# design 1

design_1/zoom.png
Window x 29 to 54, y 12 to 37 µm. Cells in gray, sequential cells in the stronger gray; small squares are vias.
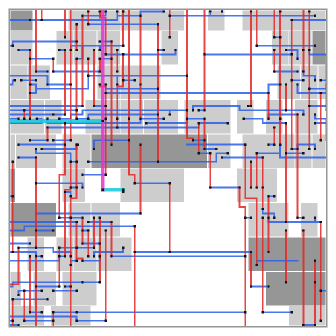

--- config.mk ---
export PLATFORM = sky130hd
export DESIGN_NAME = uart_rx_frame
export DESIGN_NICKNAME = d
export VERILOG_FILES = /design/src/rtl/uart_rx_frame.sv
export SDC_FILE = /design/constraint.sdc
export NUM_CORES = 1
export LEC_CHECK = 0
export CAP_MARGIN = 5
export CORE_MARGIN = 5
export CORE_UTILIZATION = 35
export CTS_CLUSTER_DIAMETER = 40
export CTS_CLUSTER_SIZE = 12
export DETAILED_ROUTE_END_ITERATION = 10
export MAX_ROUTING_LAYER = met4
export PLACE_DENSITY = 0.59
export SLEW_MARGIN = 30
export SYNTH_ARGS = -nofsm -noshare
export SYNTH_HDL_FRONTEND = slang
export SYNTH_SLANG_ARGS = --single-unit
--- constraint.sdc ---
create_clock -name system_clk -period 2.63 [get_ports system_clk]
set_input_delay 0.526 -clock system_clk [delete_from_list [all_inputs] [get_ports system_clk]]
set_output_delay 0.526 -clock system_clk [all_outputs]
set_load 0.05 [all_outputs]
--- src/rtl/uart_rx_frame.sv ---
// UART receive framer: oversampled start/data/parity/stop recovery with a
// registered valid/ready output stage carrying parity, framing and overrun flags.
module uart_rx_frame #(
  parameter int DATA_BITS  = 8,
  parameter int OVERSAMPLE = 16
) (
  input  logic                 system_clk,
  input  logic                 reset_n,
  input  logic                 sample_tick,
  input  logic                 rx_in,
  input  logic                 parity_en,
  input  logic                 parity_odd,
  output logic [DATA_BITS-1:0] rx_data,
  output logic                 rx_valid,
  input  logic                 rx_ready,
  output logic                 parity_err,
  output logic                 frame_err,
  output logic                 overrun,
  output logic                 busy
);

  localparam int TW = $clog2(OVERSAMPLE);
  localparam logic [TW-1:0] HALF_LAST = TW'(OVERSAMPLE / 2 - 1);
  localparam logic [TW-1:0] FULL_LAST = TW'(OVERSAMPLE - 1);
  localparam logic [3:0]    LAST_BIT  = 4'(DATA_BITS - 1);

  typedef enum logic [2:0] {
    IDLE,
    START,
    DATA,
    PARITY,
    STOP
  } state_t;

  state_t               state;
  logic [TW-1:0]        tick_cnt;
  logic [3:0]           bit_cnt;
  logic [DATA_BITS-1:0] shift_q;
  logic                 par_en_q;
  logic                 par_odd_q;
  logic                 perr_q;
  logic                 ferr_q;
  logic                 done;
  logic                 rx_meta;
  logic                 rx_s;
  logic                 rx_prev;

  // Two-flop synchroniser plus history flop; idle-high so reset never looks like a start edge.
  always_ff @(posedge system_clk or negedge reset_n) begin
    if (!reset_n) begin
      rx_meta <= 1'b1;
      rx_s    <= 1'b1;
      rx_prev <= 1'b1;
    end else begin
      rx_meta <= rx_in;
      rx_s    <= rx_meta;
      rx_prev <= rx_s;
    end
  end

  // Frame FSM; the stop bit is sampled mid-bit and IDLE is re-entered at once to resync early.
  always_ff @(posedge system_clk or negedge reset_n) begin
    if (!reset_n) begin
      state     <= IDLE;
      tick_cnt  <= '0;
      bit_cnt   <= '0;
      shift_q   <= '0;
      par_en_q  <= 1'b0;
      par_odd_q <= 1'b0;
      perr_q    <= 1'b0;
      ferr_q    <= 1'b0;
      done      <= 1'b0;
      busy      <= 1'b0;
    end else begin
      done <= 1'b0;
      case (state)
        IDLE: begin
          tick_cnt <= '0;
          if (rx_prev && !rx_s) begin
            state     <= START;
            busy      <= 1'b1;
            par_en_q  <= parity_en;
            par_odd_q <= parity_odd;
          end
        end
        START: begin
          if (sample_tick) begin
            if (tick_cnt == HALF_LAST) begin
              tick_cnt <= '0;
              bit_cnt  <= '0;
              if (rx_s) begin
                state <= IDLE;
                busy  <= 1'b0;
              end else begin
                state <= DATA;
              end
            end else begin
              tick_cnt <= tick_cnt + 1'b1;
            end
          end
        end
        DATA: begin
          if (sample_tick) begin
            if (tick_cnt == FULL_LAST) begin
              tick_cnt <= '0;
              shift_q  <= {rx_s, shift_q[DATA_BITS-1:1]};
              if (bit_cnt == LAST_BIT) begin
                state  <= par_en_q ? PARITY : STOP;
                perr_q <= 1'b0;
              end else begin
                bit_cnt <= bit_cnt + 4'd1;
              end
            end else begin
              tick_cnt <= tick_cnt + 1'b1;
            end
          end
        end
        PARITY: begin
          if (sample_tick) begin
            if (tick_cnt == FULL_LAST) begin
              tick_cnt <= '0;
              perr_q   <= (^shift_q) ^ rx_s ^ par_odd_q;
              state    <= STOP;
            end else begin
              tick_cnt <= tick_cnt + 1'b1;
            end
          end
        end
        STOP: begin
          if (sample_tick) begin
            if (tick_cnt == FULL_LAST) begin
              tick_cnt <= '0;
              ferr_q   <= ~rx_s;
              state    <= IDLE;
              busy     <= 1'b0;
              done     <= 1'b1;
            end else begin
              tick_cnt <= tick_cnt + 1'b1;
            end
          end
        end
        default: begin
          state    <= IDLE;
          busy     <= 1'b0;
          tick_cnt <= '0;
        end
      endcase
    end
  end

  // Output register: a held word is never overwritten; a simultaneous consume frees the slot.
  always_ff @(posedge system_clk or negedge reset_n) begin
    if (!reset_n) begin
      rx_data    <= '0;
      rx_valid   <= 1'b0;
      parity_err <= 1'b0;
      frame_err  <= 1'b0;
      overrun    <= 1'b0;
    end else begin
      overrun <= 1'b0;
      if (done) begin
        if (rx_valid && !rx_ready) begin
          overrun <= 1'b1;
        end else begin
          rx_data    <= shift_q;
          parity_err <= perr_q;
          frame_err  <= ferr_q;
          rx_valid   <= 1'b1;
        end
      end else if (rx_valid && rx_ready) begin
        rx_valid <= 1'b0;
      end
    end
  end

endmodule

# design 2

[config.mk]
export PLATFORM = sky130hd
export DESIGN_NAME = led_mode_ctrl_flat
export DESIGN_NICKNAME = d
export VERILOG_FILES = /design/src/rtl/led_mode_ctrl_pkg.sv /design/src/rtl/led_mode_ctrl_if.sv /design/src/rtl/led_mode_ctrl_key_debounce.sv /design/src/rtl/led_mode_ctrl.sv /design/src/flat_wrapper.sv
export SDC_FILE = /design/constraint.sdc
export NUM_CORES = 1
export LEC_CHECK = 0
export CORE_ASPECT_RATIO = 0.7
export CORE_MARGIN = 2
export CORE_UTILIZATION = 40
export DETAILED_ROUTE_END_ITERATION = 6
export PLACE_DENSITY = 0.53
export SLEW_MARGIN = 20
export SYNTH_ARGS = -nofsm -noshare
export SYNTH_HDL_FRONTEND = slang
export SYNTH_SLANG_ARGS = --single-unit
[constraint.sdc]
create_clock -name FPGA_CLK -period 3.3 [get_ports FPGA_CLK]
set_input_delay 0.33 -clock FPGA_CLK [delete_from_list [all_inputs] [get_ports FPGA_CLK]]
set_output_delay 0.33 -clock FPGA_CLK [all_outputs]
set_load 0.02 [all_outputs]
[src/rtl/led_mode_ctrl_pkg.sv]
// led_mode_ctrl_pkg: shared constants for the LED mode controller.
//   - mode encodings (3-bit), speed limit
//   - pattern ROMs, packed with step 0 in the least significant nibble
//   - helpers for mode advance and per-mode step index wrap
package led_mode_ctrl_pkg;

  localparam logic [2:0] S_OFF     = 3'd0;
  localparam logic [2:0] S_BAR     = 3'd1;
  localparam logic [2:0] S_CHASE   = 3'd2;
  localparam logic [2:0] S_BLINK   = 3'd3;
  localparam logic [2:0] S_BREATHE = 3'd4;

  localparam logic [1:0] SPEED_MAX = 2'd3;

  localparam logic [31:0] BAR_ROM   = {4'b0000, 4'b0001, 4'b0011, 4'b0111,
                                       4'b1111, 4'b0111, 4'b0011, 4'b0001};
  localparam logic [15:0] CHASE_ROM = {4'b1000, 4'b0100, 4'b0010, 4'b0001};
  localparam logic [7:0]  BLINK_ROM = {4'b0000, 4'b1111};

  function automatic logic [2:0] next_mode(input logic [2:0] m);
    case (m)
      S_OFF:   return S_BAR;
      S_BAR:   return S_CHASE;
      S_CHASE: return S_BLINK;
      S_BLINK: return S_BREATHE;
      default: return S_OFF;
    endcase
  endfunction

  function automatic logic [2:0] next_idx(input logic [2:0] m, input logic [2:0] idx);
    case (m)
      S_BAR:   return idx + 3'd1;
      S_CHASE: return {1'b0, idx[1:0] + 2'd1};
      S_BLINK: return {2'b00, ~idx[0]};
      default: return 3'd0;
    endcase
  endfunction

endpackage

[src/rtl/led_mode_ctrl_if.sv]
// led_mode_ctrl_if: board-side pin bundle of the LED mode controller.
//   KEY[3:0] : raw pushbuttons, active-low (driven by the board / master)
//   LED[3:0] : LED drive, 1 = on (driven by the controller / slave)
interface led_mode_ctrl_if;
  logic [3:0] KEY;
  logic [3:0] LED;

  modport master (output KEY, input LED);
  modport slave  (input KEY, output LED);
endinterface

[src/rtl/led_mode_ctrl_key_debounce.sv]
// key_debounce: 2-flop synchroniser, debounce and press detector for one key.
//   clk, rst : clock, synchronous active-high reset
//   key_raw  : asynchronous active-low button
//   press    : one-cycle pulse on a debounced 1->0 transition
module key_debounce #(
  parameter logic [19:0] DEB_CYCLES = 20'd1000000
) (
  input  logic clk,
  input  logic rst,
  input  logic key_raw,
  output logic press
);

  logic        sync1, sync2;
  logic        deb;
  logic        armed;
  logic [19:0] cnt;

  // The synchroniser resets low and presses need 'armed', which is only set
  // once the synchronised key has been seen high: a key held through reset
  // must be released before it can press again.
  always_ff @(posedge clk) begin
    if (rst) begin
      sync1 <= 1'b0;
      sync2 <= 1'b0;
      deb   <= 1'b1;
      armed <= 1'b0;
      cnt   <= '0;
      press <= 1'b0;
    end else begin
      sync1 <= key_raw;
      sync2 <= sync1;
      press <= 1'b0;
      if (sync2) armed <= 1'b1;
      if (sync2 == deb) begin
        cnt <= '0;
      end else if (cnt == DEB_CYCLES - 20'd1) begin
        deb   <= sync2;
        cnt   <= '0;
        press <= armed & ~sync2;
      end else begin
        cnt <= cnt + 20'd1;
      end
    end
  end

endmodule

[src/rtl/led_mode_ctrl.sv]
// led_mode_ctrl: 4-key LED pattern sequencer.
//   FPGA_CLK : system clock
//   RST      : synchronous active-high reset
//   io       : KEY[3:0] in (active-low buttons), LED[3:0] out (registered)
// KEY0 next mode, KEY1 run/pause, KEY2 speed+, KEY3 speed-; fixed priority,
// KEY0 highest, one command per cycle. Patterns step off a prescaler whose
// period is STEP_DIV >> speed.
module led_mode_ctrl
  import led_mode_ctrl_pkg::*;
#(
  parameter logic [24:0] STEP_DIV   = 25'd25000000,
  parameter logic [19:0] DEB_CYCLES = 20'd1000000
) (
  input  logic     FPGA_CLK,
  input  logic     RST,
  led_mode_ctrl_if.slave io
);

  logic [3:0]  press;
  logic        cmd_next, cmd_run, cmd_up, cmd_dn;

  logic [2:0]  mode;
  logic        run;
  logic [1:0]  speed;
  logic [24:0] step_cnt, sub_cnt;
  logic [2:0]  idx;
  logic [4:0]  level;
  logic        dir_up;
  logic [7:0]  pwm;
  logic [3:0]  led;

  logic [24:0] step_per, sub_per_raw, sub_per;
  logic        tick, sub_tick;
  logic [4:0]  level_nx;
  logic        dir_nx;
  logic [3:0]  led_nx;

  for (genvar g = 0; g < 4; g++) begin : g_key
    key_debounce #(.DEB_CYCLES(DEB_CYCLES)) u_deb (
      .clk     (FPGA_CLK),
      .rst     (RST),
      .key_raw (io.KEY[g]),
      .press   (press[g])
    );
  end

  assign cmd_next = press[0];
  assign cmd_run  = press[1] & ~press[0];
  assign cmd_up   = press[2] & ~|press[1:0];
  assign cmd_dn   = press[3] & ~|press[2:0];

  // Breathe sub-period is clamped to 1 so very short step periods still ramp.
  assign step_per    = STEP_DIV >> speed;
  assign sub_per_raw = step_per >> 5;
  assign sub_per     = (sub_per_raw == '0) ? 25'd1 : sub_per_raw;
  assign tick        = (step_cnt == step_per - 25'd1);
  assign sub_tick    = (sub_cnt == sub_per - 25'd1);

  always_comb begin
    level_nx = level;
    dir_nx   = dir_up;
    if (dir_up) begin
      if (level == 5'd31) begin
        level_nx = 5'd30;
        dir_nx   = 1'b0;
      end else begin
        level_nx = level + 5'd1;
      end
    end else begin
      if (level == '0) begin
        level_nx = 5'd1;
        dir_nx   = 1'b1;
      end else begin
        level_nx = level - 5'd1;
      end
    end
  end

  always_comb begin
    led_nx = '0;
    case (mode)
      S_BAR:     led_nx = BAR_ROM[{idx, 2'b00} +: 4];
      S_CHASE:   led_nx = CHASE_ROM[{idx[1:0], 2'b00} +: 4];
      S_BLINK:   led_nx = BLINK_ROM[{idx[0], 2'b00} +: 4];
      S_BREATHE: led_nx = {4{pwm[7:3] < level}};
      default:   led_nx = '0;
    endcase
  end

  // A command shadows a same-cycle tick: mode change and pause drop it, a
  // speed change applies it and then clears the counters.
  always_ff @(posedge FPGA_CLK) begin
    if (RST) begin
      mode     <= S_OFF;
      run      <= 1'b1;
      speed    <= '0;
      step_cnt <= '0;
      sub_cnt  <= '0;
      idx      <= '0;
      level    <= '0;
      dir_up   <= 1'b1;
      pwm      <= '0;
      led      <= '0;
    end else begin
      pwm <= pwm + 8'd1;
      led <= led_nx;
      if (cmd_next) begin
        mode     <= next_mode(mode);
        step_cnt <= '0;
        sub_cnt  <= '0;
        idx      <= '0;
        level    <= '0;
        dir_up   <= 1'b1;
      end else if (cmd_run) begin
        run <= ~run;
      end else begin
        if (cmd_up && speed != SPEED_MAX) speed <= speed + 2'd1;
        if (cmd_dn && speed != 2'd0)      speed <= speed - 2'd1;
        if (run) begin
          step_cnt <= tick ? '0 : step_cnt + 25'd1;
          sub_cnt  <= sub_tick ? '0 : sub_cnt + 25'd1;
          if (tick) idx <= next_idx(mode, idx);
          if (sub_tick && mode == S_BREATHE) begin
            level  <= level_nx;
            dir_up <= dir_nx;
          end
        end
        if (cmd_up || cmd_dn) begin
          step_cnt <= '0;
          sub_cnt  <= '0;
        end
      end
    end
  end

  assign io.LED = led;

endmodule

[src/flat_wrapper.sv]
// flat-port wrapper written by rule: the top's interface ports become plain ports
module led_mode_ctrl_flat import led_mode_ctrl_pkg::*;
#(
  parameter logic [24:0] STEP_DIV   = 25'd25000000,
  parameter logic [19:0] DEB_CYCLES = 20'd1000000
)
  (FPGA_CLK, RST, io_KEY, io_LED);
  led_mode_ctrl_if io_i ();
  input  logic FPGA_CLK;
  input  logic RST;
  input wire logic [$bits(io_i.KEY)-1:0] io_KEY;
  output wire logic [$bits(io_i.LED)-1:0] io_LED;
  assign io_i.KEY = io_KEY;
  assign io_LED = io_i.LED;
  led_mode_ctrl #(.STEP_DIV(STEP_DIV), .DEB_CYCLES(DEB_CYCLES)) u_core (.FPGA_CLK(FPGA_CLK), .RST(RST), .io(io_i));
endmodule
# design 3

$ cat config.mk
export PLATFORM = sky130hd
export DESIGN_NAME = tvm_vpi_read_dma
export DESIGN_NICKNAME = d
export VERILOG_FILES = /design/src/rtl/tvm_vpi_dma_pkg.sv /design/src/rtl/tvm_vpi_pack_reg.sv /design/src/rtl/tvm_vpi_read_dma.sv
export SDC_FILE = /design/constraint.sdc
export NUM_CORES = 1
export LEC_CHECK = 0
export CAP_MARGIN = 40
export CORE_MARGIN = 1
export CORE_UTILIZATION = 40
export DETAILED_ROUTE_END_ITERATION = 8
export PLACE_DENSITY = 0.69
export REMOVE_ABC_BUFFERS = 1
export SLEW_MARGIN = 0
export SYNTH_ARGS = -nofsm -noshare
export SYNTH_HDL_FRONTEND = slang
export SYNTH_SLANG_ARGS = --single-unit
$ cat constraint.sdc
create_clock -name clk -period 6 [get_ports clk]
set_clock_uncertainty 0.2 [all_clocks]
set_input_delay 0.6 -clock clk [delete_from_list [all_inputs] [get_ports clk]]
set_output_delay 0.6 -clock clk [all_outputs]
set_load 0.02 [all_outputs]
$ cat src/rtl/tvm_vpi_dma_pkg.sv
// Shared state encoding and lane-sizing helpers for the VPI read DMA.
package tvm_vpi_dma_pkg;

  typedef enum logic [1:0] {
    IDLE,
    REQ,
    STREAM,
    DRAIN
  } dma_state_e;

  function automatic int calc_lanes(input int out_width, input int read_width);
    return out_width / read_width;
  endfunction

  // Lane count must represent 0..LANES inclusive.
  function automatic int calc_lane_cnt_w(input int lanes);
    return $clog2(lanes) + 1;
  endfunction

endpackage

$ cat src/rtl/tvm_vpi_pack_reg.sv
// Lane packer feeding a one-entry output register on a valid/ready stream.
// The pack register empties in the same cycle it transfers, so it can refill without a bubble.
module tvm_vpi_pack_reg
  import tvm_vpi_dma_pkg::*;
#(
  parameter int  READ_WIDTH = 8,
  parameter int  OUT_WIDTH  = 32,
  localparam int LANES      = calc_lanes(OUT_WIDTH, READ_WIDTH),
  localparam int LCW        = calc_lane_cnt_w(LANES)
) (
  input  logic                  clk,
  input  logic                  rst,
  input  logic                  consume,
  input  logic [READ_WIDTH-1:0] elem,
  input  logic                  final_elem,
  input  logic                  out_ready,
  output logic                  pack_full,
  output logic                  xfer,
  output logic                  out_valid,
  output logic [OUT_WIDTH-1:0]  out_data,
  output logic [LCW-1:0]        out_lanes,
  output logic                  out_last
);

  localparam logic [LCW-1:0] FULL_CNT = LCW'(LANES);

  logic [OUT_WIDTH-1:0] pack_data_q, pack_data_d;
  logic [LCW-1:0]       pack_cnt_q, pack_cnt_d;
  logic                 pack_last_q, pack_last_d;
  logic                 out_valid_q, out_valid_d;
  logic [OUT_WIDTH-1:0] out_data_q, out_data_d;
  logic [LCW-1:0]       out_lanes_q, out_lanes_d;
  logic                 out_last_q, out_last_d;
  logic [LCW-1:0]       base_cnt;

  assign pack_full = (pack_cnt_q == FULL_CNT) || pack_last_q;
  assign xfer      = pack_full && (!out_valid_q || out_ready);

  always_comb begin
    pack_data_d = pack_data_q;
    pack_cnt_d  = pack_cnt_q;
    pack_last_d = pack_last_q;
    if (xfer) begin
      pack_data_d = '0;
      pack_cnt_d  = '0;
      pack_last_d = 1'b0;
    end
    base_cnt = pack_cnt_d;
    if (consume) begin
      for (int l = 0; l < LANES; l++) begin
        if (base_cnt == LCW'(l)) begin
          pack_data_d[l*READ_WIDTH +: READ_WIDTH] = elem;
        end
      end
      pack_cnt_d  = base_cnt + LCW'(1);
      pack_last_d = final_elem;
    end
  end

  always_comb begin
    out_valid_d = out_valid_q;
    out_data_d  = out_data_q;
    out_lanes_d = out_lanes_q;
    out_last_d  = out_last_q;
    if (out_valid_q && out_ready) begin
      out_valid_d = 1'b0;
    end
    if (xfer) begin
      out_valid_d = 1'b1;
      out_data_d  = pack_data_q;
      out_lanes_d = pack_cnt_q;
      out_last_d  = pack_last_q;
    end
  end

  always_ff @(posedge clk) begin
    if (rst) begin
      pack_data_q <= '0;
      pack_cnt_q  <= '0;
      pack_last_q <= 1'b0;
      out_valid_q <= 1'b0;
      out_data_q  <= '0;
      out_lanes_q <= '0;
      out_last_q  <= 1'b0;
    end else begin
      pack_data_q <= pack_data_d;
      pack_cnt_q  <= pack_cnt_d;
      pack_last_q <= pack_last_d;
      out_valid_q <= out_valid_d;
      out_data_q  <= out_data_d;
      out_lanes_q <= out_lanes_d;
      out_last_q  <= out_last_d;
    end
  end

  assign out_valid = out_valid_q;
  assign out_data  = out_data_q;
  assign out_lanes = out_lanes_q;
  assign out_last  = out_last_q;

endmodule

$ cat src/rtl/tvm_vpi_read_dma.sv
// Read DMA: one host read request per command, then packs the returned element stream into words.
// state  | meaning
// IDLE   | waiting for a command, cmd_ready high
// REQ    | host_read_req pulse with latched address/size
// STREAM | pulling elements until the final word reaches the output register
// DRAIN  | waiting for the last word to be accepted (or zero-size completion)
module tvm_vpi_read_dma
  import tvm_vpi_dma_pkg::*;
#(
  parameter int  READ_WIDTH = 8,
  parameter int  OUT_WIDTH  = 32,
  parameter int  ADDR_WIDTH = 32,
  parameter int  SIZE_WIDTH = 32,
  localparam int LANES      = calc_lanes(OUT_WIDTH, READ_WIDTH),
  localparam int LCW        = calc_lane_cnt_w(LANES)
) (
  input  logic                  clk,
  input  logic                  rst,
  input  logic                  cmd_valid,
  output logic                  cmd_ready,
  input  logic [ADDR_WIDTH-1:0] cmd_addr,
  input  logic [SIZE_WIDTH-1:0] cmd_size,
  output logic                  host_read_req,
  output logic [ADDR_WIDTH-1:0] host_read_addr,
  output logic [SIZE_WIDTH-1:0] host_read_size,
  output logic                  read_en,
  input  logic [READ_WIDTH-1:0] read_data_in,
  input  logic                  read_data_valid,
  output logic                  out_valid,
  input  logic                  out_ready,
  output logic [OUT_WIDTH-1:0]  out_data,
  output logic [LCW-1:0]        out_lanes,
  output logic                  out_last,
  output logic                  done
);

  dma_state_e            state_q, state_d;
  logic [ADDR_WIDTH-1:0] addr_q, addr_d;
  logic [SIZE_WIDTH-1:0] size_q, size_d;
  logic [SIZE_WIDTH-1:0] remaining_q, remaining_d;
  logic                  done_q, done_d;
  logic                  pack_full;
  logic                  xfer;
  logic                  consume;
  logic                  final_elem;

  assign cmd_ready      = (state_q == IDLE);
  assign host_read_req  = (state_q == REQ);
  assign host_read_addr = addr_q;
  assign host_read_size = size_q;
  assign done           = done_q;

  // A full pack register that is transferring this cycle can still take an element.
  assign read_en    = (state_q == STREAM) && (remaining_q != '0) && (!pack_full || xfer);
  assign consume    = read_en && read_data_valid;
  assign final_elem = (remaining_q == SIZE_WIDTH'(1));

  always_comb begin
    state_d     = state_q;
    addr_d      = addr_q;
    size_d      = size_q;
    remaining_d = remaining_q;
    done_d      = 1'b0;
    case (state_q)
      IDLE: begin
        if (cmd_valid) begin
          addr_d      = cmd_addr;
          size_d      = cmd_size;
          remaining_d = cmd_size;
          if (cmd_size == '0) begin
            state_d = DRAIN;
            done_d  = 1'b1;
          end else begin
            state_d = REQ;
          end
        end
      end
      REQ: state_d = STREAM;
      STREAM: begin
        if (consume) begin
          remaining_d = remaining_q - SIZE_WIDTH'(1);
        end
        if ((remaining_q == '0) && xfer) begin
          state_d = DRAIN;
        end
      end
      DRAIN: begin
        if (size_q == '0) begin
          state_d = IDLE;
        end else if (out_valid && out_ready && out_last) begin
          state_d = IDLE;
          done_d  = 1'b1;
        end
      end
      default: state_d = IDLE;
    endcase
  end

  always_ff @(posedge clk) begin
    if (rst) begin
      state_q     <= IDLE;
      addr_q      <= '0;
      size_q      <= '0;
      remaining_q <= '0;
      done_q      <= 1'b0;
    end else begin
      state_q     <= state_d;
      addr_q      <= addr_d;
      size_q      <= size_d;
      remaining_q <= remaining_d;
      done_q      <= done_d;
    end
  end

  tvm_vpi_pack_reg #(
    .READ_WIDTH(READ_WIDTH),
    .OUT_WIDTH (OUT_WIDTH)
  ) u_pack (
    .clk       (clk),
    .rst       (rst),
    .consume   (consume),
    .elem      (read_data_in),
    .final_elem(final_elem),
    .out_ready (out_ready),
    .pack_full (pack_full),
    .xfer      (xfer),
    .out_valid (out_valid),
    .out_data  (out_data),
    .out_lanes (out_lanes),
    .out_last  (out_last)
  );

endmodule
design_2/final_congestion.png
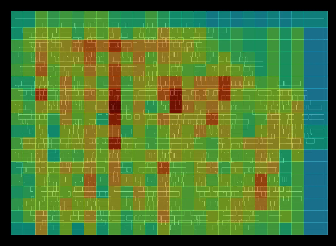
Post-Route Utilization: 45.34%
routed length per instance: 13.62 µm
global-route met1 utilization: 25.48%
busiest metal layer after global routing: met1
met2 routing resource usage after global routing: 21.79%

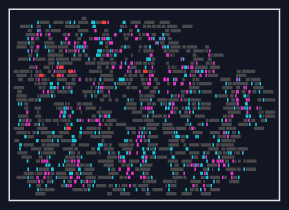
design_2/gate_families.png
Drawn at 1.5 px/µm.
- NAND gates: magenta (cells 195; where widely spread)
- multiplexers: red (cells 7)
- NOR gates: cyan (cells 249; where widely spread)
top logic cell by instance count in the layout: sky130_fd_sc_hd__dfxtp_1
combinational share of cell area: 49.89%
non-filler instance count after layout: 1299

==> out/notes.md, design 2 <==
The run finished with clean final reports. The switching power as a share of total power was 22.07%. The run gives 126.6 µm for the vertical die dimension.

The worst endpoint data arrival time was 3200 ps; the number of stages on the worst setup path was 8. The number of cells traversed by the worst hold path was 1; the number of antenna violations at the first check in global routing was 0. The layout report lists the multi-input gate area as 0.004732 mm². The wire length recorded after detailed routing is 17.70 mm. The final report lists the setup-violating endpoint count as 0.

Once placement completed, the tool counted placed cells totaling 1267. The post-cts sizing count is 0, and the total number of vias is 6677. The number of enable flip-flop cells came out at 0. For the completed layout, the total cell area is recorded as 0.009485 mm². Library cell occupying the most area in the post-synthesis netlist: sky130_fd_sc_hd__dfxtp_1. Overall routing resource usage recorded by global route was 16.45%.
design 2: power by group through the flow:
stage,sequential (µW),combinational (µW),clock [µW]
2_1_floorplan,2230,90.5,0
3_3_place_gp,2240,115,0
3_5_place_dp,2240,115,0
4_1_cts,2190,116,2160
5_1_grt,2200,130,2230
6_report,2190,113,2090
design 2: per-layer routing:
metal | part of all wire, % | track usage [%] | vias to the layer above
met3 | 4.8 | 4.287 | 13
met1 | 56 | 25.48 | 3033
met2 | 38 | 21.79 | 114
met4 | 1.2 | 5.123 | 0
li1 | - | - | 3517
met5 | 0 | 0 | -
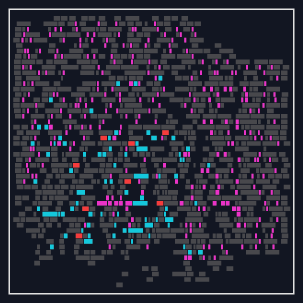
design_3/gate_families.png
Drawn at 2 px/µm.
- NOR gates: cyan (cells 73)
- NAND gates: magenta (cells 274; where widely spread)
- multiplexers: red (cells 8)
combinational share of cell area: 38.66%
non-filler instance count after layout: 1366
top logic cell by instance count in the layout: sky130_fd_sc_hd__nand2_1

==> out/notes.md, design 3 <==
Largest power group: registers. The cell sitting at the root of the clock tree is a sky130_fd_sc_hd__clkbuf_16. The data arrival time reported for the critical path is 3020 ps. The relative contribution of the clock network to total power is 33.5%, and the number of enable flip-flop cells is 0. The tools report the placed cell area as 0.009787 mm².

Setup repair after global routing left no endpoint under its margin. Endpoint of the worst hold-timing path: u_pack.out_data[25]$_SDFFE_PP0P_. The final timing report lists a max-slew violation count of 0. Wire segments on met2 add up to 11.28 mm in the final route. The run gives 3220 µW as the overall power of the completed layout. The kind of cell with the highest combined delay along the critical path is simple AND/OR/NAND/NOR gates.

The mean cell area of the mapped netlist was 8.146 µm². The run finished with clean final reports. For met1 alone, demand over resource in global routing was 31.36%.

The power report attributes to the combinational group a share of 25.5%. The first-pass GRT wire length is 38.45 mm. The run gives 1320 µW for the power in sequential cells.
## design 3: kinds of logic after synthesis
group | Yosys count | synth area share (%)
simple gates | 364 | 22.38
compound gates | 307 | 25.61
flops | 172 | 44.22
buf+inv | 93 | 4.836
fa+ha+maj | 12 | 1.928
mux | 8 | 1.028
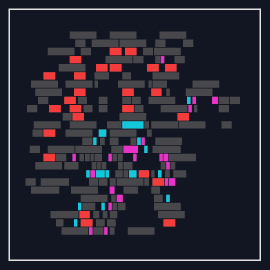
design_1/gate_families.png
Drawn at 3 px/µm.
- NOR gates: cyan (cells 15)
- multiplexers: red (cells 25)
- NAND gates: magenta (cells 20)
top logic cell by instance count in the layout: sky130_fd_sc_hd__dfrtp_1
combinational share of cell area: 37.06%
non-filler instance count after layout: 250

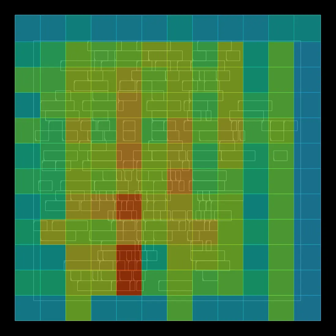
design_1/final_congestion.png
met3 GRT Util: 3.267%
met2 routing resource usage after global routing: 16.18%

About design_1/zoom.png:
- met2: red
- met1: blue
- met3: cyan
- met4: magenta
- netlist names of flops here include: bit_cnt (2), state (1)
- sequential cells in the window: 3
- cells with their middle in the window: 50
- most frequent: o21ai_0 (7), nand2_1 (6), nor2_1 (5)

==> out/notes.md, design 1 <==
Portion of the post-synthesis area used by sequential elements: 53.60%. Per STA, the startpoint of the critical path is sample_tick. Total power for the finished layout comes to 1480 µW.

The HPWL after detailed placement was 2.311 mm; the mean cell area of the mapped netlist was 11.86 µm². The placeable core region was 0.005140 mm². Worst slew slack as a fraction of its limit: 66.11%. The run gives 476.7 MHz as the timing-limited maximum frequency. The run gives 8 for the largest fanout on the critical path. The largest individual stage delay along the critical path comes from the cell sky130_fd_sc_hd__clkdlybuf4s50_1. Detailed placement reports a standard cell area of 0.002121 mm².

The finished layout cell area is 0.002205 mm², and the area share of xor/xnor cells in the synthesized design is 5.607%. The flow ran to the end, and the final reports show no timing, DRC or antenna violations. Total inserted antenna cells: 0. The logs give 2 for the number of buffers on the longest clock path and 3.186 mm for the total wire length after detailed routing. The type recorded for the worst min-delay path is primary input to async pin.

The post-synthesis adder-cell area fraction is 1.335%, and the final core area utilization is 42.89%. The combinational power reported by the tool is 328 µW. The run gives 2098 ps for the clock period minus final worst setup slack. The main area contributors are sky130_fd_sc_hd__dfrtp_1, sky130_fd_sc_hd__mux2_2, sky130_fd_sc_hd__dfstp_2, sky130_fd_sc_hd__xnor2_1, sky130_fd_sc_hd__o21ai_0. The critical path goes through clkdlybuf4s50_1 > and3_1 > nand2_1 > or2_2 > nor2_8 > mux2_2. The number of storage elements in the synthesis netlist came out at 40. The share of the core area taken by cells at floorplan is 36.47%.
design 1: area by class of cell:
class	instances	area, µm²	area share, %
flip-flops and latches	40	1005	45.57
multi-input cells	107	817.0	37.06
repair buffers	20	195.2	8.854
well taps	70	87.58	3.973
clock buffers	7	76.32	3.462
inverters	5	18.77	0.8513
clock inverters	1	5.005	0.2270
design 1: synthesized netlist by cell type, drive strengths merged, types with 3 or more instances:
cell type	count
a21oi	7
buf	3
clkbuf	3
dfrtp	37
dfstp	3
inv	5
mux2	22
mux2i	3
nand2	13
nand2b	3
nand3	3
nor2	12
o21ai	12
xnor2	9
xor2	3

==> gallery <==
Pin map.
shot_01.png
Drawn at 3 px/µm. Pins as bars across the die edge, other pins in gray.
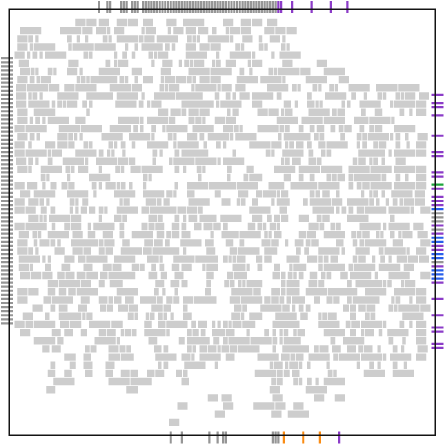
shot_02.png
Drawn at 3 px/µm. Pins as bars across the die edge, other pins in gray.
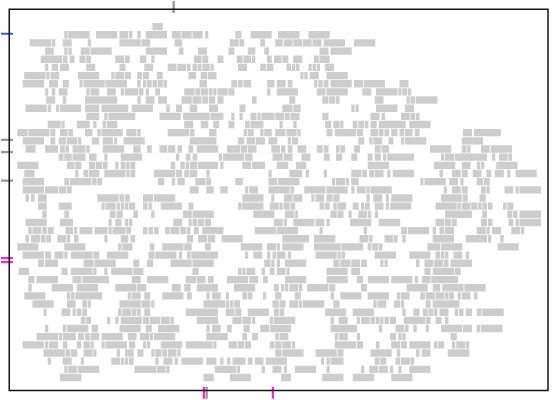
shot_03.png
Drawn at 6 px/µm. Pins as bars across the die edge, other pins in gray.
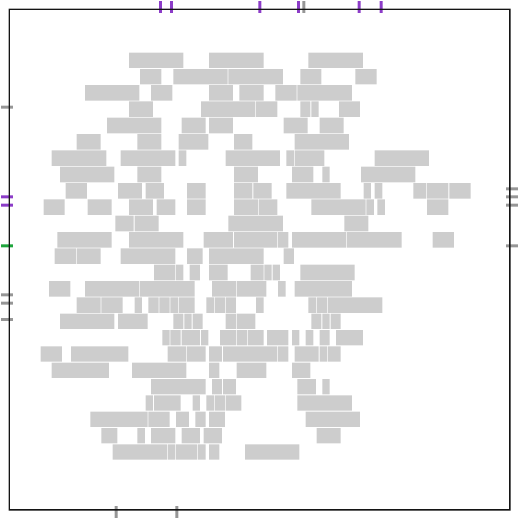
Design 2 is shot_02.png.
Design 1 is shot_03.png.
Design 3 is shot_01.png.


# design 4

design_4/registers.png
Drawn at 1 px/µm. Other sequential cells in the stronger gray, the rest of the logic in the fainter gray.
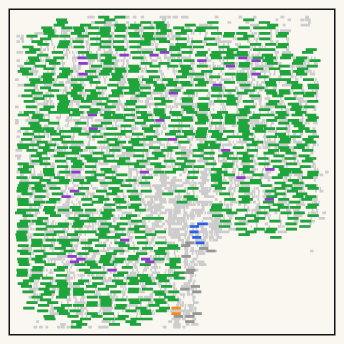

$ cat src/rtl/sm4_rkey_store.sv
// rtl/sm4_rkey_store.sv - SM4 round-key store: loads ROUNDS keys in order, replays them ascending or descending
module sm4_rkey_store #(
    parameter int WORD_WIDTH = 32,
    parameter int ROUNDS     = 32
) (
    input  logic                  clk,
    input  logic                  rst_n,
    input  logic                  stall,
    input  logic                  key_load,
    input  logic                  rk_wr_en,
    input  logic [WORD_WIDTH-1:0] rk_wr_data,
    input  logic                  rd_start,
    input  logic                  rd_mode,
    output logic                  keys_ready,
    output logic                  rd_valid,
    output logic [WORD_WIDTH-1:0] rd_data,
    output logic [4:0]            rd_round,
    output logic                  rd_last
);

    localparam int IW = (ROUNDS > 1) ? $clog2(ROUNDS) : 1;
    localparam logic [IW-1:0] LAST_IDX   = IW'(ROUNDS - 1);
    localparam logic [4:0]    LAST_ROUND = 5'(ROUNDS - 1);

    typedef enum logic [1:0] {
        S_EMPTY,
        S_LOADING,
        S_READY,
        S_READING
    } state_t;

    state_t                state_q, state_d;
    logic [IW-1:0]         wr_ptr_q, wr_ptr_d;
    logic [IW-1:0]         rd_idx_q, rd_idx_d;
    logic                  rd_mode_q, rd_mode_d;
    logic                  keys_ready_q, keys_ready_d;
    logic                  rd_valid_q, rd_valid_d;
    logic [WORD_WIDTH-1:0] rd_data_q, rd_data_d;
    logic [4:0]            rd_round_q, rd_round_d;
    logic                  rd_last_q, rd_last_d;
    logic                  mem_we;

    // Key storage is deliberately not reset; the state machine alone gates reads.
    logic [WORD_WIDTH-1:0] mem [ROUNDS];

    always_ff @(posedge clk) begin
        if (mem_we) begin
            mem[wr_ptr_q] <= rk_wr_data;
        end
    end

    always_comb begin
        state_d    = state_q;
        wr_ptr_d   = wr_ptr_q;
        rd_idx_d   = rd_idx_q;
        rd_mode_d  = rd_mode_q;
        rd_valid_d = rd_valid_q;
        rd_data_d  = rd_data_q;
        rd_round_d = rd_round_q;
        rd_last_d  = rd_last_q;
        mem_we     = 1'b0;

        if (key_load) begin
            state_d    = S_LOADING;
            wr_ptr_d   = '0;
            rd_valid_d = 1'b0;
            rd_last_d  = 1'b0;
        end else begin
            case (state_q)
                S_LOADING: begin
                    if (rk_wr_en) begin
                        mem_we = 1'b1;
                        if (wr_ptr_q == LAST_IDX) begin
                            wr_ptr_d = '0;
                            state_d  = S_READY;
                        end else begin
                            wr_ptr_d = wr_ptr_q + 1'b1;
                        end
                    end
                end
                S_READY: begin
                    if (rd_start && !stall) begin
                        state_d    = S_READING;
                        rd_mode_d  = rd_mode;
                        rd_idx_d   = rd_mode ? LAST_IDX : '0;
                        rd_data_d  = mem[rd_idx_d];
                        rd_valid_d = 1'b1;
                        rd_round_d = '0;
                        rd_last_d  = (LAST_ROUND == 5'd0);
                    end
                end
                S_READING: begin
                    // Termination follows the beat count, so the index never wraps.
                    if (!stall) begin
                        if (rd_last_q) begin
                            state_d    = S_READY;
                            rd_valid_d = 1'b0;
                            rd_last_d  = 1'b0;
                            rd_data_d  = '0;
                        end else begin
                            rd_idx_d   = rd_mode_q ? rd_idx_q - 1'b1 : rd_idx_q + 1'b1;
                            rd_data_d  = mem[rd_idx_d];
                            rd_round_d = rd_round_q + 5'd1;
                            rd_last_d  = (rd_round_d == LAST_ROUND);
                        end
                    end
                end
                default: ;
            endcase
        end

        keys_ready_d = (state_d == S_READY);
    end

    always_ff @(posedge clk or negedge rst_n) begin
        if (!rst_n) begin
            state_q      <= S_EMPTY;
            wr_ptr_q     <= '0;
            rd_idx_q     <= '0;
            rd_mode_q    <= 1'b0;
            keys_ready_q <= 1'b0;
            rd_valid_q   <= 1'b0;
            rd_data_q    <= '0;
            rd_round_q   <= '0;
            rd_last_q    <= 1'b0;
        end else begin
            state_q      <= state_d;
            wr_ptr_q     <= wr_ptr_d;
            rd_idx_q     <= rd_idx_d;
            rd_mode_q    <= rd_mode_d;
            keys_ready_q <= keys_ready_d;
            rd_valid_q   <= rd_valid_d;
            rd_data_q    <= rd_data_d;
            rd_round_q   <= rd_round_d;
            rd_last_q    <= rd_last_d;
        end
    end

    assign keys_ready = keys_ready_q;
    assign rd_valid   = rd_valid_q;
    assign rd_data    = rd_data_q;
    assign rd_round   = rd_round_q;
    assign rd_last    = rd_last_q;

endmodule

$ cat config.mk
export PLATFORM = sky130hd
export DESIGN_NAME = sm4_rkey_store
export DESIGN_NICKNAME = d
export VERILOG_FILES = /design/src/rtl/sm4_rkey_store.sv
export SDC_FILE = /design/constraint.sdc
export NUM_CORES = 1
export LEC_CHECK = 0
export ABC_AREA = 1
export CAP_MARGIN = 15
export CORE_MARGIN = 5
export CORE_UTILIZATION = 45
export DETAILED_ROUTE_END_ITERATION = 16
export PLACE_DENSITY = 0.6
export SLEW_MARGIN = 10
export SYNTH_ARGS = -nofsm -noshare
export SYNTH_HDL_FRONTEND = slang
export SYNTH_SLANG_ARGS = --single-unit
$ cat constraint.sdc
create_clock -name clk -period 2.7 [get_ports clk]
set_input_delay 0.54 -clock clk [delete_from_list [all_inputs] [get_ports clk]]
set_output_delay 0.54 -clock clk [all_outputs]
set_load 0.01 [all_outputs]
# design 5

File: config.mk
export PLATFORM = sky130hd
export DESIGN_NAME = pipe_stage_reg
export DESIGN_NICKNAME = d
export VERILOG_FILES = /design/src/rtl/cpu_pipe_pkg.sv /design/src/rtl/pipe_sat_counter.sv /design/src/rtl/pipe_stage_reg.sv
export SDC_FILE = /design/constraint.sdc
export NUM_CORES = 1
export LEC_CHECK = 0
export CAP_MARGIN = 20
export CORE_UTILIZATION = 44
export DETAILED_ROUTE_END_ITERATION = 8
export GPL_ROUTABILITY_DRIVEN = 0
export PLACE_DENSITY = 0.78
export SYNTH_ARGS = -nofsm -noshare
export SYNTH_HDL_FRONTEND = slang
export SYNTH_SLANG_ARGS = --single-unit
File: constraint.sdc
create_clock -name CLK -period 5.2 [get_ports CLK]
set_input_delay 1.56 -clock CLK [delete_from_list [all_inputs] [get_ports CLK]]
set_output_delay 1.56 -clock CLK [all_outputs]
set_load 0.005 [all_outputs]
File: src/rtl/cpu_pipe_pkg.sv
// Shared state encoding and default per-stage widths for the core's pipeline registers.
package cpu_pipe_pkg;

   typedef enum logic [1:0] {
      ST_EMPTY = 2'd0,
      ST_ONE   = 2'd1,
      ST_TWO   = 2'd2
   } pipe_state_t;

   localparam int IFID_DATA_W  = 96;
   localparam int IFID_CTRL_W  = 4;
   localparam int IDEX_DATA_W  = 64;
   localparam int IDEX_CTRL_W  = 8;
   localparam int EXMEM_DATA_W = 64;
   localparam int EXMEM_CTRL_W = 6;
   localparam int MEMWB_DATA_W = 64;
   localparam int MEMWB_CTRL_W = 3;

   // Entries lost on a flush: everything held plus an offered input, minus one that left anyway.
   function automatic logic [1:0] dropCount(input logic [1:0] occ,
                                            input logic       inTaken,
                                            input logic       outTaken);
      return occ + {1'b0, inTaken} - {1'b0, outTaken};
   endfunction

endpackage

File: src/rtl/pipe_sat_counter.sv
// Saturating up-counter with a 0..3 increment and synchronous clear.
module pipe_sat_counter #(
   parameter int CNT_W = 16
) (
   input  logic             i_clk,
   input  logic             i_clear,
   input  logic [1:0]       i_inc,
   output logic [CNT_W-1:0] o_count
);

   logic [CNT_W-1:0] r_count;
   logic [CNT_W:0]   w_sum;

   assign w_sum   = {1'b0, r_count} + {{(CNT_W-1){1'b0}}, i_inc};
   assign o_count = r_count;

   // A carry out of the top bit means the count would wrap, so pin it at all-ones.
   always_ff @(posedge i_clk) begin
      if (i_clear) begin
         r_count <= '0;
      end else if (w_sum[CNT_W]) begin
         r_count <= '1;
      end else begin
         r_count <= w_sum[CNT_W-1:0];
      end
   end

endmodule

File: src/rtl/pipe_stage_reg.sv
// Valid/ready pipeline stage register with optional 2-entry skid buffer, flush and drop counter.
module pipe_stage_reg
   import cpu_pipe_pkg::*;
#(
   parameter int DATA_W     = 64,
   parameter int CTRL_W     = 8,
   parameter int SKID       = 1,
   parameter int FLUSH_COMB = 1,
   parameter int CNT_W      = 16
) (
   input  logic              CLK,
   input  logic              RST,
   input  logic              in_valid,
   output logic              in_ready,
   input  logic [DATA_W-1:0] in_data,
   input  logic [CTRL_W-1:0] in_ctrl,
   input  logic              flush,
   output logic              out_valid,
   input  logic              out_ready,
   output logic [DATA_W-1:0] out_data,
   output logic [CTRL_W-1:0] out_ctrl,
   output logic [1:0]        occ,
   output logic [CNT_W-1:0]  drop_cnt
);

   pipe_state_t       r_state;
   logic [DATA_W-1:0] r_mData;
   logic [CTRL_W-1:0] r_mCtrl;
   logic [DATA_W-1:0] r_sData;
   logic [CTRL_W-1:0] r_sCtrl;

   logic       w_flushMask;
   logic       w_outValid;
   logic       w_inReady;
   logic       w_inFire;
   logic       w_outFire;
   logic [1:0] w_occ;
   logic [1:0] w_dropInc;

   assign w_flushMask = flush & (FLUSH_COMB != 0);
   assign w_outValid  = (r_state != ST_EMPTY) & ~w_flushMask;

   // With the skid entry, in_ready is a pure state decode so it never depends on out_ready.
   assign w_inReady = (SKID != 0) ? (r_state != ST_TWO) : (~w_outValid | out_ready);

   assign w_inFire  = in_valid & w_inReady & ~flush;
   assign w_outFire = w_outValid & out_ready;
   assign w_occ     = r_state;
   assign w_dropInc = flush ? dropCount(w_occ, in_valid & w_inReady, w_outFire) : 2'd0;

   assign in_ready  = w_inReady;
   assign out_valid = w_outValid;
   assign out_data  = r_mData;
   assign out_ctrl  = w_outValid ? r_mCtrl : '0;
   assign occ       = w_occ;

   // M always holds the oldest entry; S only fills when M is stalled, keeping strict FIFO order.
   always_ff @(posedge CLK) begin
      if (RST) begin
         r_state <= ST_EMPTY;
         r_mData <= '0;
         r_mCtrl <= '0;
         r_sData <= '0;
         r_sCtrl <= '0;
      end else if (flush) begin
         r_state <= ST_EMPTY;
      end else begin
         case (r_state)
            ST_EMPTY: begin
               if (w_inFire) begin
                  r_mData <= in_data;
                  r_mCtrl <= in_ctrl;
                  r_state <= ST_ONE;
               end
            end
            ST_ONE: begin
               if (w_inFire && (w_outFire || (SKID == 0))) begin
                  r_mData <= in_data;
                  r_mCtrl <= in_ctrl;
               end else if (w_inFire) begin
                  r_sData <= in_data;
                  r_sCtrl <= in_ctrl;
                  r_state <= ST_TWO;
               end else if (w_outFire) begin
                  r_state <= ST_EMPTY;
               end
            end
            ST_TWO: begin
               if (w_outFire) begin
                  r_mData <= r_sData;
                  r_mCtrl <= r_sCtrl;
                  r_state <= ST_ONE;
               end
            end
            default: r_state <= ST_EMPTY;
         endcase
      end
   end

   pipe_sat_counter #(
      .CNT_W (CNT_W)
   ) u_dropCounter (
      .i_clk   (CLK),
      .i_clear (RST),
      .i_inc   (w_dropInc),
      .o_count (drop_cnt)
   );

endmodule

# design 6

===== config.mk =====
export PLATFORM = sky130hd
export DESIGN_NAME = sat_counter
export DESIGN_NICKNAME = d
export VERILOG_FILES = /design/src/rtl/sat_counter.sv
export SDC_FILE = /design/constraint.sdc
export NUM_CORES = 1
export LEC_CHECK = 0
export ABC_AREA = 1
export CAP_MARGIN = 30
export CORE_AREA = 2 2 39 41
export CTS_CLUSTER_DIAMETER = 100
export DETAILED_ROUTE_END_ITERATION = 12
export DIE_AREA = 0 0 41 43
export HOLD_SLACK_MARGIN = 0.12
export PLACE_DENSITY_LB_ADDON = 0.05
export SYNTH_ARGS = -nofsm -noshare
export SYNTH_HDL_FRONTEND = slang
export SYNTH_SLANG_ARGS = --single-unit
export TNS_END_PERCENT = 50

===== constraint.sdc =====
create_clock -name clk -period 1.52 [get_ports clk]
set_clock_uncertainty 0.05 [all_clocks]
set_input_delay 0.304 -clock clk [delete_from_list [all_inputs] [get_ports clk]]
set_output_delay 0.304 -clock clk [all_outputs]
set_load 0.01 [all_outputs]

===== src/rtl/sat_counter.sv =====
// ---------------------------------------------------------------------------
// sat_counter
// Up-counter that sticks at all-ones instead of wrapping.
//   clk   : rising-edge clock
//   rst   : asynchronous active-high reset to zero
//   i_clr : synchronous clear (wins over i_inc)
//   i_inc : increment request
//   o_cnt : current count (W bits)
// ---------------------------------------------------------------------------
module sat_counter #(
  parameter int W = 8
) (
  input  logic         clk,
  input  logic         rst,
  input  logic         i_clr,
  input  logic         i_inc,
  output logic [W-1:0] o_cnt
);

  logic [W-1:0] r_cnt;

  always_ff @(posedge clk or posedge rst) begin
    if (rst) begin
      r_cnt <= '0;
    end else if (i_clr) begin
      r_cnt <= '0;
    end else if (i_inc && (r_cnt != {W{1'b1}})) begin
      r_cnt <= r_cnt + 1'b1;
    end
  end

  assign o_cnt = r_cnt;

endmodule



## Gallery

Congestion heat map.
image #1
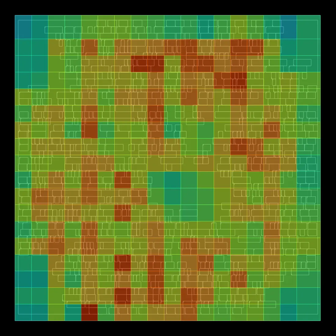
image #2
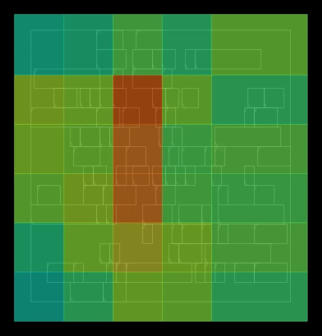
image #3
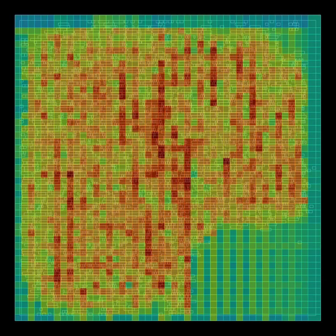
Of these, lowest track usage: image #2
Image #1 is design 5.
Image #2 is design 6.
Image #3 is design 4.

design_4/zoom.png
Window x 149 to 174, y 85 to 110 µm. Cells in gray, sequential cells in the stronger gray; small squares are vias.
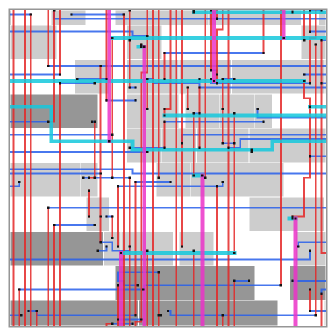
- met1: blue
- met4: magenta
- met3: cyan
- met2: red
- most frequent: buf_4 (10), edfxtp_1 (5), nor2_4 (4)
- netlist names of flops here include: mem (5)
- cells with their middle in the window: 29
- sequential cells in the window: 5

About design_4/registers.png:
- rd_idx_q: blue (flops 5)
- state_q: orange (flops 2)
- rd_data: purple (flops 32)
- mem: green (flops 1024; where widely spread)
- not colored: 14
Storage cell area: 0.03208 mm²
flop share of the area: 61.22%
seq pwr: 18400 µW

==> out/notes.md, design 4 <==
A synthesized cell averages 11.51 µm². In this run switching power makes up 20.90% of total power. Endpoint of the worst hold-timing path: rd_data[23]$_DFFE_PN0P_.

The largest power group is registers. Once routing completed, OpenROAD measured the worst setup slack at 74.80 ps. The detailed router reports a met2 wire length of 62.57 mm. STA lists the startpoint of the worst register-to-register path as rd_idx_q[0]$_DFFE_PN0P_.

Summing the areas of all compound-gate instances in the mapped netlist gives 1.097% of the synthesized area. The floorplan step set the die width to 324.0 µm. The global routing report lists met3 layer usage as 3.569%.

After legalization and detailed placement, the total HPWL measured 74.10 mm. With fillers left out, the area of the finished cells amounts to 0.05240 mm². The area growth from synthesis to layout is 18.14%.

Per the STA report, the cell with the highest stage delay on the worst path is sky130_fd_sc_hd__fa_4. The worst register-to-register path has a depth of 11. The tools report the cell-internal power as 27410 µW.

The run finished with clean final reports. The run gives 97.23% for the post-route clock period utilization. For the cell area after synthesis, the log shows 0.04435 mm².

The biggest slice of the area belongs to sequential cells. Overall power of the completed layout: 34650 µW. In this run the remaining antenna-violating nets after routing total 0. The maximum vdd drop came out at 0.0005379 V. Counting plain and timing-repair buffers in the layout gives 293. For this run the aggregate overflow at the end of global routing stands at 0. The OpenROAD warning count is 42. The first TritonRoute pass finished after 6 iterations. Clock tree synthesis inserted a total of 110 buffers.
design 4: timing repair:
item | 4_1_cts | 5_1_grt
setup endpoints to repair | 0 | 23
endpoints found under the hold margin | 30 | 0
gates resized | 0 | 11
buffers inserted | 0 | 4
hold buffers | 1 | 0
design 4: critical path, delay by kind of cell (launching register included):
| family | cells | cell delay (ps) |
|---|---|---|
| and+or+nand+nor | 6 | 520 |
| buffers and inverters | 3 | 490 |
| DFF | 1 | 510 |
| adders and majority gates | 1 | 910 |
| AOI/OAI and AO/OA | 1 | 70 |
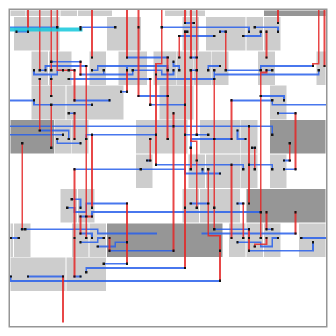
design_6/zoom.png
Window x 8 to 33, y 0 to 25 µm. Cells in gray, sequential cells in the stronger gray; small squares are vias.
- met3: cyan
- met1: blue
- met2: red
- most frequent: nand2_1 (18), inv_1 (5), nor2_1 (4)
- cells with their middle in the window: 45
- sequential cells in the window: 2
- netlist names of flops here include: o_cnt (2)

==> out/notes.md, design 6 <==
In the post-synthesis netlist, the biggest area contributors are sky130_fd_sc_hd__dfrtp_1, sky130_fd_sc_hd__nand2_1, sky130_fd_sc_hd__inv_1, sky130_fd_sc_hd__xor2_1, sky130_fd_sc_hd__nand3_1. The report lists the number of cells resized after CTS as 4. OpenSTA, run right after detailed placement, puts the worst setup slack at 8.260 ps. After detailed routing, the number of remaining DRC violations is 0. The report lists the power per cell area as 642.0 mW/mm². TritonCTS built the clock tree. The run finished with clean final reports. With the logic gate share of total power at 13.6%, the placed cell area is 651.9 µm². Setup TNS: 0 ps.

Per the detailed-route log, wirelength across all metal layers totals 1.044 mm. Per the layout area report, the register area comes to 200.2 µm². Measured along the y axis, the die boundary spans 43 µm. The buffer and inverter count on the worst path is 1.

The run gives 36.62% as the effective utilization at floorplan. Final weighted congestion in routability-driven placement: 0.6943. The layout report lists the clock-cell share of area as 3.158%. Per the layout report, the design carries 3 clock buffers.
design 6: cell usage after synthesis (all sizes together):
cell    number
dfrtp        8
nand2       29
xor2         3
inv         10
xnor2        1
nor2         7
o21ai        1
nand3        5
clkinv       1
nor3b        1
a21oi        2
ha           1
design 6: kinds of logic after synthesis:
family	after synthesis	synth area share (%)
AOI/OAI and AO/OA	3	2.962
xor gates and xnor gates	4	6.915
buffers and inverters	11	9.137
adders and majority gates	1	2.469
and+or+nand+nor	42	39.01
DFF	8	39.51
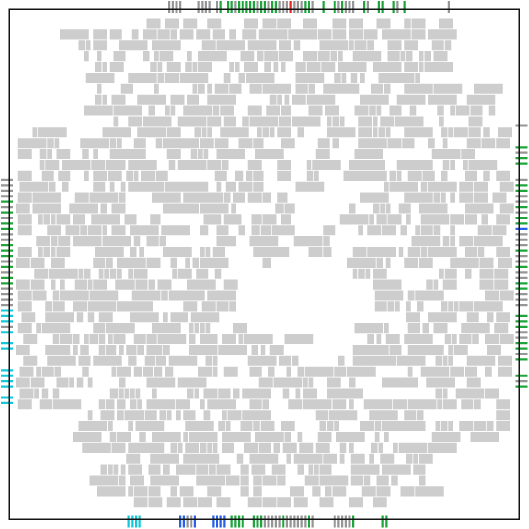
design_5/pins.png
Drawn at 4 px/µm. Pins as bars across the die edge, other pins in gray.
- in_valid: red (pins 1; direction input; edge north)
- in_ctrl: blue (pins 8; direction input; edge 7 south, 1 east)
- out_data: green (pins 64; direction output; edge 22 north, 20 east, 12 south, 10 west)
- drop_cnt: cyan (pins 16; direction output; edge 12 west, 4 south)
Die Y-Extent: 127.1 µm
tally of buffers added on design ports: 168
horizontal die dimension: 127.1 µm

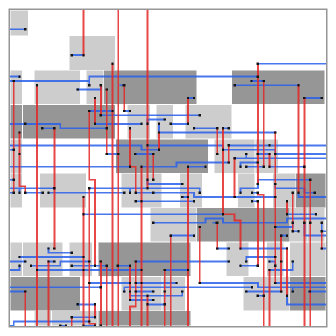
design_5/zoom.png
Window x 51 to 76, y 26 to 51 µm. Cells in gray, sequential cells in the stronger gray; small squares are vias.
- met1: blue
- met2: red
- cells with their middle in the window: 33
- sequential cells in the window: 7
- netlist names of flops here include: r_mCtrl (3), r_sCtrl (2)
- most frequent: nand2_1 (8), a21oi_1 (7), dfxtp_1 (7)

==> out/notes.md, design 5 <==
The run gives 318.1 mW/mm² for the total power per unit cell area. Sorting the synthesized cells by area gives the leading types as sky130_fd_sc_hd__dfxtp_1, sky130_fd_sc_hd__a21oi_1, sky130_fd_sc_hd__mux2i_1, sky130_fd_sc_hd__a311oi_1, sky130_fd_sc_hd__nand2_1. Of the total synthesized cell area, the portion taken by XOR and XNOR cells is 1.271%.

The largest fanout on the critical path is 9, and the number of standard-cell rows in the floorplan is 45. The detail route stage leaves a number of antenna-violating nets equal to 0. Per the CTS log, the root buffer master is sky130_fd_sc_hd__clkbuf_16.

The cell repeated most along the worst path is sky130_fd_sc_hd__clkdlybuf4s50_1. Of the total power, the share spent switching nets is 21.66%. Most common library cell in the layout ignoring fill and taps: sky130_fd_sc_hd__clkdlybuf4s50_1. Non-clock buffers in the final layout number 182. The non-clock buffer share of cell area works out to 19.73%.

According to the timing report, the arrival time at the worst endpoint equals 3050 ps. The critical path ends at out_ctrl[7]. The overall track demand over capacity in global routing was 21.65%.

The run gives 639.0 µW as the total net switching power. The library cell occupying the most area in the post-synthesis netlist was sky130_fd_sc_hd__dfxtp_1. The flow ran to the end, and the final reports show no timing, DRC or antenna violations. By area, the combinational part of the netlist is dominated by AND-OR/OR-AND gates.

The power report lists the combinational group at 321 µW. Sequential cells placed in the final layout were counted as 162. The largest incremental delay on the critical path was 540 ps.

After synthesis, flip-flops and latches occupy 47.07% of the total area. The run gives 0 for the total of max-cap violations. Origin of the worst min-delay path: r_sData[37]$_SDFFE_PP0P_. For the CTS buffer count, the log shows 17. The group that draws the most power in this run is registers.
-- design 5: layer usage --
layer	vias to the layer above	track usage, %	wire length (µm)
met5	-	0	0
met4	0	7.073	185
met3	12	5.318	878
met2	137	34.91	8307
met1	2822	28.47	8217
li1	3026	-	-
-- design 5: metrics by stage --
step                std cells  instance area (µm²)  worst slack (ps)  total power [µW]
floorplan                 777                 6890             828.0              1486
global placement         1093                 8628             386.5              1659
detailed placement       1093                 8628             309.6              1663
CTS                      1122                 9245             589.3              2975
global route             1123                 9273             424.9              3059
finish                   1123                 9273             592.7              2950

# design 7

design_7/final_congestion.png
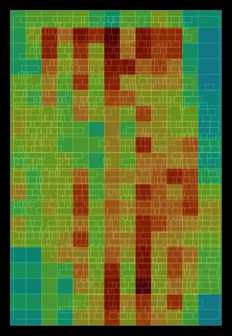

--- src/rtl/mem_access_ctrl.sv ---
// Load/store sequencer between the pipeline memory stage and the data cache.
// Captures one request, checks alignment, runs a req/ack handshake with a
// bounded wait, and returns aligned, extended load data.
module mem_access_ctrl #(
  parameter int n       = 32,
  parameter int TIMEOUT = 15
) (
  input  logic         clk,
  input  logic         clr,
  input  logic         mem_rd,
  input  logic         mem_wr,
  input  logic [n-1:0] addr,
  input  logic [1:0]   size,
  input  logic         sign_ext,
  input  logic [n-1:0] st_data,
  output logic         cache_req,
  output logic         cache_we,
  output logic [n-1:0] cache_addr,
  output logic [3:0]   cache_be,
  output logic [n-1:0] cache_wdata,
  input  logic         cache_ack,
  input  logic [n-1:0] cache_rdata,
  output logic         ld_str,
  output logic [n-1:0] load_data,
  output logic         stall,
  output logic         done,
  output logic         err
);

  typedef enum logic [2:0] {IDLE, REQ, WAIT, DONE, ERR} state_t;

  localparam logic [7:0] TIMEOUT_CNT = 8'(TIMEOUT);

  state_t       state, next_state;
  logic [7:0]   wait_cnt;
  logic [n-1:0] addr_q;
  logic [n-1:0] st_data_q;
  logic [1:0]   size_q;
  logic         sign_ext_q;
  logic         is_store_q;
  logic         request;
  logic         req_err;
  logic         active;
  logic [n-1:0] shifted_rdata;
  logic [n-1:0] ext_data;

  assign request = mem_rd | mem_wr;
  assign req_err = (mem_rd & mem_wr)
                 | (size == 2'b11)
                 | ((size == 2'b01) & addr[0])
                 | ((size == 2'b10) & (addr[1:0] != 2'b00));
  assign active  = (state == REQ) || (state == WAIT);

  // State register
  always_ff @(posedge clk) begin
    if (clr) state <= IDLE;
    else     state <= next_state;
  end

  // Wait-cycle counter: 1 on entry to WAIT, counts up while waiting
  always_ff @(posedge clk) begin
    if (clr)                 wait_cnt <= 8'd0;
    else if (state == REQ)   wait_cnt <= 8'd1;
    else if (state == WAIT)  wait_cnt <= wait_cnt + 8'd1;
    else                     wait_cnt <= 8'd0;
  end

  // Capture the request so cache-side outputs stay stable during the access
  always_ff @(posedge clk) begin
    if (clr) begin
      addr_q     <= '0;
      st_data_q  <= '0;
      size_q     <= 2'b00;
      sign_ext_q <= 1'b0;
      is_store_q <= 1'b0;
    end else if (state == IDLE && request) begin
      addr_q     <= addr;
      st_data_q  <= st_data;
      size_q     <= size;
      sign_ext_q <= sign_ext;
      is_store_q <= mem_wr;
    end
  end

  // Next-state logic and handshake/pipeline control outputs
  always_comb begin
    next_state = state;
    cache_req  = 1'b0;
    stall      = 1'b0;
    done       = 1'b0;
    err        = 1'b0;
    ld_str     = 1'b0;
    case (state)
      IDLE: begin
        stall = request;
        if (request) next_state = req_err ? ERR : REQ;
      end
      REQ: begin
        cache_req  = 1'b1;
        stall      = 1'b1;
        ld_str     = is_store_q;
        next_state = cache_ack ? DONE : WAIT;
      end
      WAIT: begin
        cache_req = 1'b1;
        stall     = 1'b1;
        ld_str    = is_store_q;
        if (cache_ack)                    next_state = DONE;
        else if (wait_cnt == TIMEOUT_CNT) next_state = ERR;
      end
      DONE: begin
        done       = 1'b1;
        ld_str     = is_store_q;
        next_state = IDLE;
      end
      ERR: begin
        done       = 1'b1;
        err        = 1'b1;
        next_state = IDLE;
      end
      default: next_state = IDLE;
    endcase
  end

  // Cache-side address, byte enables, replicated write data and load extension
  always_comb begin
    cache_addr    = {addr_q[n-1:2], 2'b00};
    cache_we      = active & is_store_q;
    cache_be      = 4'b0000;
    cache_wdata   = st_data_q;
    shifted_rdata = cache_rdata >> {addr_q[1:0], 3'b000};
    ext_data      = shifted_rdata;
    case (size_q)
      2'b00: begin
        cache_wdata = {4{st_data_q[7:0]}};
        ext_data    = {{(n-8){sign_ext_q & shifted_rdata[7]}}, shifted_rdata[7:0]};
        if (active && is_store_q) cache_be = 4'b0001 << addr_q[1:0];
      end
      2'b01: begin
        cache_wdata = {2{st_data_q[15:0]}};
        ext_data    = {{(n-16){sign_ext_q & shifted_rdata[15]}}, shifted_rdata[15:0]};
        if (active && is_store_q) cache_be = addr_q[1] ? 4'b1100 : 4'b0011;
      end
      default: begin
        if (active && is_store_q) cache_be = 4'b1111;
      end
    endcase
  end

  // Load result register, updated only when a load is acknowledged
  always_ff @(posedge clk) begin
    if (clr)                                  load_data <= '0;
    else if (active && cache_ack && !is_store_q) load_data <= ext_data;
  end

endmodule

--- config.mk ---
export PLATFORM = sky130hd
export DESIGN_NAME = mem_access_ctrl
export DESIGN_NICKNAME = d
export VERILOG_FILES = /design/src/rtl/mem_access_ctrl.sv
export SDC_FILE = /design/constraint.sdc
export NUM_CORES = 1
export LEC_CHECK = 0
export CAP_MARGIN = 0
export CORE_ASPECT_RATIO = 1.5
export CORE_UTILIZATION = 44
export DETAILED_ROUTE_END_ITERATION = 8
export PLACE_DENSITY = 0.85
export SLEW_MARGIN = 40
export SYNTH_ARGS = -nofsm -noshare
export SYNTH_HDL_FRONTEND = slang
export SYNTH_SLANG_ARGS = --single-unit
--- constraint.sdc ---
create_clock -name clk -period 2.3 [get_ports clk]
set_clock_uncertainty 0.2 [all_clocks]
set_input_delay 0.23 -clock clk [delete_from_list [all_inputs] [get_ports clk]]
set_output_delay 0.23 -clock clk [all_outputs]
set_load 0.01 [all_outputs]
# design 8

==> config.mk <==
export PLATFORM = sky130hd
export DESIGN_NAME = pipelined_barrel_shifter
export DESIGN_NICKNAME = d
export VERILOG_FILES = /design/src/rtl/pipelined_barrel_shifter.sv
export SDC_FILE = /design/constraint.sdc
export NUM_CORES = 1
export LEC_CHECK = 0
export ABC_AREA = 1
export CAP_MARGIN = 20
export CORE_MARGIN = 2
export CORE_UTILIZATION = 45
export CTS_BUF_LIST = sky130_fd_sc_hd__clkbuf_16
export DETAILED_ROUTE_END_ITERATION = 7
export PLACE_DENSITY_LB_ADDON = 0.2
export SYNTH_ARGS = -nofsm -noshare
export SYNTH_HDL_FRONTEND = slang
export SYNTH_SLANG_ARGS = --single-unit
==> constraint.sdc <==
create_clock -name i_clk -period 1.9 [get_ports i_clk]
set_input_delay 0.38 -clock i_clk [delete_from_list [all_inputs] [get_ports i_clk]]
set_output_delay 0.38 -clock i_clk [all_outputs]
set_load 0.005 [all_outputs]
==> src/rtl/pipelined_barrel_shifter.sv <==
// Multi-mode barrel shifter (LSR/ASR/ROR/ROL) with valid/ready flow control.
// Define BARREL_SHIFT_PIPE_EN to register every log-stage; otherwise one output register.
module pipelined_barrel_shifter #(
   parameter int N  = 8,
   parameter int SW = $clog2(N)
) (
   input  logic          i_clk,
   input  logic          i_rst_n,
   input  logic          i_valid,
   output logic          o_ready,
   input  logic [N-1:0]  i_num,
   input  logic [SW-1:0] i_amount,
   input  logic [1:0]    i_mode,
   output logic          o_valid,
   input  logic          i_ready,
   output logic [N-1:0]  o_result,
   output logic          o_zero
);

   localparam logic [1:0] MODE_LSR = 2'b00;
   localparam logic [1:0] MODE_ASR = 2'b01;
   localparam logic [1:0] MODE_ROL = 2'b11;

   // One log-stage: shift by sh when en, filling from the mode-dependent upper half.
   function automatic logic [N-1:0] shift_stage(
      input logic [N-1:0] d,
      input logic [1:0]   mode,
      input logic         sign,
      input logic         en,
      input int unsigned  sh
   );
      logic [2*N-1:0] ext;
      case (mode)
         MODE_LSR: ext = {{N{1'b0}}, d};
         MODE_ASR: ext = {{N{sign}}, d};
         default:  ext = {d, d};
      endcase
      shift_stage = en ? N'(ext >> sh) : d;
   endfunction

   logic [SW-1:0] cap_amount_s;

   // Rotate left becomes rotate right by (N - amount) mod N at capture.
   always_comb begin
      if (i_mode == MODE_ROL) begin
         cap_amount_s = {SW{1'b0}} - i_amount;
      end else begin
         cap_amount_s = i_amount;
      end
   end

`ifdef BARREL_SHIFT_PIPE_EN

   logic [SW-1:0] valid_vec_s;
   logic [SW-1:0] ready_s;
   logic          full_s;

   // A stage may load when it or any stage after it has a free slot, or the sink drains.
   always_comb begin
      ready_s = {SW{1'b0}};
      full_s  = 1'b1;
      for (int k = 0; k < SW; k++) begin
         full_s = 1'b1;
         for (int j = k; j < SW; j++) begin
            full_s = full_s & valid_vec_s[j];
         end
         ready_s[k] = i_ready | ~full_s;
      end
   end

   for (genvar k = 0; k < SW; k++) begin : g_stage
      localparam int AW = SW - k;

      logic [N-1:0]  in_data_s;
      logic [AW-1:0] in_amt_s;
      logic [1:0]    in_mode_s;
      logic          in_sign_s;
      logic          in_valid_s;
      logic [N-1:0]  shifted_s;
      logic          valid_r;
      logic [N-1:0]  data_r;

      if (k == 0) begin : g_src
         assign in_data_s  = i_num;
         assign in_amt_s   = cap_amount_s;
         assign in_mode_s  = i_mode;
         assign in_sign_s  = i_num[N-1];
         assign in_valid_s = i_valid;
      end else begin : g_src
         assign in_data_s  = g_stage[k-1].data_r;
         assign in_amt_s   = g_stage[k-1].g_side.amt_r;
         assign in_mode_s  = g_stage[k-1].g_side.mode_r;
         assign in_sign_s  = g_stage[k-1].g_side.sign_r;
         assign in_valid_s = g_stage[k-1].valid_r;
      end

      // Remaining amount is consumed LSB-first, so each stage only looks at bit 0.
      assign shifted_s      = shift_stage(in_data_s, in_mode_s, in_sign_s, in_amt_s[0], 2**k);
      assign valid_vec_s[k] = valid_r;

      // Stage data and valid register.
      always_ff @(posedge i_clk) begin
         if (!i_rst_n) begin
            valid_r <= 1'b0;
            data_r  <= {N{1'b0}};
         end else if (ready_s[k]) begin
            valid_r <= in_valid_s;
            if (in_valid_s) begin
               data_r <= shifted_s;
            end
         end
      end

      if (k < SW - 1) begin : g_side
         logic [AW-2:0] amt_r;
         logic [1:0]    mode_r;
         logic          sign_r;

         // Sideband travelling with the word.
         always_ff @(posedge i_clk) begin
            if (!i_rst_n) begin
               amt_r  <= {(AW-1){1'b0}};
               mode_r <= 2'b00;
               sign_r <= 1'b0;
            end else if (ready_s[k] && in_valid_s) begin
               amt_r  <= in_amt_s[AW-1:1];
               mode_r <= in_mode_s;
               sign_r <= in_sign_s;
            end
         end
      end else begin : g_last
         logic zero_r;

         // Zero flag registered alongside the final result.
         always_ff @(posedge i_clk) begin
            if (!i_rst_n) begin
               zero_r <= 1'b0;
            end else if (ready_s[k] && in_valid_s) begin
               zero_r <= (shifted_s == {N{1'b0}});
            end
         end
      end
   end

   assign o_ready  = ready_s[0];
   assign o_valid  = valid_vec_s[SW-1];
   assign o_result = g_stage[SW-1].data_r;
   assign o_zero   = g_stage[SW-1].g_last.zero_r;

`else

   logic [N-1:0] comb_data_s;
   logic         ready_s;
   logic         valid_r;
   logic [N-1:0] data_r;
   logic         zero_r;

   // Full shift network evaluated in one cycle.
   always_comb begin
      comb_data_s = i_num;
      for (int k = 0; k < SW; k++) begin
         comb_data_s = shift_stage(comb_data_s, i_mode, i_num[N-1], cap_amount_s[k], 1 << k);
      end
   end

   assign ready_s = ~valid_r | i_ready;

   // Single output register with the same handshake as a pipeline stage.
   always_ff @(posedge i_clk) begin
      if (!i_rst_n) begin
         valid_r <= 1'b0;
         data_r  <= {N{1'b0}};
         zero_r  <= 1'b0;
      end else if (ready_s) begin
         valid_r <= i_valid;
         if (i_valid) begin
            data_r <= comb_data_s;
            zero_r <= (comb_data_s == {N{1'b0}});
         end
      end
   end

   assign o_ready  = ready_s;
   assign o_valid  = valid_r;
   assign o_result = data_r;
   assign o_zero   = zero_r;

`endif

endmodule
# design 9

## src/rtl/alu_pkg.sv

```systemverilog
// alu_pkg: shared types for the registered sequential ALU.
//   alu_op_t    - 4-bit operation codes (all 16 defined)
//   alu_state_t - sequencer states
//   flags_t     - registered carry/equal flags
package alu_pkg;

  typedef enum logic [3:0] {
    OP_ADD  = 4'h0,
    OP_SHL  = 4'h1,
    OP_SHR  = 4'h2,
    OP_MOVA = 4'h3,
    OP_OR   = 4'h4,
    OP_XOR  = 4'h5,
    OP_AND  = 4'h6,
    OP_ADDI = 4'h7,
    OP_BNE  = 4'h8,
    OP_BEQ  = 4'h9,
    OP_MOVB = 4'hA,
    OP_MUL  = 4'hB,
    OP_SHLN = 4'hC,
    OP_CMP  = 4'hD,
    OP_SHRN = 4'hE,
    OP_NOP  = 4'hF
  } alu_op_t;

  typedef enum logic [1:0] {
    ST_IDLE  = 2'd0,
    ST_MUL   = 2'd1,
    ST_SHIFT = 2'd2
  } alu_state_t;

  typedef struct packed {
    logic carry;
    logic equal;
  } flags_t;

endpackage

```

## src/rtl/alu_core.sv

```systemverilog
// alu_core: combinational single-cycle datapath.
//   op_i        - operation code
//   a_i, b_i    - operands
//   cin_i       - carry/shift-in
//   result_o    - result value
//   cout_o      - carry out (0 for logic/move ops)
//   eq_o        - a_i == b_i
//   wr_carry_o  - op writes result, carry and clears the high product half
//   wr_equal_o  - op writes the equal flag
// SHLN/SHRN are only resolved here for distances 0 and 1; longer
// distances are sequenced by the top level.
module alu_core
  import alu_pkg::*;
#(
  parameter int unsigned W = 8
) (
  input  alu_op_t        op_i,
  input  logic [W-1:0]   a_i,
  input  logic [W-1:0]   b_i,
  input  logic           cin_i,
  output logic [W-1:0]   result_o,
  output logic           cout_o,
  output logic           eq_o,
  output logic           wr_carry_o,
  output logic           wr_equal_o
);

  localparam int unsigned NW = $clog2(W);
  localparam int unsigned SW = W + 1;

  logic [SW-1:0] sum;
  logic [NW-1:0] n;

  always_comb begin
    result_o   = '0;
    cout_o     = 1'b0;
    wr_carry_o = 1'b0;
    wr_equal_o = 1'b0;
    eq_o       = (a_i == b_i);
    n          = b_i[NW-1:0];
    sum        = {1'b0, a_i} + {1'b0, b_i} + SW'(cin_i);
    case (op_i)
      OP_ADD, OP_ADDI: begin
        {cout_o, result_o} = sum;
        wr_carry_o         = 1'b1;
      end
      OP_SHL: begin
        {cout_o, result_o} = {a_i, cin_i};
        wr_carry_o         = 1'b1;
      end
      OP_SHR: begin
        {result_o, cout_o} = {cin_i, a_i};
        wr_carry_o         = 1'b1;
      end
      OP_MOVA: begin
        result_o   = a_i;
        wr_carry_o = 1'b1;
      end
      OP_OR: begin
        result_o   = a_i | b_i;
        wr_carry_o = 1'b1;
      end
      OP_XOR: begin
        result_o   = a_i ^ b_i;
        wr_carry_o = 1'b1;
      end
      OP_AND: begin
        result_o   = a_i & b_i;
        wr_carry_o = 1'b1;
      end
      OP_MOVB: begin
        result_o   = b_i;
        wr_carry_o = 1'b1;
      end
      // Distance 0 passes A through with carry cleared; otherwise one bit.
      OP_SHLN: begin
        if (n != '0) {cout_o, result_o} = {a_i, 1'b0};
        else         result_o = a_i;
        wr_carry_o = 1'b1;
      end
      OP_SHRN: begin
        if (n != '0) {result_o, cout_o} = {1'b0, a_i};
        else         result_o = a_i;
        wr_carry_o = 1'b1;
      end
      OP_BNE, OP_BEQ, OP_CMP: begin
        wr_equal_o = 1'b1;
      end
      default: ;
    endcase
  end

endmodule

```

## src/rtl/alu_seq.sv

```systemverilog
// alu_seq: registered ALU with start/done handshake.
//   clk, reset    - clock, synchronous active-high reset
//   start         - request, accepted when busy is 0
//   alu_cmd       - operation code (sampled on accept)
//   inA, inB      - operands (sampled on accept)
//   sc_i          - carry/shift-in (sampled on accept)
//   busy          - multi-cycle MUL/SHLN/SHRN in progress
//   done          - one-cycle pulse when results update
//   rslt, rslt_hi - result / high product half
//   sc_o, equal   - registered carry and compare flags
//   zero, pari    - derived from the rslt register
module alu_seq
  import alu_pkg::*;
#(
  parameter int unsigned W = 8
) (
  input  logic         clk,
  input  logic         reset,
  input  logic         start,
  input  logic [3:0]   alu_cmd,
  input  logic [W-1:0] inA,
  input  logic [W-1:0] inB,
  input  logic         sc_i,
  output logic         busy,
  output logic         done,
  output logic [W-1:0] rslt,
  output logic [W-1:0] rslt_hi,
  output logic         sc_o,
  output logic         zero,
  output logic         pari,
  output logic         equal
);

  localparam int unsigned NW = $clog2(W);
  localparam int unsigned CW = NW + 1;
  localparam int unsigned PW = 2 * W;
  localparam int unsigned SW = W + 1;

  alu_state_t    state_q, state_d;
  logic [CW-1:0] cnt_q, cnt_d;
  logic [W-1:0]  mcand_q, mcand_d;
  logic [PW-1:0] prod_q, prod_d;
  logic [W-1:0]  sh_q, sh_d;
  logic          shl_q, shl_d;
  logic [NW-1:0] n_q, n_d;
  logic [W-1:0]  rslt_q, rslt_d;
  logic [W-1:0]  hi_q, hi_d;
  flags_t        flags_q, flags_d;
  logic          done_q, done_d;
  logic          busy_q, busy_d;

  alu_op_t       op_c;
  logic [NW-1:0] n_in;
  logic          accept;
  logic          long_sh;
  logic          mul_last;
  logic          sh_last;
  logic [PW-1:0] prod_nx;
  logic [SW-1:0] sh_nx;

  logic [W-1:0]  core_res;
  logic          core_cout;
  logic          core_eq;
  logic          core_wr_carry;
  logic          core_wr_equal;

  // One shift-add step: conditionally add multiplicand to the high half,
  // then shift the whole {carry, hi, lo} right by one.
  function automatic logic [PW-1:0] mul_step(input logic [PW-1:0] p,
                                             input logic [W-1:0]  m);
    logic [SW-1:0] s;
    s = {1'b0, p[PW-1:W]} + (p[0] ? {1'b0, m} : SW'(0));
    return {s, p[W-1:1]};
  endfunction

  // One zero-fill shift step, returned as {bit shifted out, value}.
  function automatic logic [SW-1:0] sh_step(input logic [W-1:0] v,
                                            input logic         left);
    return left ? {v, 1'b0} : {v[0], 1'b0, v[W-1:1]};
  endfunction

  assign op_c     = alu_op_t'(alu_cmd);
  assign n_in     = inB[NW-1:0];
  assign accept   = start && (state_q == ST_IDLE);
  assign long_sh  = ((op_c == OP_SHLN) || (op_c == OP_SHRN)) && (n_in >= NW'(2));
  assign mul_last = (cnt_q == CW'(W - 1));
  assign sh_last  = (cnt_q == (CW'(n_q) - CW'(1)));
  assign prod_nx  = mul_step(prod_q, mcand_q);
  assign sh_nx    = sh_step(sh_q, shl_q);

  alu_core #(.W(W)) u_core (
    .op_i       (op_c),
    .a_i        (inA),
    .b_i        (inB),
    .cin_i      (sc_i),
    .result_o   (core_res),
    .cout_o     (core_cout),
    .eq_o       (core_eq),
    .wr_carry_o (core_wr_carry),
    .wr_equal_o (core_wr_equal)
  );

  // State register
  always_ff @(posedge clk) begin
    if (reset) state_q <= ST_IDLE;
    else       state_q <= state_d;
  end

  // Next-state logic
  always_comb begin
    state_d = state_q;
    case (state_q)
      ST_IDLE: begin
        if (accept) begin
          if (op_c == OP_MUL) state_d = ST_MUL;
          else if (long_sh)   state_d = ST_SHIFT;
        end
      end
      ST_MUL:   if (mul_last) state_d = ST_IDLE;
      ST_SHIFT: if (sh_last)  state_d = ST_IDLE;
      default:  state_d = ST_IDLE;
    endcase
  end

  // Datapath and output next values. The first MUL/SHIFT iteration runs on
  // the accept edge so completion lands on cycle W (MUL) or n (SHIFT).
  always_comb begin
    cnt_d   = cnt_q;
    mcand_d = mcand_q;
    prod_d  = prod_q;
    sh_d    = sh_q;
    shl_d   = shl_q;
    n_d     = n_q;
    rslt_d  = rslt_q;
    hi_d    = hi_q;
    flags_d = flags_q;
    done_d  = 1'b0;
    busy_d  = (state_d != ST_IDLE);
    case (state_q)
      ST_IDLE: begin
        if (accept) begin
          if (op_c == OP_MUL) begin
            mcand_d = inA;
            prod_d  = mul_step({{W{1'b0}}, inB}, inA);
            cnt_d   = CW'(1);
          end else if (long_sh) begin
            shl_d = (op_c == OP_SHLN);
            n_d   = n_in;
            sh_d  = (op_c == OP_SHLN) ? {inA[W-2:0], 1'b0} : {1'b0, inA[W-1:1]};
            cnt_d = CW'(1);
          end else begin
            done_d = 1'b1;
            if (core_wr_carry) begin
              rslt_d        = core_res;
              hi_d          = '0;
              flags_d.carry = core_cout;
            end
            if (core_wr_equal) flags_d.equal = core_eq;
          end
        end
      end
      ST_MUL: begin
        prod_d = prod_nx;
        cnt_d  = cnt_q + CW'(1);
        if (mul_last) begin
          done_d        = 1'b1;
          rslt_d        = prod_nx[W-1:0];
          hi_d          = prod_nx[PW-1:W];
          flags_d.carry = |prod_nx[PW-1:W];
        end
      end
      ST_SHIFT: begin
        sh_d  = sh_nx[W-1:0];
        cnt_d = cnt_q + CW'(1);
        if (sh_last) begin
          done_d        = 1'b1;
          rslt_d        = sh_nx[W-1:0];
          hi_d          = '0;
          flags_d.carry = sh_nx[W];
        end
      end
      default: ;
    endcase
  end

  // Datapath and output registers
  always_ff @(posedge clk) begin
    if (reset) begin
      cnt_q   <= '0;
      mcand_q <= '0;
      prod_q  <= '0;
      sh_q    <= '0;
      shl_q   <= 1'b0;
      n_q     <= '0;
      rslt_q  <= '0;
      hi_q    <= '0;
      flags_q <= '0;
      done_q  <= 1'b0;
      busy_q  <= 1'b0;
    end else begin
      cnt_q   <= cnt_d;
      mcand_q <= mcand_d;
      prod_q  <= prod_d;
      sh_q    <= sh_d;
      shl_q   <= shl_d;
      n_q     <= n_d;
      rslt_q  <= rslt_d;
      hi_q    <= hi_d;
      flags_q <= flags_d;
      done_q  <= done_d;
      busy_q  <= busy_d;
    end
  end

  assign busy    = busy_q;
  assign done    = done_q;
  assign rslt    = rslt_q;
  assign rslt_hi = hi_q;
  assign sc_o    = flags_q.carry;
  assign equal   = flags_q.equal;
  assign zero    = (rslt_q == '0);
  assign pari    = ^rslt_q;

endmodule

```

## config.mk

```make
export PLATFORM = sky130hd
export DESIGN_NAME = alu_seq
export DESIGN_NICKNAME = d
export VERILOG_FILES = /design/src/rtl/alu_pkg.sv /design/src/rtl/alu_core.sv /design/src/rtl/alu_seq.sv
export SDC_FILE = /design/constraint.sdc
export NUM_CORES = 1
export LEC_CHECK = 0
export CELL_PAD_IN_SITES_DETAIL_PLACEMENT = 0
export CELL_PAD_IN_SITES_GLOBAL_PLACEMENT = 1
export CORE_ASPECT_RATIO = 0.9
export CORE_UTILIZATION = 47
export CTS_BUF_LIST = sky130_fd_sc_hd__clkbuf_4 sky130_fd_sc_hd__clkbuf_8 sky130_fd_sc_hd__clkbuf_16
export DETAILED_ROUTE_END_ITERATION = 16
export GPL_TIMING_DRIVEN = 0
export PLACE_DENSITY_LB_ADDON = 0.1
export SKIP_LAST_GASP = 1
export SLEW_MARGIN = 20
export SYNTH_ARGS = -nofsm -noshare
export SYNTH_HDL_FRONTEND = slang
export SYNTH_SLANG_ARGS = --single-unit
```

## constraint.sdc

```tcl
create_clock -name clk -period 7.2 [get_ports clk]
set_clock_uncertainty 0.2 [all_clocks]
set_input_delay 1.8 -clock clk [delete_from_list [all_inputs] [get_ports clk]]
set_output_delay 1.8 -clock clk [all_outputs]
set_load 0.05 [all_outputs]
```

# design 10

--- src/rtl/fetch_pkg.sv ---
// Shared types and constants for the instruction-fetch front end.
package fetch_pkg;

  localparam logic [31:0] NOP_INSTR = 32'h0000_0013;

  typedef enum logic [1:0] {
    BOOT,
    RUN,
    HALT
  } fetch_state_t;

  // fetch_entry_t {pc[XLEN], instr[32], fault} is declared at each use site; this is its width.
  function automatic int unsigned entry_width(input int unsigned xlen);
    return xlen + 33;
  endfunction

endpackage

--- src/rtl/fetch_fifo.sv ---
// Synchronous FIFO of fetch entries with flush and first-word-visible head.
// A push in the same cycle as a flush lands as the sole entry of the emptied queue.
module fetch_fifo
  import fetch_pkg::*;
#(
  parameter int unsigned XLEN  = 32,
  parameter int unsigned DEPTH = 4,
  localparam int unsigned EntryW = entry_width(XLEN),
  localparam int unsigned CntW   = $clog2(DEPTH) + 1
) (
  input  logic              clk_i,
  input  logic              rst_ni,
  input  logic              push_i,
  input  logic [EntryW-1:0] push_data_i,
  input  logic              pop_i,
  input  logic              flush_i,
  output logic [CntW-1:0]   count_o,
  output logic              head_valid_o,
  output logic [EntryW-1:0] head_data_o
);

  localparam int unsigned PtrW = $clog2(DEPTH);

  logic [EntryW-1:0] mem_q [DEPTH];
  logic [PtrW-1:0]   wr_ptr_q, wr_ptr_d, rd_ptr_q, rd_ptr_d, wr_idx;
  logic [CntW-1:0]   count_q, count_d;
  logic              do_pop;

  always_comb begin
    do_pop   = pop_i && (count_q != '0);
    wr_ptr_d = wr_ptr_q;
    rd_ptr_d = rd_ptr_q;
    count_d  = count_q;
    wr_idx   = flush_i ? '0 : wr_ptr_q;
    if (flush_i) begin
      rd_ptr_d = '0;
      wr_ptr_d = push_i ? PtrW'(1) : '0;
      count_d  = push_i ? CntW'(1) : '0;
    end else begin
      if (push_i) wr_ptr_d = wr_ptr_q + PtrW'(1);
      if (do_pop) rd_ptr_d = rd_ptr_q + PtrW'(1);
      count_d = count_q + CntW'(push_i) - CntW'(do_pop);
    end
  end

  always_ff @(posedge clk_i) begin
    if (push_i) mem_q[wr_idx] <= push_data_i;
  end

  // rst_ni is sampled synchronously.
  always_ff @(posedge clk_i) begin
    if (!rst_ni) begin
      wr_ptr_q <= '0;
      rd_ptr_q <= '0;
      count_q  <= '0;
    end else begin
      wr_ptr_q <= wr_ptr_d;
      rd_ptr_q <= rd_ptr_d;
      count_q  <= count_d;
    end
  end

  assign count_o      = count_q;
  assign head_valid_o = (count_q != '0);
  assign head_data_o  = mem_q[rd_ptr_q];

endmodule

--- src/rtl/fetch_queue.sv ---
// RV32I fetch front end: pipelined imem requests, credit-limited queue, redirect flush.
// Optional misaligned-redirect trap is enabled by defining FETCH_MISALIGN_TRAP_EN.
module fetch_queue
  import fetch_pkg::*;
#(
  parameter int unsigned      XLEN     = 32,
  parameter int unsigned      DEPTH    = 4,
  parameter logic [XLEN-1:0]  RESET_PC = '0
) (
  input  logic            clk,
  input  logic            reset,
  output logic            imem_req_valid,
  input  logic            imem_req_ready,
  output logic [XLEN-1:0] imem_req_addr,
  input  logic            imem_rsp_valid,
  input  logic [31:0]     imem_rsp_data,
  input  logic            redirect_valid,
  input  logic [XLEN-1:0] redirect_pc,
  output logic            out_valid,
  input  logic            out_ready,
  output logic [XLEN-1:0] out_pc,
  output logic [31:0]     out_instr,
  output logic            out_fault
);

  localparam int unsigned CntW  = $clog2(DEPTH) + 1;
  localparam int unsigned LiveW = CntW + 1;

  typedef struct packed {
    logic [XLEN-1:0] pc;
    logic [31:0]     instr;
    logic            fault;
  } fetch_entry_t;

  fetch_state_t    state_q, state_d;
  logic [XLEN-1:0] fetch_pc_q, fetch_pc_d, rsp_pc_q, rsp_pc_d, target;
  logic [CntW-1:0] outstanding_q, outstanding_d, discard_q, discard_d, occ;
  logic [LiveW-1:0] live;
  logic            req_fire, rsp_take, rsp_keep, trap, push, pop;
  fetch_entry_t    push_entry, head;

  assign target = {redirect_pc[XLEN-1:2], 2'b00};

`ifdef FETCH_MISALIGN_TRAP_EN
  assign trap = redirect_valid && (redirect_pc[1:0] != 2'b00);
`else
  assign trap = 1'b0;
`endif

  // Words still owed to the queue: buffered plus non-stale in flight.
  assign live = LiveW'(occ) + LiveW'(outstanding_q) - LiveW'(discard_q);

  always_comb begin
    imem_req_valid = reset && (state_q == RUN) && !redirect_valid &&
                     (live < LiveW'(DEPTH)) && (outstanding_q < CntW'(DEPTH));
    req_fire      = imem_req_valid && imem_req_ready;
    rsp_take      = imem_rsp_valid && (outstanding_q != '0);
    rsp_keep      = rsp_take && (discard_q == '0);
    outstanding_d = outstanding_q + CntW'(req_fire) - CntW'(rsp_take);

    discard_d = discard_q;
    if (redirect_valid) discard_d = outstanding_d;
    else if (rsp_take && !rsp_keep) discard_d = discard_q - CntW'(1);

    fetch_pc_d = fetch_pc_q;
    rsp_pc_d   = rsp_pc_q;
    if (redirect_valid) begin
      fetch_pc_d = target;
      rsp_pc_d   = target;
    end else begin
      if (req_fire) fetch_pc_d = fetch_pc_q + XLEN'(4);
      if (rsp_keep) rsp_pc_d = rsp_pc_q + XLEN'(4);
    end

    state_d = state_q;
    if (redirect_valid) state_d = trap ? HALT : RUN;
    else if (state_q == BOOT) state_d = RUN;

    // A redirect flushes; the only word that survives it is the trap marker.
    push = redirect_valid ? trap : rsp_keep;
    if (trap) begin
      push_entry.pc    = redirect_pc;
      push_entry.instr = NOP_INSTR;
      push_entry.fault = 1'b1;
    end else begin
      push_entry.pc    = rsp_pc_q;
      push_entry.instr = imem_rsp_data;
      push_entry.fault = 1'b0;
    end
    pop = out_valid && out_ready;
  end

  always_ff @(posedge clk) begin
    if (!reset) begin
      state_q       <= BOOT;
      fetch_pc_q    <= RESET_PC;
      rsp_pc_q      <= RESET_PC;
      outstanding_q <= '0;
      discard_q     <= '0;
    end else begin
      state_q       <= state_d;
      fetch_pc_q    <= fetch_pc_d;
      rsp_pc_q      <= rsp_pc_d;
      outstanding_q <= outstanding_d;
      discard_q     <= discard_d;
    end
  end

  fetch_fifo #(
    .XLEN  (XLEN),
    .DEPTH (DEPTH)
  ) u_fifo (
    .clk_i        (clk),
    .rst_ni       (reset),
    .push_i       (push),
    .push_data_i  (push_entry),
    .pop_i        (pop),
    .flush_i      (redirect_valid),
    .count_o      (occ),
    .head_valid_o (out_valid),
    .head_data_o  (head)
  );

  assign imem_req_addr = fetch_pc_q;

  always_comb begin
    out_pc    = '0;
    out_instr = '0;
    if (out_valid) begin
      out_pc    = head.pc;
      out_instr = head.instr;
    end
  end

`ifdef FETCH_MISALIGN_TRAP_EN
  assign out_fault = out_valid && head.fault;
`else
  logic unused_fault;
  assign unused_fault = head.fault;
  assign out_fault    = 1'b0;
`endif

endmodule

--- config.mk ---
export PLATFORM = sky130hd
export DESIGN_NAME = fetch_queue
export DESIGN_NICKNAME = d
export VERILOG_FILES = /design/src/rtl/fetch_pkg.sv /design/src/rtl/fetch_fifo.sv /design/src/rtl/fetch_queue.sv
export SDC_FILE = /design/constraint.sdc
export NUM_CORES = 1
export LEC_CHECK = 0
export ABC_AREA = 1
export CELL_PAD_IN_SITES_DETAIL_PLACEMENT = 1
export CELL_PAD_IN_SITES_GLOBAL_PLACEMENT = 1
export CORE_AREA = 2 2 185 187
export CTS_CLUSTER_SIZE = 24
export DETAILED_ROUTE_END_ITERATION = 16
export DIE_AREA = 0 0 187 189
export PLACE_DENSITY = 0.83
export SLEW_MARGIN = 15
export SYNTH_ARGS = -nofsm -noshare
export SYNTH_HDL_FRONTEND = slang
export SYNTH_SLANG_ARGS = --single-unit
--- constraint.sdc ---
create_clock -name clk -period 12.75 [get_ports clk]
set_input_delay 2.55 -clock clk [delete_from_list [all_inputs] [get_ports clk]]
set_output_delay 2.55 -clock clk [all_outputs]
set_load 0.01 [all_outputs]
design_8/zoom.png
Window x 11 to 36, y 2 to 27 µm. Cells in gray, sequential cells in the stronger gray; small squares are vias.
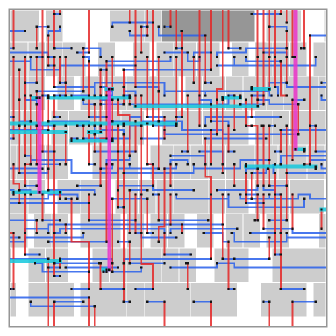
- met3: cyan
- met2: red
- met1: blue
- met4: magenta
- most frequent: nand2_1 (36), nand3_1 (15), inv_1 (9)
- netlist names of flops here include: o_zero (1)
- sequential cells in the window: 1
- cells with their middle in the window: 91

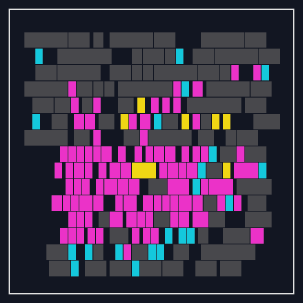
design_8/gate_families.png
Drawn at 6 px/µm.
- inverters: cyan (cells 21)
- NAND gates: magenta (cells 89)
- NOR gates: yellow (cells 7)
non-filler instance count after layout: 215
top logic cell by instance count in the layout: sky130_fd_sc_hd__nand2_1
combinational share of cell area: 43.10%

==> out/notes.md, design 8 <==
The flow ran to the end, and the final reports show no timing, DRC or antenna violations. The simple-gate share of the synthesized area is 48.66%. The worst setup path is launched from a primary input. The critical path ends at o_zero$_SDFFE_PN0P_. The startpoint identified for the worst hold timing path is o_result[0]$_SDFFE_PN0P_. The logs give 1102 for the total number of vias and 838.3 µm² for the cell area after synthesis. For the CTS buffer count, the log shows 3. The library cell occupying the most area in the post-synthesis netlist is sky130_fd_sc_hd__nand2_1. Of the total standard cell area in the layout, the sequential portion is 15.02%.

The clock period minus final worst setup slack came out at 1725 ps. For this run, the chip area from Yosys synthesis comes to 838.3 µm². With the slew at the pin closest to its max-slew limit at 348.4 ps, the setup TNS is 0 ps. Looking at the reg2reg group, the worst path starts from o_valid$_SDFFE_PN0N_.

The count of distinct cell types in the synthesized netlist was 20; the pin count of the biggest net entering global routing was 12. The async set or reset register ratio after synthesis is 0%, and the total wire length after detailed routing is 2.426 mm. The largest fanout on the critical path works out to 8.

The run gives 1.024 mm as the length of routed wiring on met1.
design 8: worst reg2reg max path, cell delays in order, from the launching register on:
cell and delay [ps]:
sky130_fd_sc_hd__dfxtp_1 300, sky130_fd_sc_hd__nand2_1 90, sky130_fd_sc_hd__nand2_1 110, sky130_fd_sc_hd__inv_1 180, sky130_fd_sc_hd__buf_4 210, sky130_fd_sc_hd__o21ai_0 100
sky130_fd_sc_hd__a31oi_1 220
design 8: power by group:
part           internal (µW)  switching, µW
clock network            272           85.7
logic                    148            153
registers                229           8.19
total                    649            247
design 8: registers in the layout (all words and copies together), names as in the netlist:
signal    flops
o_zero        1
o_valid       1
o_result      8
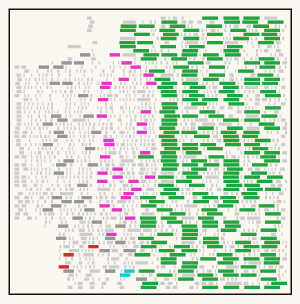
design_10/registers.png
Drawn at 1.5 px/µm. Other sequential cells in the stronger gray, the rest of the logic in the fainter gray.
- u_fifo.mem_q: green (flops 248)
- outstanding_q: red (flops 3)
- rsp_pc_q: magenta (flops 30)
- u_fifo.rd_ptr_q: cyan (flops 2)
- not colored: 41
Storage cell area: 0.008974 mm²
seq pwr: 1240 µW
Post-Route Utilization: 53.82%
flop share of the area: 50.10%

==> out/notes.md, design 10 <==
In the final layout, multi-input gates take up 29.01% of the cell area. The number of gates resized after CTS was 0. The number of warnings reported in the stage logs is 31. Top-level port count: 169.

Effective utilization at floorplan: 44.79%. Total of max-cap violations: 0. The post-synthesis adder-cell area fraction was 1.461%.

The most common logic cells in the final layout are sky130_fd_sc_hd__nor2_1, sky130_fd_sc_hd__nand2_1, sky130_fd_sc_hd__edfxtp_1. The tools report the required time reported for the critical path endpoint as 10200 ps. For the total number of vias, the log shows 12130. In the post-synthesis netlist, the cell with the most instances is sky130_fd_sc_hd__nor2_1. The run gives 32.07% for the worst slew slack as a fraction of its limit.

The most common logic cell in the final layout is sky130_fd_sc_hd__nor2_1. The count of yosys warnings during synthesis was 0. The tools report the kind of capture point of the worst setup path as a primary output. Slowest library cell on the worst path: sky130_fd_sc_hd__inv_2. Per the synthesis report, the single largest cell type by area occupies 49.96% of cell area. The critical path goes through buf_2 > inv_2 > nand2_2 > nor2_2 > nand3_2 > inv_1 > clkdlybuf4s50_1.

The number of cells traversed by the worst hold path was 1; the overall power of the completed layout was 2557 µW. The main area contributors are sky130_fd_sc_hd__edfxtp_1, sky130_fd_sc_hd__dfxtp_1, sky130_fd_sc_hd__nor2_1, sky130_fd_sc_hd__nand2_1, sky130_fd_sc_hd__o21ai_0. The flow ran to the end, and the final reports show no timing, DRC or antenna violations. For the final database, setup skew stands at 22.53 ps.

After detailed routing, no signal wire sits above met4. Mean number of vias per cell: 5.439. The highest supply drop recorded on VDD is 0.00008946 V. The run gives 8970 ps as the reg2reg setup slack. The largest part of the power goes to registers.

For the worst reg-to-reg path, the endpoint reported by OpenROAD is discard_q[2]$_SDFFE_PN0P_.
-- design 10: worst max path at each step --
stage | to | slack (ps) | depth (start not counted)
2_1_floorplan | u_fifo.mem_q[1][0]$_DFFE_PP_ | 4820 | 7
3_3_place_gp | imem_req_valid | 5340 | 7
3_5_place_dp | imem_req_valid | 5280 | 7
4_1_cts | imem_req_valid | 5260 | 7
5_1_grt | imem_req_valid | 5110 | 7
6_report | imem_req_valid | 5290 | 7
-- design 10: kinds of logic after synthesis --
kind of cell,after synthesis
AOI/OAI and AO/OA,287
xor gates and xnor gates,18
adders and majority gates,15
buffers and inverters,192
DFF,324
other,1
and+or+nand+nor,788
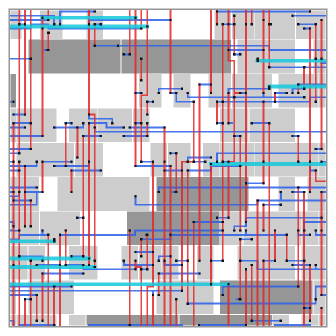
design_7/zoom.png
Window x 34 to 59, y 29 to 54 µm. Cells in gray, sequential cells in the stronger gray; small squares are vias.
- met2: red
- met1: blue
- met3: cyan
- netlist names of flops here include: addr_q (2)
- cells with their middle in the window: 49
- sequential cells in the window: 5
- most frequent: nand2_1 (9), a21oi_1 (7)

Notes on design_7/final_congestion.png above:
met2 routing resource usage after global routing: 40.83%
all-layer global routing usage: 24.02%

==> out/notes.md, design 7 <==
The logs give 0 for the number of setup buffers added after CTS and 0.005471 mm² for the synthesized chip area reported by yosys. The synthesized netlist contains 50 unique library cells. Sorting the Yosys area breakdown by cell type puts at the top sky130_fd_sc_hd__dfxtp_1. Sorting the synthesized cells by how often they occur yields sky130_fd_sc_hd__nand2_1, sky130_fd_sc_hd__dfxtp_1, sky130_fd_sc_hd__a21oi_1.

Looking at the power breakdown, sequential logic takes 39.5% of the total. Origin of the worst min-delay path: clr. The flow ran to the end, and the final reports show no timing, DRC or antenna violations. The worst setup path is launched from a register. For the worst reg-to-reg path, the startpoint reported by OpenROAD is addr_q[1]$_SDFFE_PP0P_.

For the global-route congestion overflow total, the log shows 0. Along the worst hold path, the cell count comes to 2. The floorplan has 49 rows.

As logged by OpenROAD, the buffers inserted on ports number 207. The synthesized design contains 0 enable-type register cells. The final hold violation count was 0. Registers take 0.002231 mm². Counting pins that exceed their max-slew limit in the final report gives 0. Total combinational power: 1890 µW.
==> design 7: cell usage in the layout, fill, tap and decap left out, drive strengths merged, types with 17 or more instances in the layout <==
cell,n
clkdlybuf4s50,196
nor2,49
a21oi,81
mux2i,18
dfxtp,111
buf,17
mux2,23
o21ai,18
a211oi,24
nand2,205
==> design 7: cell type report <==
type	count	area share, %
clock buffer	11	3.283
clock inverter	5	0.8127
inverter	3	0.1463
multi-input combinational	486	34.80
sequential	111	28.98
tap	153	2.487
timing repair buffer	223	29.49
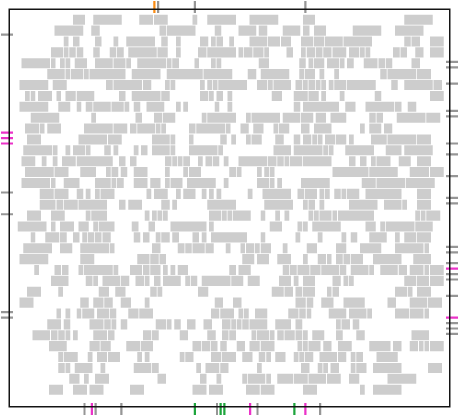
design_9/pins.png
Drawn at 4 px/µm. Pins as bars across the die edge, other pins in gray.
- inB: magenta (pins 8; direction input; edge 3 west, 3 south, 2 east)
- done: orange (pins 1; direction output; edge north)
- alu_cmd: green (pins 4; direction input; edge south)
tally of buffers added on design ports: 44
horizontal die dimension: 109.8 µm
Die Y-Extent: 99 µm

==> out/notes.md, design 9 <==
The synthesis run shows the most used standard cells to be sky130_fd_sc_hd__nand2_1, sky130_fd_sc_hd__nor2_1, sky130_fd_sc_hd__dfxtp_1. Compared with the post-synthesis result, the final layout area differs by 17.77%. The timing report gives the worst reg2reg path a setup slack of 4290 ps. Setup repair after global routing left no endpoint under its margin. Once synthesis finished, the tally of register bits stood at 62.

Per the Yosys statistics, synthesis produced 642 cells. The report lists the cells along the critical path as clkdlybuf4s50_1 > clkbuf_1 > inv_1 > ha_1 > a211oi_1 > o211ai_1 > a21oi_1 > xor2_1 > o211ai_1 > a22oi_1 > a211oi_2. The register fraction of the total cell area was 21.45%. According to the floorplan report, the placeable core area is 0.01020 mm².

Per the CTS log, the buffer count on the longest clock path is 2. After clock tree synthesis, the clock-pin slew on the worst setup and hold paths is 50 ps. For this run, the top clock speed supported by timing is 199.2 MHz. The total DRC errors in the routed layout is 0.

The run finished with clean final reports. In this run, the synthesized area fraction spent on xor and xnor cells is recorded as 2.674%. Clock tree synthesis found a total of 62 sinks.

For met2 alone, demand over resource in global routing was 47.41%. Simple-gate share of the synthesized area: 21.62%. The synthesis report lists the most area-consuming cells as sky130_fd_sc_hd__dfxtp_1, sky130_fd_sc_hd__ha_1, sky130_fd_sc_hd__mux2i_1, sky130_fd_sc_hd__nand2_1, sky130_fd_sc_hd__nor2_1. The global routing report lists met3 layer usage as 7.870%. The met1 layer usage reported by global route is 47.55%, and the switching power as a share of total power is 33.51%. OpenSTA lists the critical path endpoint as rslt[7]$_SDFFE_PP0P_. For reference, the critical path is launched at inA[1]. The total net switching power was 348.1 µW; the portion of the post-synthesis area used by sequential elements was 25.26%. The run gives 10 as the clock buffer count in the final layout. The top cell types in the final layout, fill and taps aside, are sky130_fd_sc_hd__nand2_1, sky130_fd_sc_hd__nor2_1, sky130_fd_sc_hd__dfxtp_1. The final timing report lists a max-slew violation count of 0.
design 9: power groups by stage:
stage	clock network, µW	logic [µW]	registers (µW)
3_5_place_dp	0	274	368
6_report	398	280	361
4_1_cts	403	275	361
5_1_grt	416	300	362
3_3_place_gp	0	272	367
2_1_floorplan	0	166	385
design 9: per-stage QoR:
stage	power, µW	util, %
3_5_place_dp	641.9	54.05
6_report	1039	56.71
3_3_place_gp	639.7	54.05
2_1_floorplan	550.9	-
4_1_cts	1040	56.71
5_1_grt	1078	56.71

==> gallery <==
Congestion heat map.
(a)
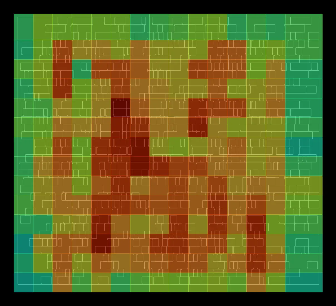
(b)
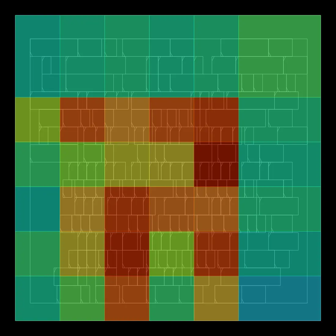
(c)
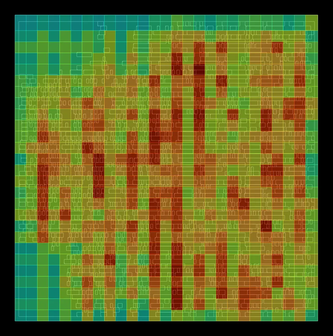
| from | picture |
|---|---|
| design 10 | (c) |
| design 9 | (a) |
| design 8 | (b) |
The one with the highest track usage is (a).
The one with the least wire per cell is (b).


# design 11

design_11/zoom.png
Window x 11 to 36, y 1 to 26 µm. Cells in gray, sequential cells in the stronger gray; small squares are vias.
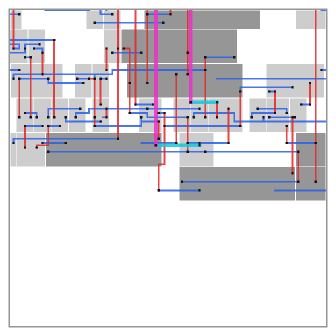

===== src/rtl/handshake_system.sv =====
// Master/slave Moore FSM pair joined by an internal four-phase req/ack handshake.
// Optional `busy` status output is enabled by defining HANDSHAKE_BUSY_EN.
module handshake_system #(
  parameter int DATA_W = 4
) (
  input  logic              clock,
  input  logic              reset_n,
  input  logic              request,
  input  logic              confirm,
  input  logic [DATA_W-1:0] data_in,
  output logic [DATA_W-1:0] first_data_out,
  output logic [DATA_W-1:0] second_data_out
`ifdef HANDSHAKE_BUSY_EN
  ,
  output logic              busy
`endif
);

  typedef enum logic [1:0] {
    M_IDLE    = 2'd0,
    M_WAIT    = 2'd1,
    M_SEND    = 2'd2,
    M_RELEASE = 2'd3
  } m_state_t;

  typedef enum logic {
    S_IDLE = 1'b0,
    S_ACK  = 1'b1
  } s_state_t;

  m_state_t m_state;
  s_state_t s_state;
  logic     req;
  logic     ack;

  // Master: captures host data on confirm and holds req until the slave acknowledges.
  always_ff @(posedge clock or negedge reset_n) begin
    if (!reset_n) begin
      m_state        <= M_IDLE;
      req            <= 1'b0;
      first_data_out <= '0;
    end else begin
      case (m_state)
        M_IDLE: begin
          if (request) m_state <= M_WAIT;
        end
        M_WAIT: begin
          if (!request) begin
            m_state <= M_IDLE;
          end else if (confirm) begin
            first_data_out <= data_in;
            req            <= 1'b1;
            m_state        <= M_SEND;
          end
        end
        M_SEND: begin
          if (ack) begin
            req     <= 1'b0;
            m_state <= M_RELEASE;
          end
        end
        M_RELEASE: begin
          // Transfer is never aborted; request only decides where we land afterwards.
          if (!ack) m_state <= request ? M_WAIT : M_IDLE;
        end
        default: begin
          req     <= 1'b0;
          m_state <= M_IDLE;
        end
      endcase
    end
  end

  // Slave: latches the forwarded value on req rise and acknowledges until req falls.
  always_ff @(posedge clock or negedge reset_n) begin
    if (!reset_n) begin
      s_state         <= S_IDLE;
      ack             <= 1'b0;
      second_data_out <= '0;
    end else begin
      case (s_state)
        S_IDLE: begin
          if (req) begin
            second_data_out <= first_data_out;
            ack             <= 1'b1;
            s_state         <= S_ACK;
          end
        end
        S_ACK: begin
          if (!req) begin
            ack     <= 1'b0;
            s_state <= S_IDLE;
          end
        end
        default: begin
          ack     <= 1'b0;
          s_state <= S_IDLE;
        end
      endcase
    end
  end

`ifdef HANDSHAKE_BUSY_EN
  assign busy = (m_state == M_SEND) || (m_state == M_RELEASE) || (s_state == S_ACK);
`endif

endmodule


===== config.mk =====
export PLATFORM = sky130hd
export DESIGN_NAME = handshake_system
export DESIGN_NICKNAME = d
export VERILOG_FILES = /design/src/rtl/handshake_system.sv
export SDC_FILE = /design/constraint.sdc
export NUM_CORES = 1
export LEC_CHECK = 0
export ABC_AREA = 1
export CAP_MARGIN = 20
export CORE_MARGIN = 3
export CORE_UTILIZATION = 34
export CTS_CLUSTER_SIZE = 16
export DETAILED_ROUTE_END_ITERATION = 10
export HOLD_SLACK_MARGIN = 0.08
export PLACE_DENSITY = 0.72
export SETUP_SLACK_MARGIN = 0.15
export SLEW_MARGIN = 10
export SYNTH_ARGS = -nofsm -noshare
export SYNTH_HDL_FRONTEND = slang
export SYNTH_SLANG_ARGS = --single-unit

===== constraint.sdc =====
create_clock -name clock -period 1.5 [get_ports clock]
set_input_delay 0.15 -clock clock [delete_from_list [all_inputs] [get_ports clock]]
set_output_delay 0.15 -clock clock [all_outputs]
set_load 0.05 [all_outputs]

# design 12

### src/rtl/loader_pkg.sv
// Shared constants for the boot-time instruction memory loader.
package loader_pkg;

    localparam logic [2:0] IDLE   = 3'd0;
    localparam logic [2:0] HDR_LO = 3'd1;
    localparam logic [2:0] HDR_HI = 3'd2;
    localparam logic [2:0] DATA   = 3'd3;
    localparam logic [2:0] CHK    = 3'd4;
    localparam logic [2:0] DONE   = 3'd5;
    localparam logic [2:0] ERR    = 3'd6;

    localparam logic [1:0] ERR_NONE = 2'b00;
    localparam logic [1:0] ERR_OVF  = 2'b01;
    localparam logic [1:0] ERR_CSUM = 2'b10;

    localparam int HDR_BYTES = 2;

    // States in which the loader takes bytes from the stream.
    function automatic logic is_ready_state(input logic [2:0] s);
        return (s == HDR_LO) || (s == HDR_HI) || (s == DATA) || (s == CHK);
    endfunction

endpackage

### src/rtl/program_loader_byte_packer.sv
// Assembles four stream bytes into one little-endian 32-bit word.
module byte_packer
    import loader_pkg::*;
(
    input  logic        clk,
    input  logic        reset,
    input  logic        clear,
    input  logic        byte_valid,
    input  logic [7:0]  byte_data,
    output logic [31:0] word,
    output logic        word_ready
);

    logic [1:0]  lane_q, lane_d;
    logic [23:0] shift_q, shift_d;

    // Bytes enter at the top and drift down, so the first byte ends up in [7:0].
    always_comb begin
        lane_d  = lane_q;
        shift_d = shift_q;
        if (clear) begin
            lane_d  = 2'd0;
            shift_d = 24'd0;
        end else if (byte_valid) begin
            lane_d  = lane_q + 2'd1;
            shift_d = {byte_data, shift_q[23:8]};
        end
    end

    always_ff @(posedge clk or negedge reset) begin
        if (!reset) begin
            lane_q  <= 2'd0;
            shift_q <= 24'd0;
        end else begin
            lane_q  <= lane_d;
            shift_q <= shift_d;
        end
    end

    assign word       = {byte_data, shift_q};
    assign word_ready = byte_valid && (lane_q == 2'd3);

endmodule

### src/rtl/program_loader.sv
// Streams a length-prefixed image into instruction memory and holds the core in reset
// until it is written. Optional trailing checksum byte: define LOADER_CHECKSUM_EN.
module program_loader
    import loader_pkg::*;
#(
    parameter int ADDR_W    = 10,
    parameter int BASE_ADDR = 0
) (
    input  logic              clk,
    input  logic              reset,
    input  logic              start,
    input  logic              in_valid,
    input  logic [7:0]        in_data,
    output logic              in_ready,
    output logic              imem_we,
    output logic [ADDR_W-1:0] imem_addr,
    output logic [31:0]       imem_wdata,
    output logic              cpu_hold,
    output logic              busy,
    output logic              done,
    output logic [1:0]        err_code
);

    localparam logic [16:0] CAPACITY = 17'(2**ADDR_W);
    localparam logic [16:0] BASE17   = 17'(BASE_ADDR);

    logic [2:0]        state_q, state_d;
    logic [15:0]       count_q, count_d;
    logic [15:0]       word_idx_q, word_idx_d;
    logic              in_ready_q, in_ready_d;
    logic              we_q, we_d;
    logic [ADDR_W-1:0] addr_q, addr_d;
    logic [31:0]       wdata_q, wdata_d;
    logic              hold_q, hold_d;
    logic              done_q, done_d;
    logic [1:0]        err_q, err_d;
`ifdef LOADER_CHECKSUM_EN
    logic [7:0]        csum_q, csum_d;
`endif

    logic        xfer;
    logic        pack_clear;
    logic        pack_valid;
    logic [31:0] pack_word;
    logic        pack_ready;
    logic [15:0] n_hdr;
    logic [16:0] end_addr;

    assign xfer       = in_valid && in_ready_q;
    assign pack_valid = xfer && (state_q == DATA);
    assign n_hdr      = {in_data, count_q[7:0]};
    assign end_addr   = BASE17 + {1'b0, n_hdr};

    byte_packer u_packer (
        .clk        (clk),
        .reset      (reset),
        .clear      (pack_clear),
        .byte_valid (pack_valid),
        .byte_data  (in_data),
        .word       (pack_word),
        .word_ready (pack_ready)
    );

    // Overflow is judged on the 17-bit end address so an oversized image never writes.
    always_comb begin
        state_d    = state_q;
        count_d    = count_q;
        word_idx_d = word_idx_q;
        we_d       = 1'b0;
        addr_d     = addr_q;
        wdata_d    = wdata_q;
        hold_d     = hold_q;
        done_d     = done_q;
        err_d      = err_q;
        pack_clear = 1'b0;
`ifdef LOADER_CHECKSUM_EN
        csum_d     = csum_q;
`endif
        case (state_q)
            IDLE, DONE, ERR: begin
                if (start) begin
                    state_d    = HDR_LO;
                    done_d     = 1'b0;
                    err_d      = ERR_NONE;
                    hold_d     = 1'b1;
                    count_d    = 16'd0;
                    word_idx_d = 16'd0;
                    pack_clear = 1'b1;
`ifdef LOADER_CHECKSUM_EN
                    csum_d     = 8'd0;
`endif
                end else if (state_q == DONE) begin
                    hold_d = 1'b0;
                end
            end
            HDR_LO: begin
                if (xfer) begin
                    count_d = {count_q[15:8], in_data};
                    state_d = HDR_HI;
                end
            end
            HDR_HI: begin
                if (xfer) begin
                    count_d = n_hdr;
                    if (end_addr > CAPACITY) begin
                        state_d = ERR;
                        err_d   = ERR_OVF;
                    end else if (n_hdr == 16'd0) begin
`ifdef LOADER_CHECKSUM_EN
                        state_d = CHK;
`else
                        state_d = DONE;
                        done_d  = 1'b1;
`endif
                    end else begin
                        state_d = DATA;
                    end
                end
            end
            DATA: begin
                if (xfer) begin
`ifdef LOADER_CHECKSUM_EN
                    csum_d = csum_q + in_data;
`endif
                    if (pack_ready) begin
                        we_d       = 1'b1;
                        addr_d     = ADDR_W'(BASE17 + {1'b0, word_idx_q});
                        wdata_d    = pack_word;
                        word_idx_d = word_idx_q + 16'd1;
                        if (word_idx_d == count_q) begin
`ifdef LOADER_CHECKSUM_EN
                            state_d = CHK;
`else
                            state_d = DONE;
                            done_d  = 1'b1;
`endif
                        end
                    end
                end
            end
`ifdef LOADER_CHECKSUM_EN
            CHK: begin
                if (xfer) begin
                    if (in_data == csum_q) begin
                        state_d = DONE;
                        done_d  = 1'b1;
                    end else begin
                        state_d = ERR;
                        err_d   = ERR_CSUM;
                    end
                end
            end
`endif
            default: state_d = IDLE;
        endcase
        in_ready_d = is_ready_state(state_d);
    end

    always_ff @(posedge clk or negedge reset) begin
        if (!reset) begin
            state_q    <= IDLE;
            count_q    <= 16'd0;
            word_idx_q <= 16'd0;
            in_ready_q <= 1'b0;
            we_q       <= 1'b0;
            addr_q     <= '0;
            wdata_q    <= 32'd0;
            hold_q     <= 1'b1;
            done_q     <= 1'b0;
            err_q      <= ERR_NONE;
`ifdef LOADER_CHECKSUM_EN
            csum_q     <= 8'd0;
`endif
        end else begin
            state_q    <= state_d;
            count_q    <= count_d;
            word_idx_q <= word_idx_d;
            in_ready_q <= in_ready_d;
            we_q       <= we_d;
            addr_q     <= addr_d;
            wdata_q    <= wdata_d;
            hold_q     <= hold_d;
            done_q     <= done_d;
            err_q      <= err_d;
`ifdef LOADER_CHECKSUM_EN
            csum_q     <= csum_d;
`endif
        end
    end

    assign in_ready   = in_ready_q;
    assign imem_we    = we_q;
    assign imem_addr  = addr_q;
    assign imem_wdata = wdata_q;
    assign cpu_hold   = hold_q;
    assign busy       = is_ready_state(state_q);
    assign done       = done_q;
    assign err_code   = err_q;

endmodule
### config.mk
export PLATFORM = sky130hd
export DESIGN_NAME = program_loader
export DESIGN_NICKNAME = d
export VERILOG_FILES = /design/src/rtl/loader_pkg.sv /design/src/rtl/program_loader_byte_packer.sv /design/src/rtl/program_loader.sv
export SDC_FILE = /design/constraint.sdc
export NUM_CORES = 1
export LEC_CHECK = 0
export ABC_AREA = 0
export CORE_MARGIN = 1
export CORE_UTILIZATION = 50
export CTS_CLUSTER_DIAMETER = 40
export DETAILED_ROUTE_END_ITERATION = 12
export GPL_TIMING_DRIVEN = 0
export PLACE_DENSITY = 0.76
export SYNTH_ARGS = -nofsm -noshare
export SYNTH_HDL_FRONTEND = slang
export SYNTH_SLANG_ARGS = --single-unit
### constraint.sdc
create_clock -name clk -period 2.2 [get_ports clk]
set_input_delay 0.55 -clock clk [delete_from_list [all_inputs] [get_ports clk]]
set_output_delay 0.55 -clock clk [all_outputs]
set_load 0.05 [all_outputs]
design_11/cell_classes.png
Drawn at 8 px/µm.
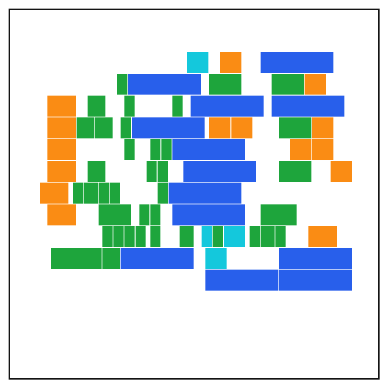
- other buffers and delay cells: orange (cells 15; share of their area 19%)
- all other logic: green (cells 38; share of their area 31%)
- clock drivers and dummy loads: cyan (cells 4; share of their area 3.8%)
- flops: blue (cells 13; share of their area 46%)
site row count: 13
flop share of the area: 45.22%
Post-Route Utilization: 51.43%
design area: 719.4 µm²
Core Footprint: 0.001399 mm²

Notes on design_11/zoom.png above:
- met3: cyan
- met1: blue
- met4: magenta
- met2: red
- most frequent: nand2_1 (9), dfrtp_1 (5), inv_1 (3)
- sequential cells in the window: 5
- cells with their middle in the window: 29

==> out/notes.md, design 11 <==
The total net switching power is 811.2 µW, and the power in sequential cells is 639 µW. The total power per unit cell area came out at 2397 mW/mm². Per the detail_route report, the via count comes to 401. With the final hold violation count at 0, the quantity of hold-fixing buffers added after cts is 0. TritonCTS built the clock tree. The placed cell area is 693.2 µm², and the area growth from synthesis to layout is 32.18%. The logs give 4 for the iteration count of the initial detailed-routing pass and 208 µW for the clock distribution power. The number of nets in the synthesized netlist is 60. The average routed wire per standard cell was 11.64 µm. The last timing report of the flow puts the setup violation total at 0. The mean number of vias per cell is 4.718, and the switching power as a share of total power is 47.05%. The worst pin sits at a relative slew slack of 64.32%. The run gives 0.0003668 µW for the static leakage. The via count of the first global-routing pass was 349; the met1 layer usage reported by global route was 13.77%.

The worst setup path is of the register to register kind. The run gives 0 as the post-cts sizing count. The registers of the reported paths see a clock transition of 70 ps. The run finished with clean final reports. The flow reports that the clock network draws 12.1% of the design power. The count of cells in the finished layout, fillers not included, comes to 85.
[design 11: cells by family after synthesis]
| kind of cell | synth area share [%] |
|---|---|
| flip-flops | 59.77 |
| buffers and inverters | 3.449 |
| multiplexers | 8.275 |
| AND/OR/NAND/NOR | 23.45 |
| adder cells (fa/ha/maj) | 2.298 |
| AND-OR/OR-AND | 2.756 |
[design 11: area by class of cell]
class / instances / area [µm²]
tap: 15 / 18.77
inverter: 5 / 18.77
fill: 143 / 679.4
sequential: 13 / 325.3
clock buffer: 4 / 26.28
multi-input combinational: 33 / 200.2
timing repair buffer: 15 / 130.1
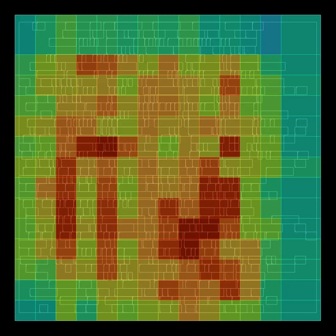
design_12/final_congestion.png
met3 GRT Util: 5.966%
all-layer global routing usage: 24.60%

==> out/notes.md, design 12 <==
The run finished, with violations left. The checks that failed: setup timing. The total number of vias was 4397.

The run gives 321 for the number of DRC violations after detailed-routing iteration 0. The floorplan report gives the top-level pin count as 61. The worst register-to-register path has a setup slack of -110 ps. The share of post-route cells with drive strength above 1 came out at 19.29%.

In the final layout, flip-flops and latches occupy 0.002709 mm². The run gives 66.08% as the final core area utilization. In this run the maximum-capacitance check reported violations numbering 0.

The worst setup slack after layout is -114.3 ps. The run gives -995.1 ps as the setup slack after placement. The run gives 4818 µW for the cell-internal power.

Detailed placement finished with a half-perimeter wire length of 8.363 mm. The end-of-flow timing check tallies setup violations at 3.
==> design 12: power groups by stage <==
stage          clock [µW]  sequential (µW)  combinational (µW)
2_1_floorplan           0             4340                1680
3_3_place_gp            0             3230                3970
3_5_place_dp            0             3250                4050
4_1_cts              1250             3200                4250
5_1_grt              1350             3300                4720
6_report             1250             3210                4410
==> design 12: what timing repair did <==
action	in CTS	in global routing
setup buffers	9	14
hold buffers	0	0
endpoints found under the hold margin	0	0
pin swaps	11	15
resized	46	39
endpoints found under the setup margin	80	95


## Gallery

Pin map.
picture 1
Drawn at 12 px/µm. Pins as bars across the die edge, other pins in gray.
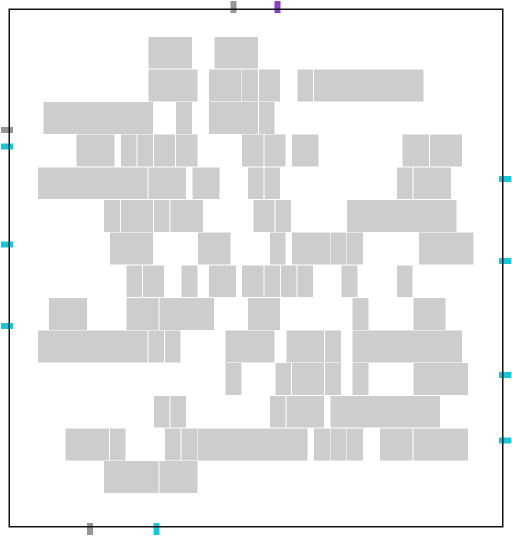
picture 2
Drawn at 1.5 px/µm. Pins as bars across the die edge, other pins in gray.
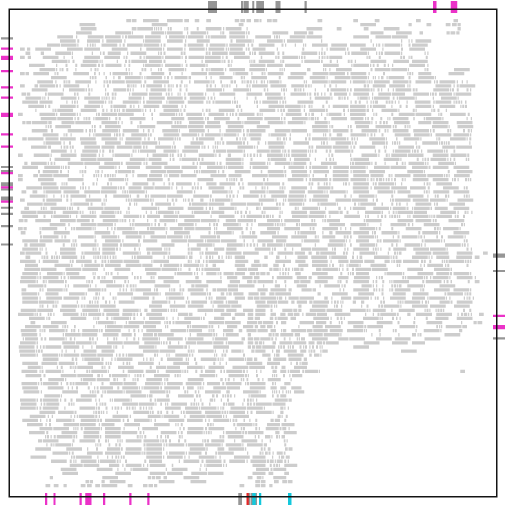
picture 3
Drawn at 3 px/µm. Pins as bars across the die edge, other pins in gray.
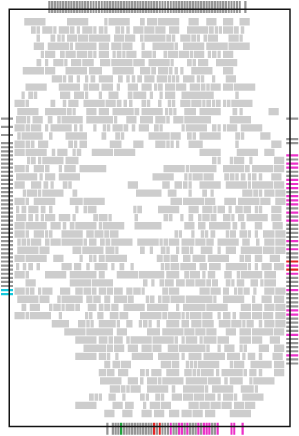
picture 4
Drawn at 2 px/µm. Pins as bars across the die edge, other pins in gray.
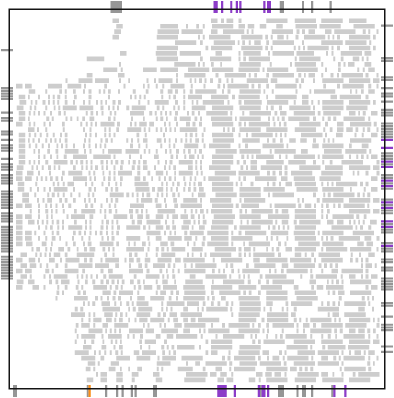
picture 5
Drawn at 4 px/µm. Pins as bars across the die edge, other pins in gray.
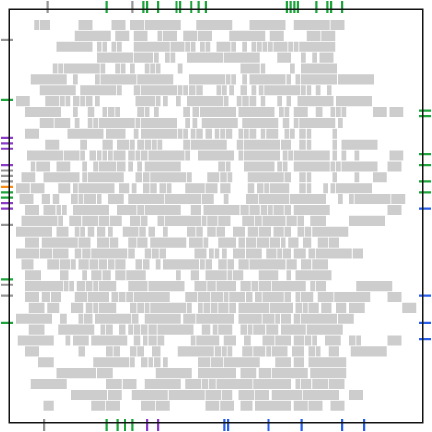
picture 6
Drawn at 10 px/µm. Pins as bars across the die edge, other pins in gray.
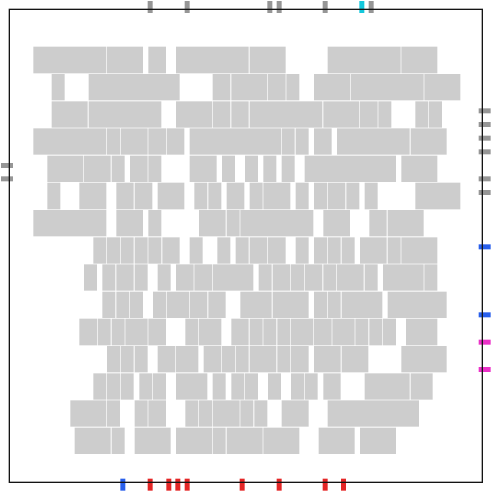
| picture | from |
|---|---|
| picture 2 | design 4 |
| picture 5 | design 12 |
| picture 6 | design 8 |
| picture 1 | design 6 |
| picture 4 | design 10 |
| picture 3 | design 7 |

Key to picture 5:
- done: orange (pins 1; direction output; edge west)
- imem_addr: blue (pins 10; direction output; edge 6 south, 4 east)
- in_data: purple (pins 8; direction input; edge 6 west, 2 south)
- imem_wdata: green (pins 32; direction output; edge 17 north, 6 east, 5 west, 4 south)


==> gallery <==
Zoomed window.
panel A
Window x 42 to 67, y 17 to 42 µm. Cells in gray, sequential cells in the stronger gray; small squares are vias.
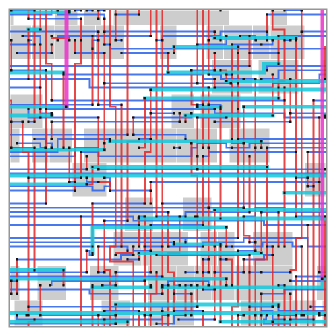
panel B
Window x 58 to 83, y 30 to 55 µm. Cells in gray, sequential cells in the stronger gray; small squares are vias.
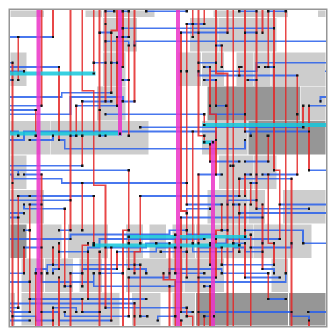
panel C
Window x 81 to 106, y 44 to 69 µm. Cells in gray, sequential cells in the stronger gray; small squares are vias.
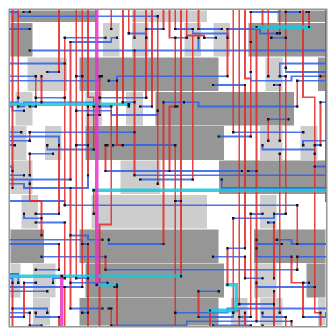
panel D
Window x 77 to 102, y 25 to 50 µm. Cells in gray, sequential cells in the stronger gray; small squares are vias.
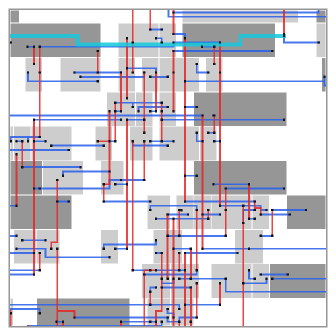
panel E
Window x 39 to 64, y 18 to 43 µm. Cells in gray, sequential cells in the stronger gray; small squares are vias.
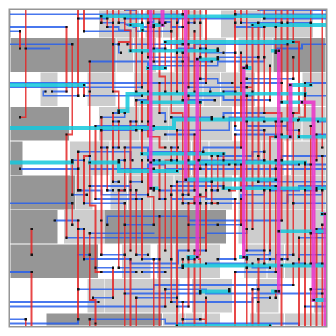
- panel D = design 2
- panel A = design 9
- panel B = design 3
- panel C = design 10
- panel E = design 12

Power and IR drop assume default switching activity.
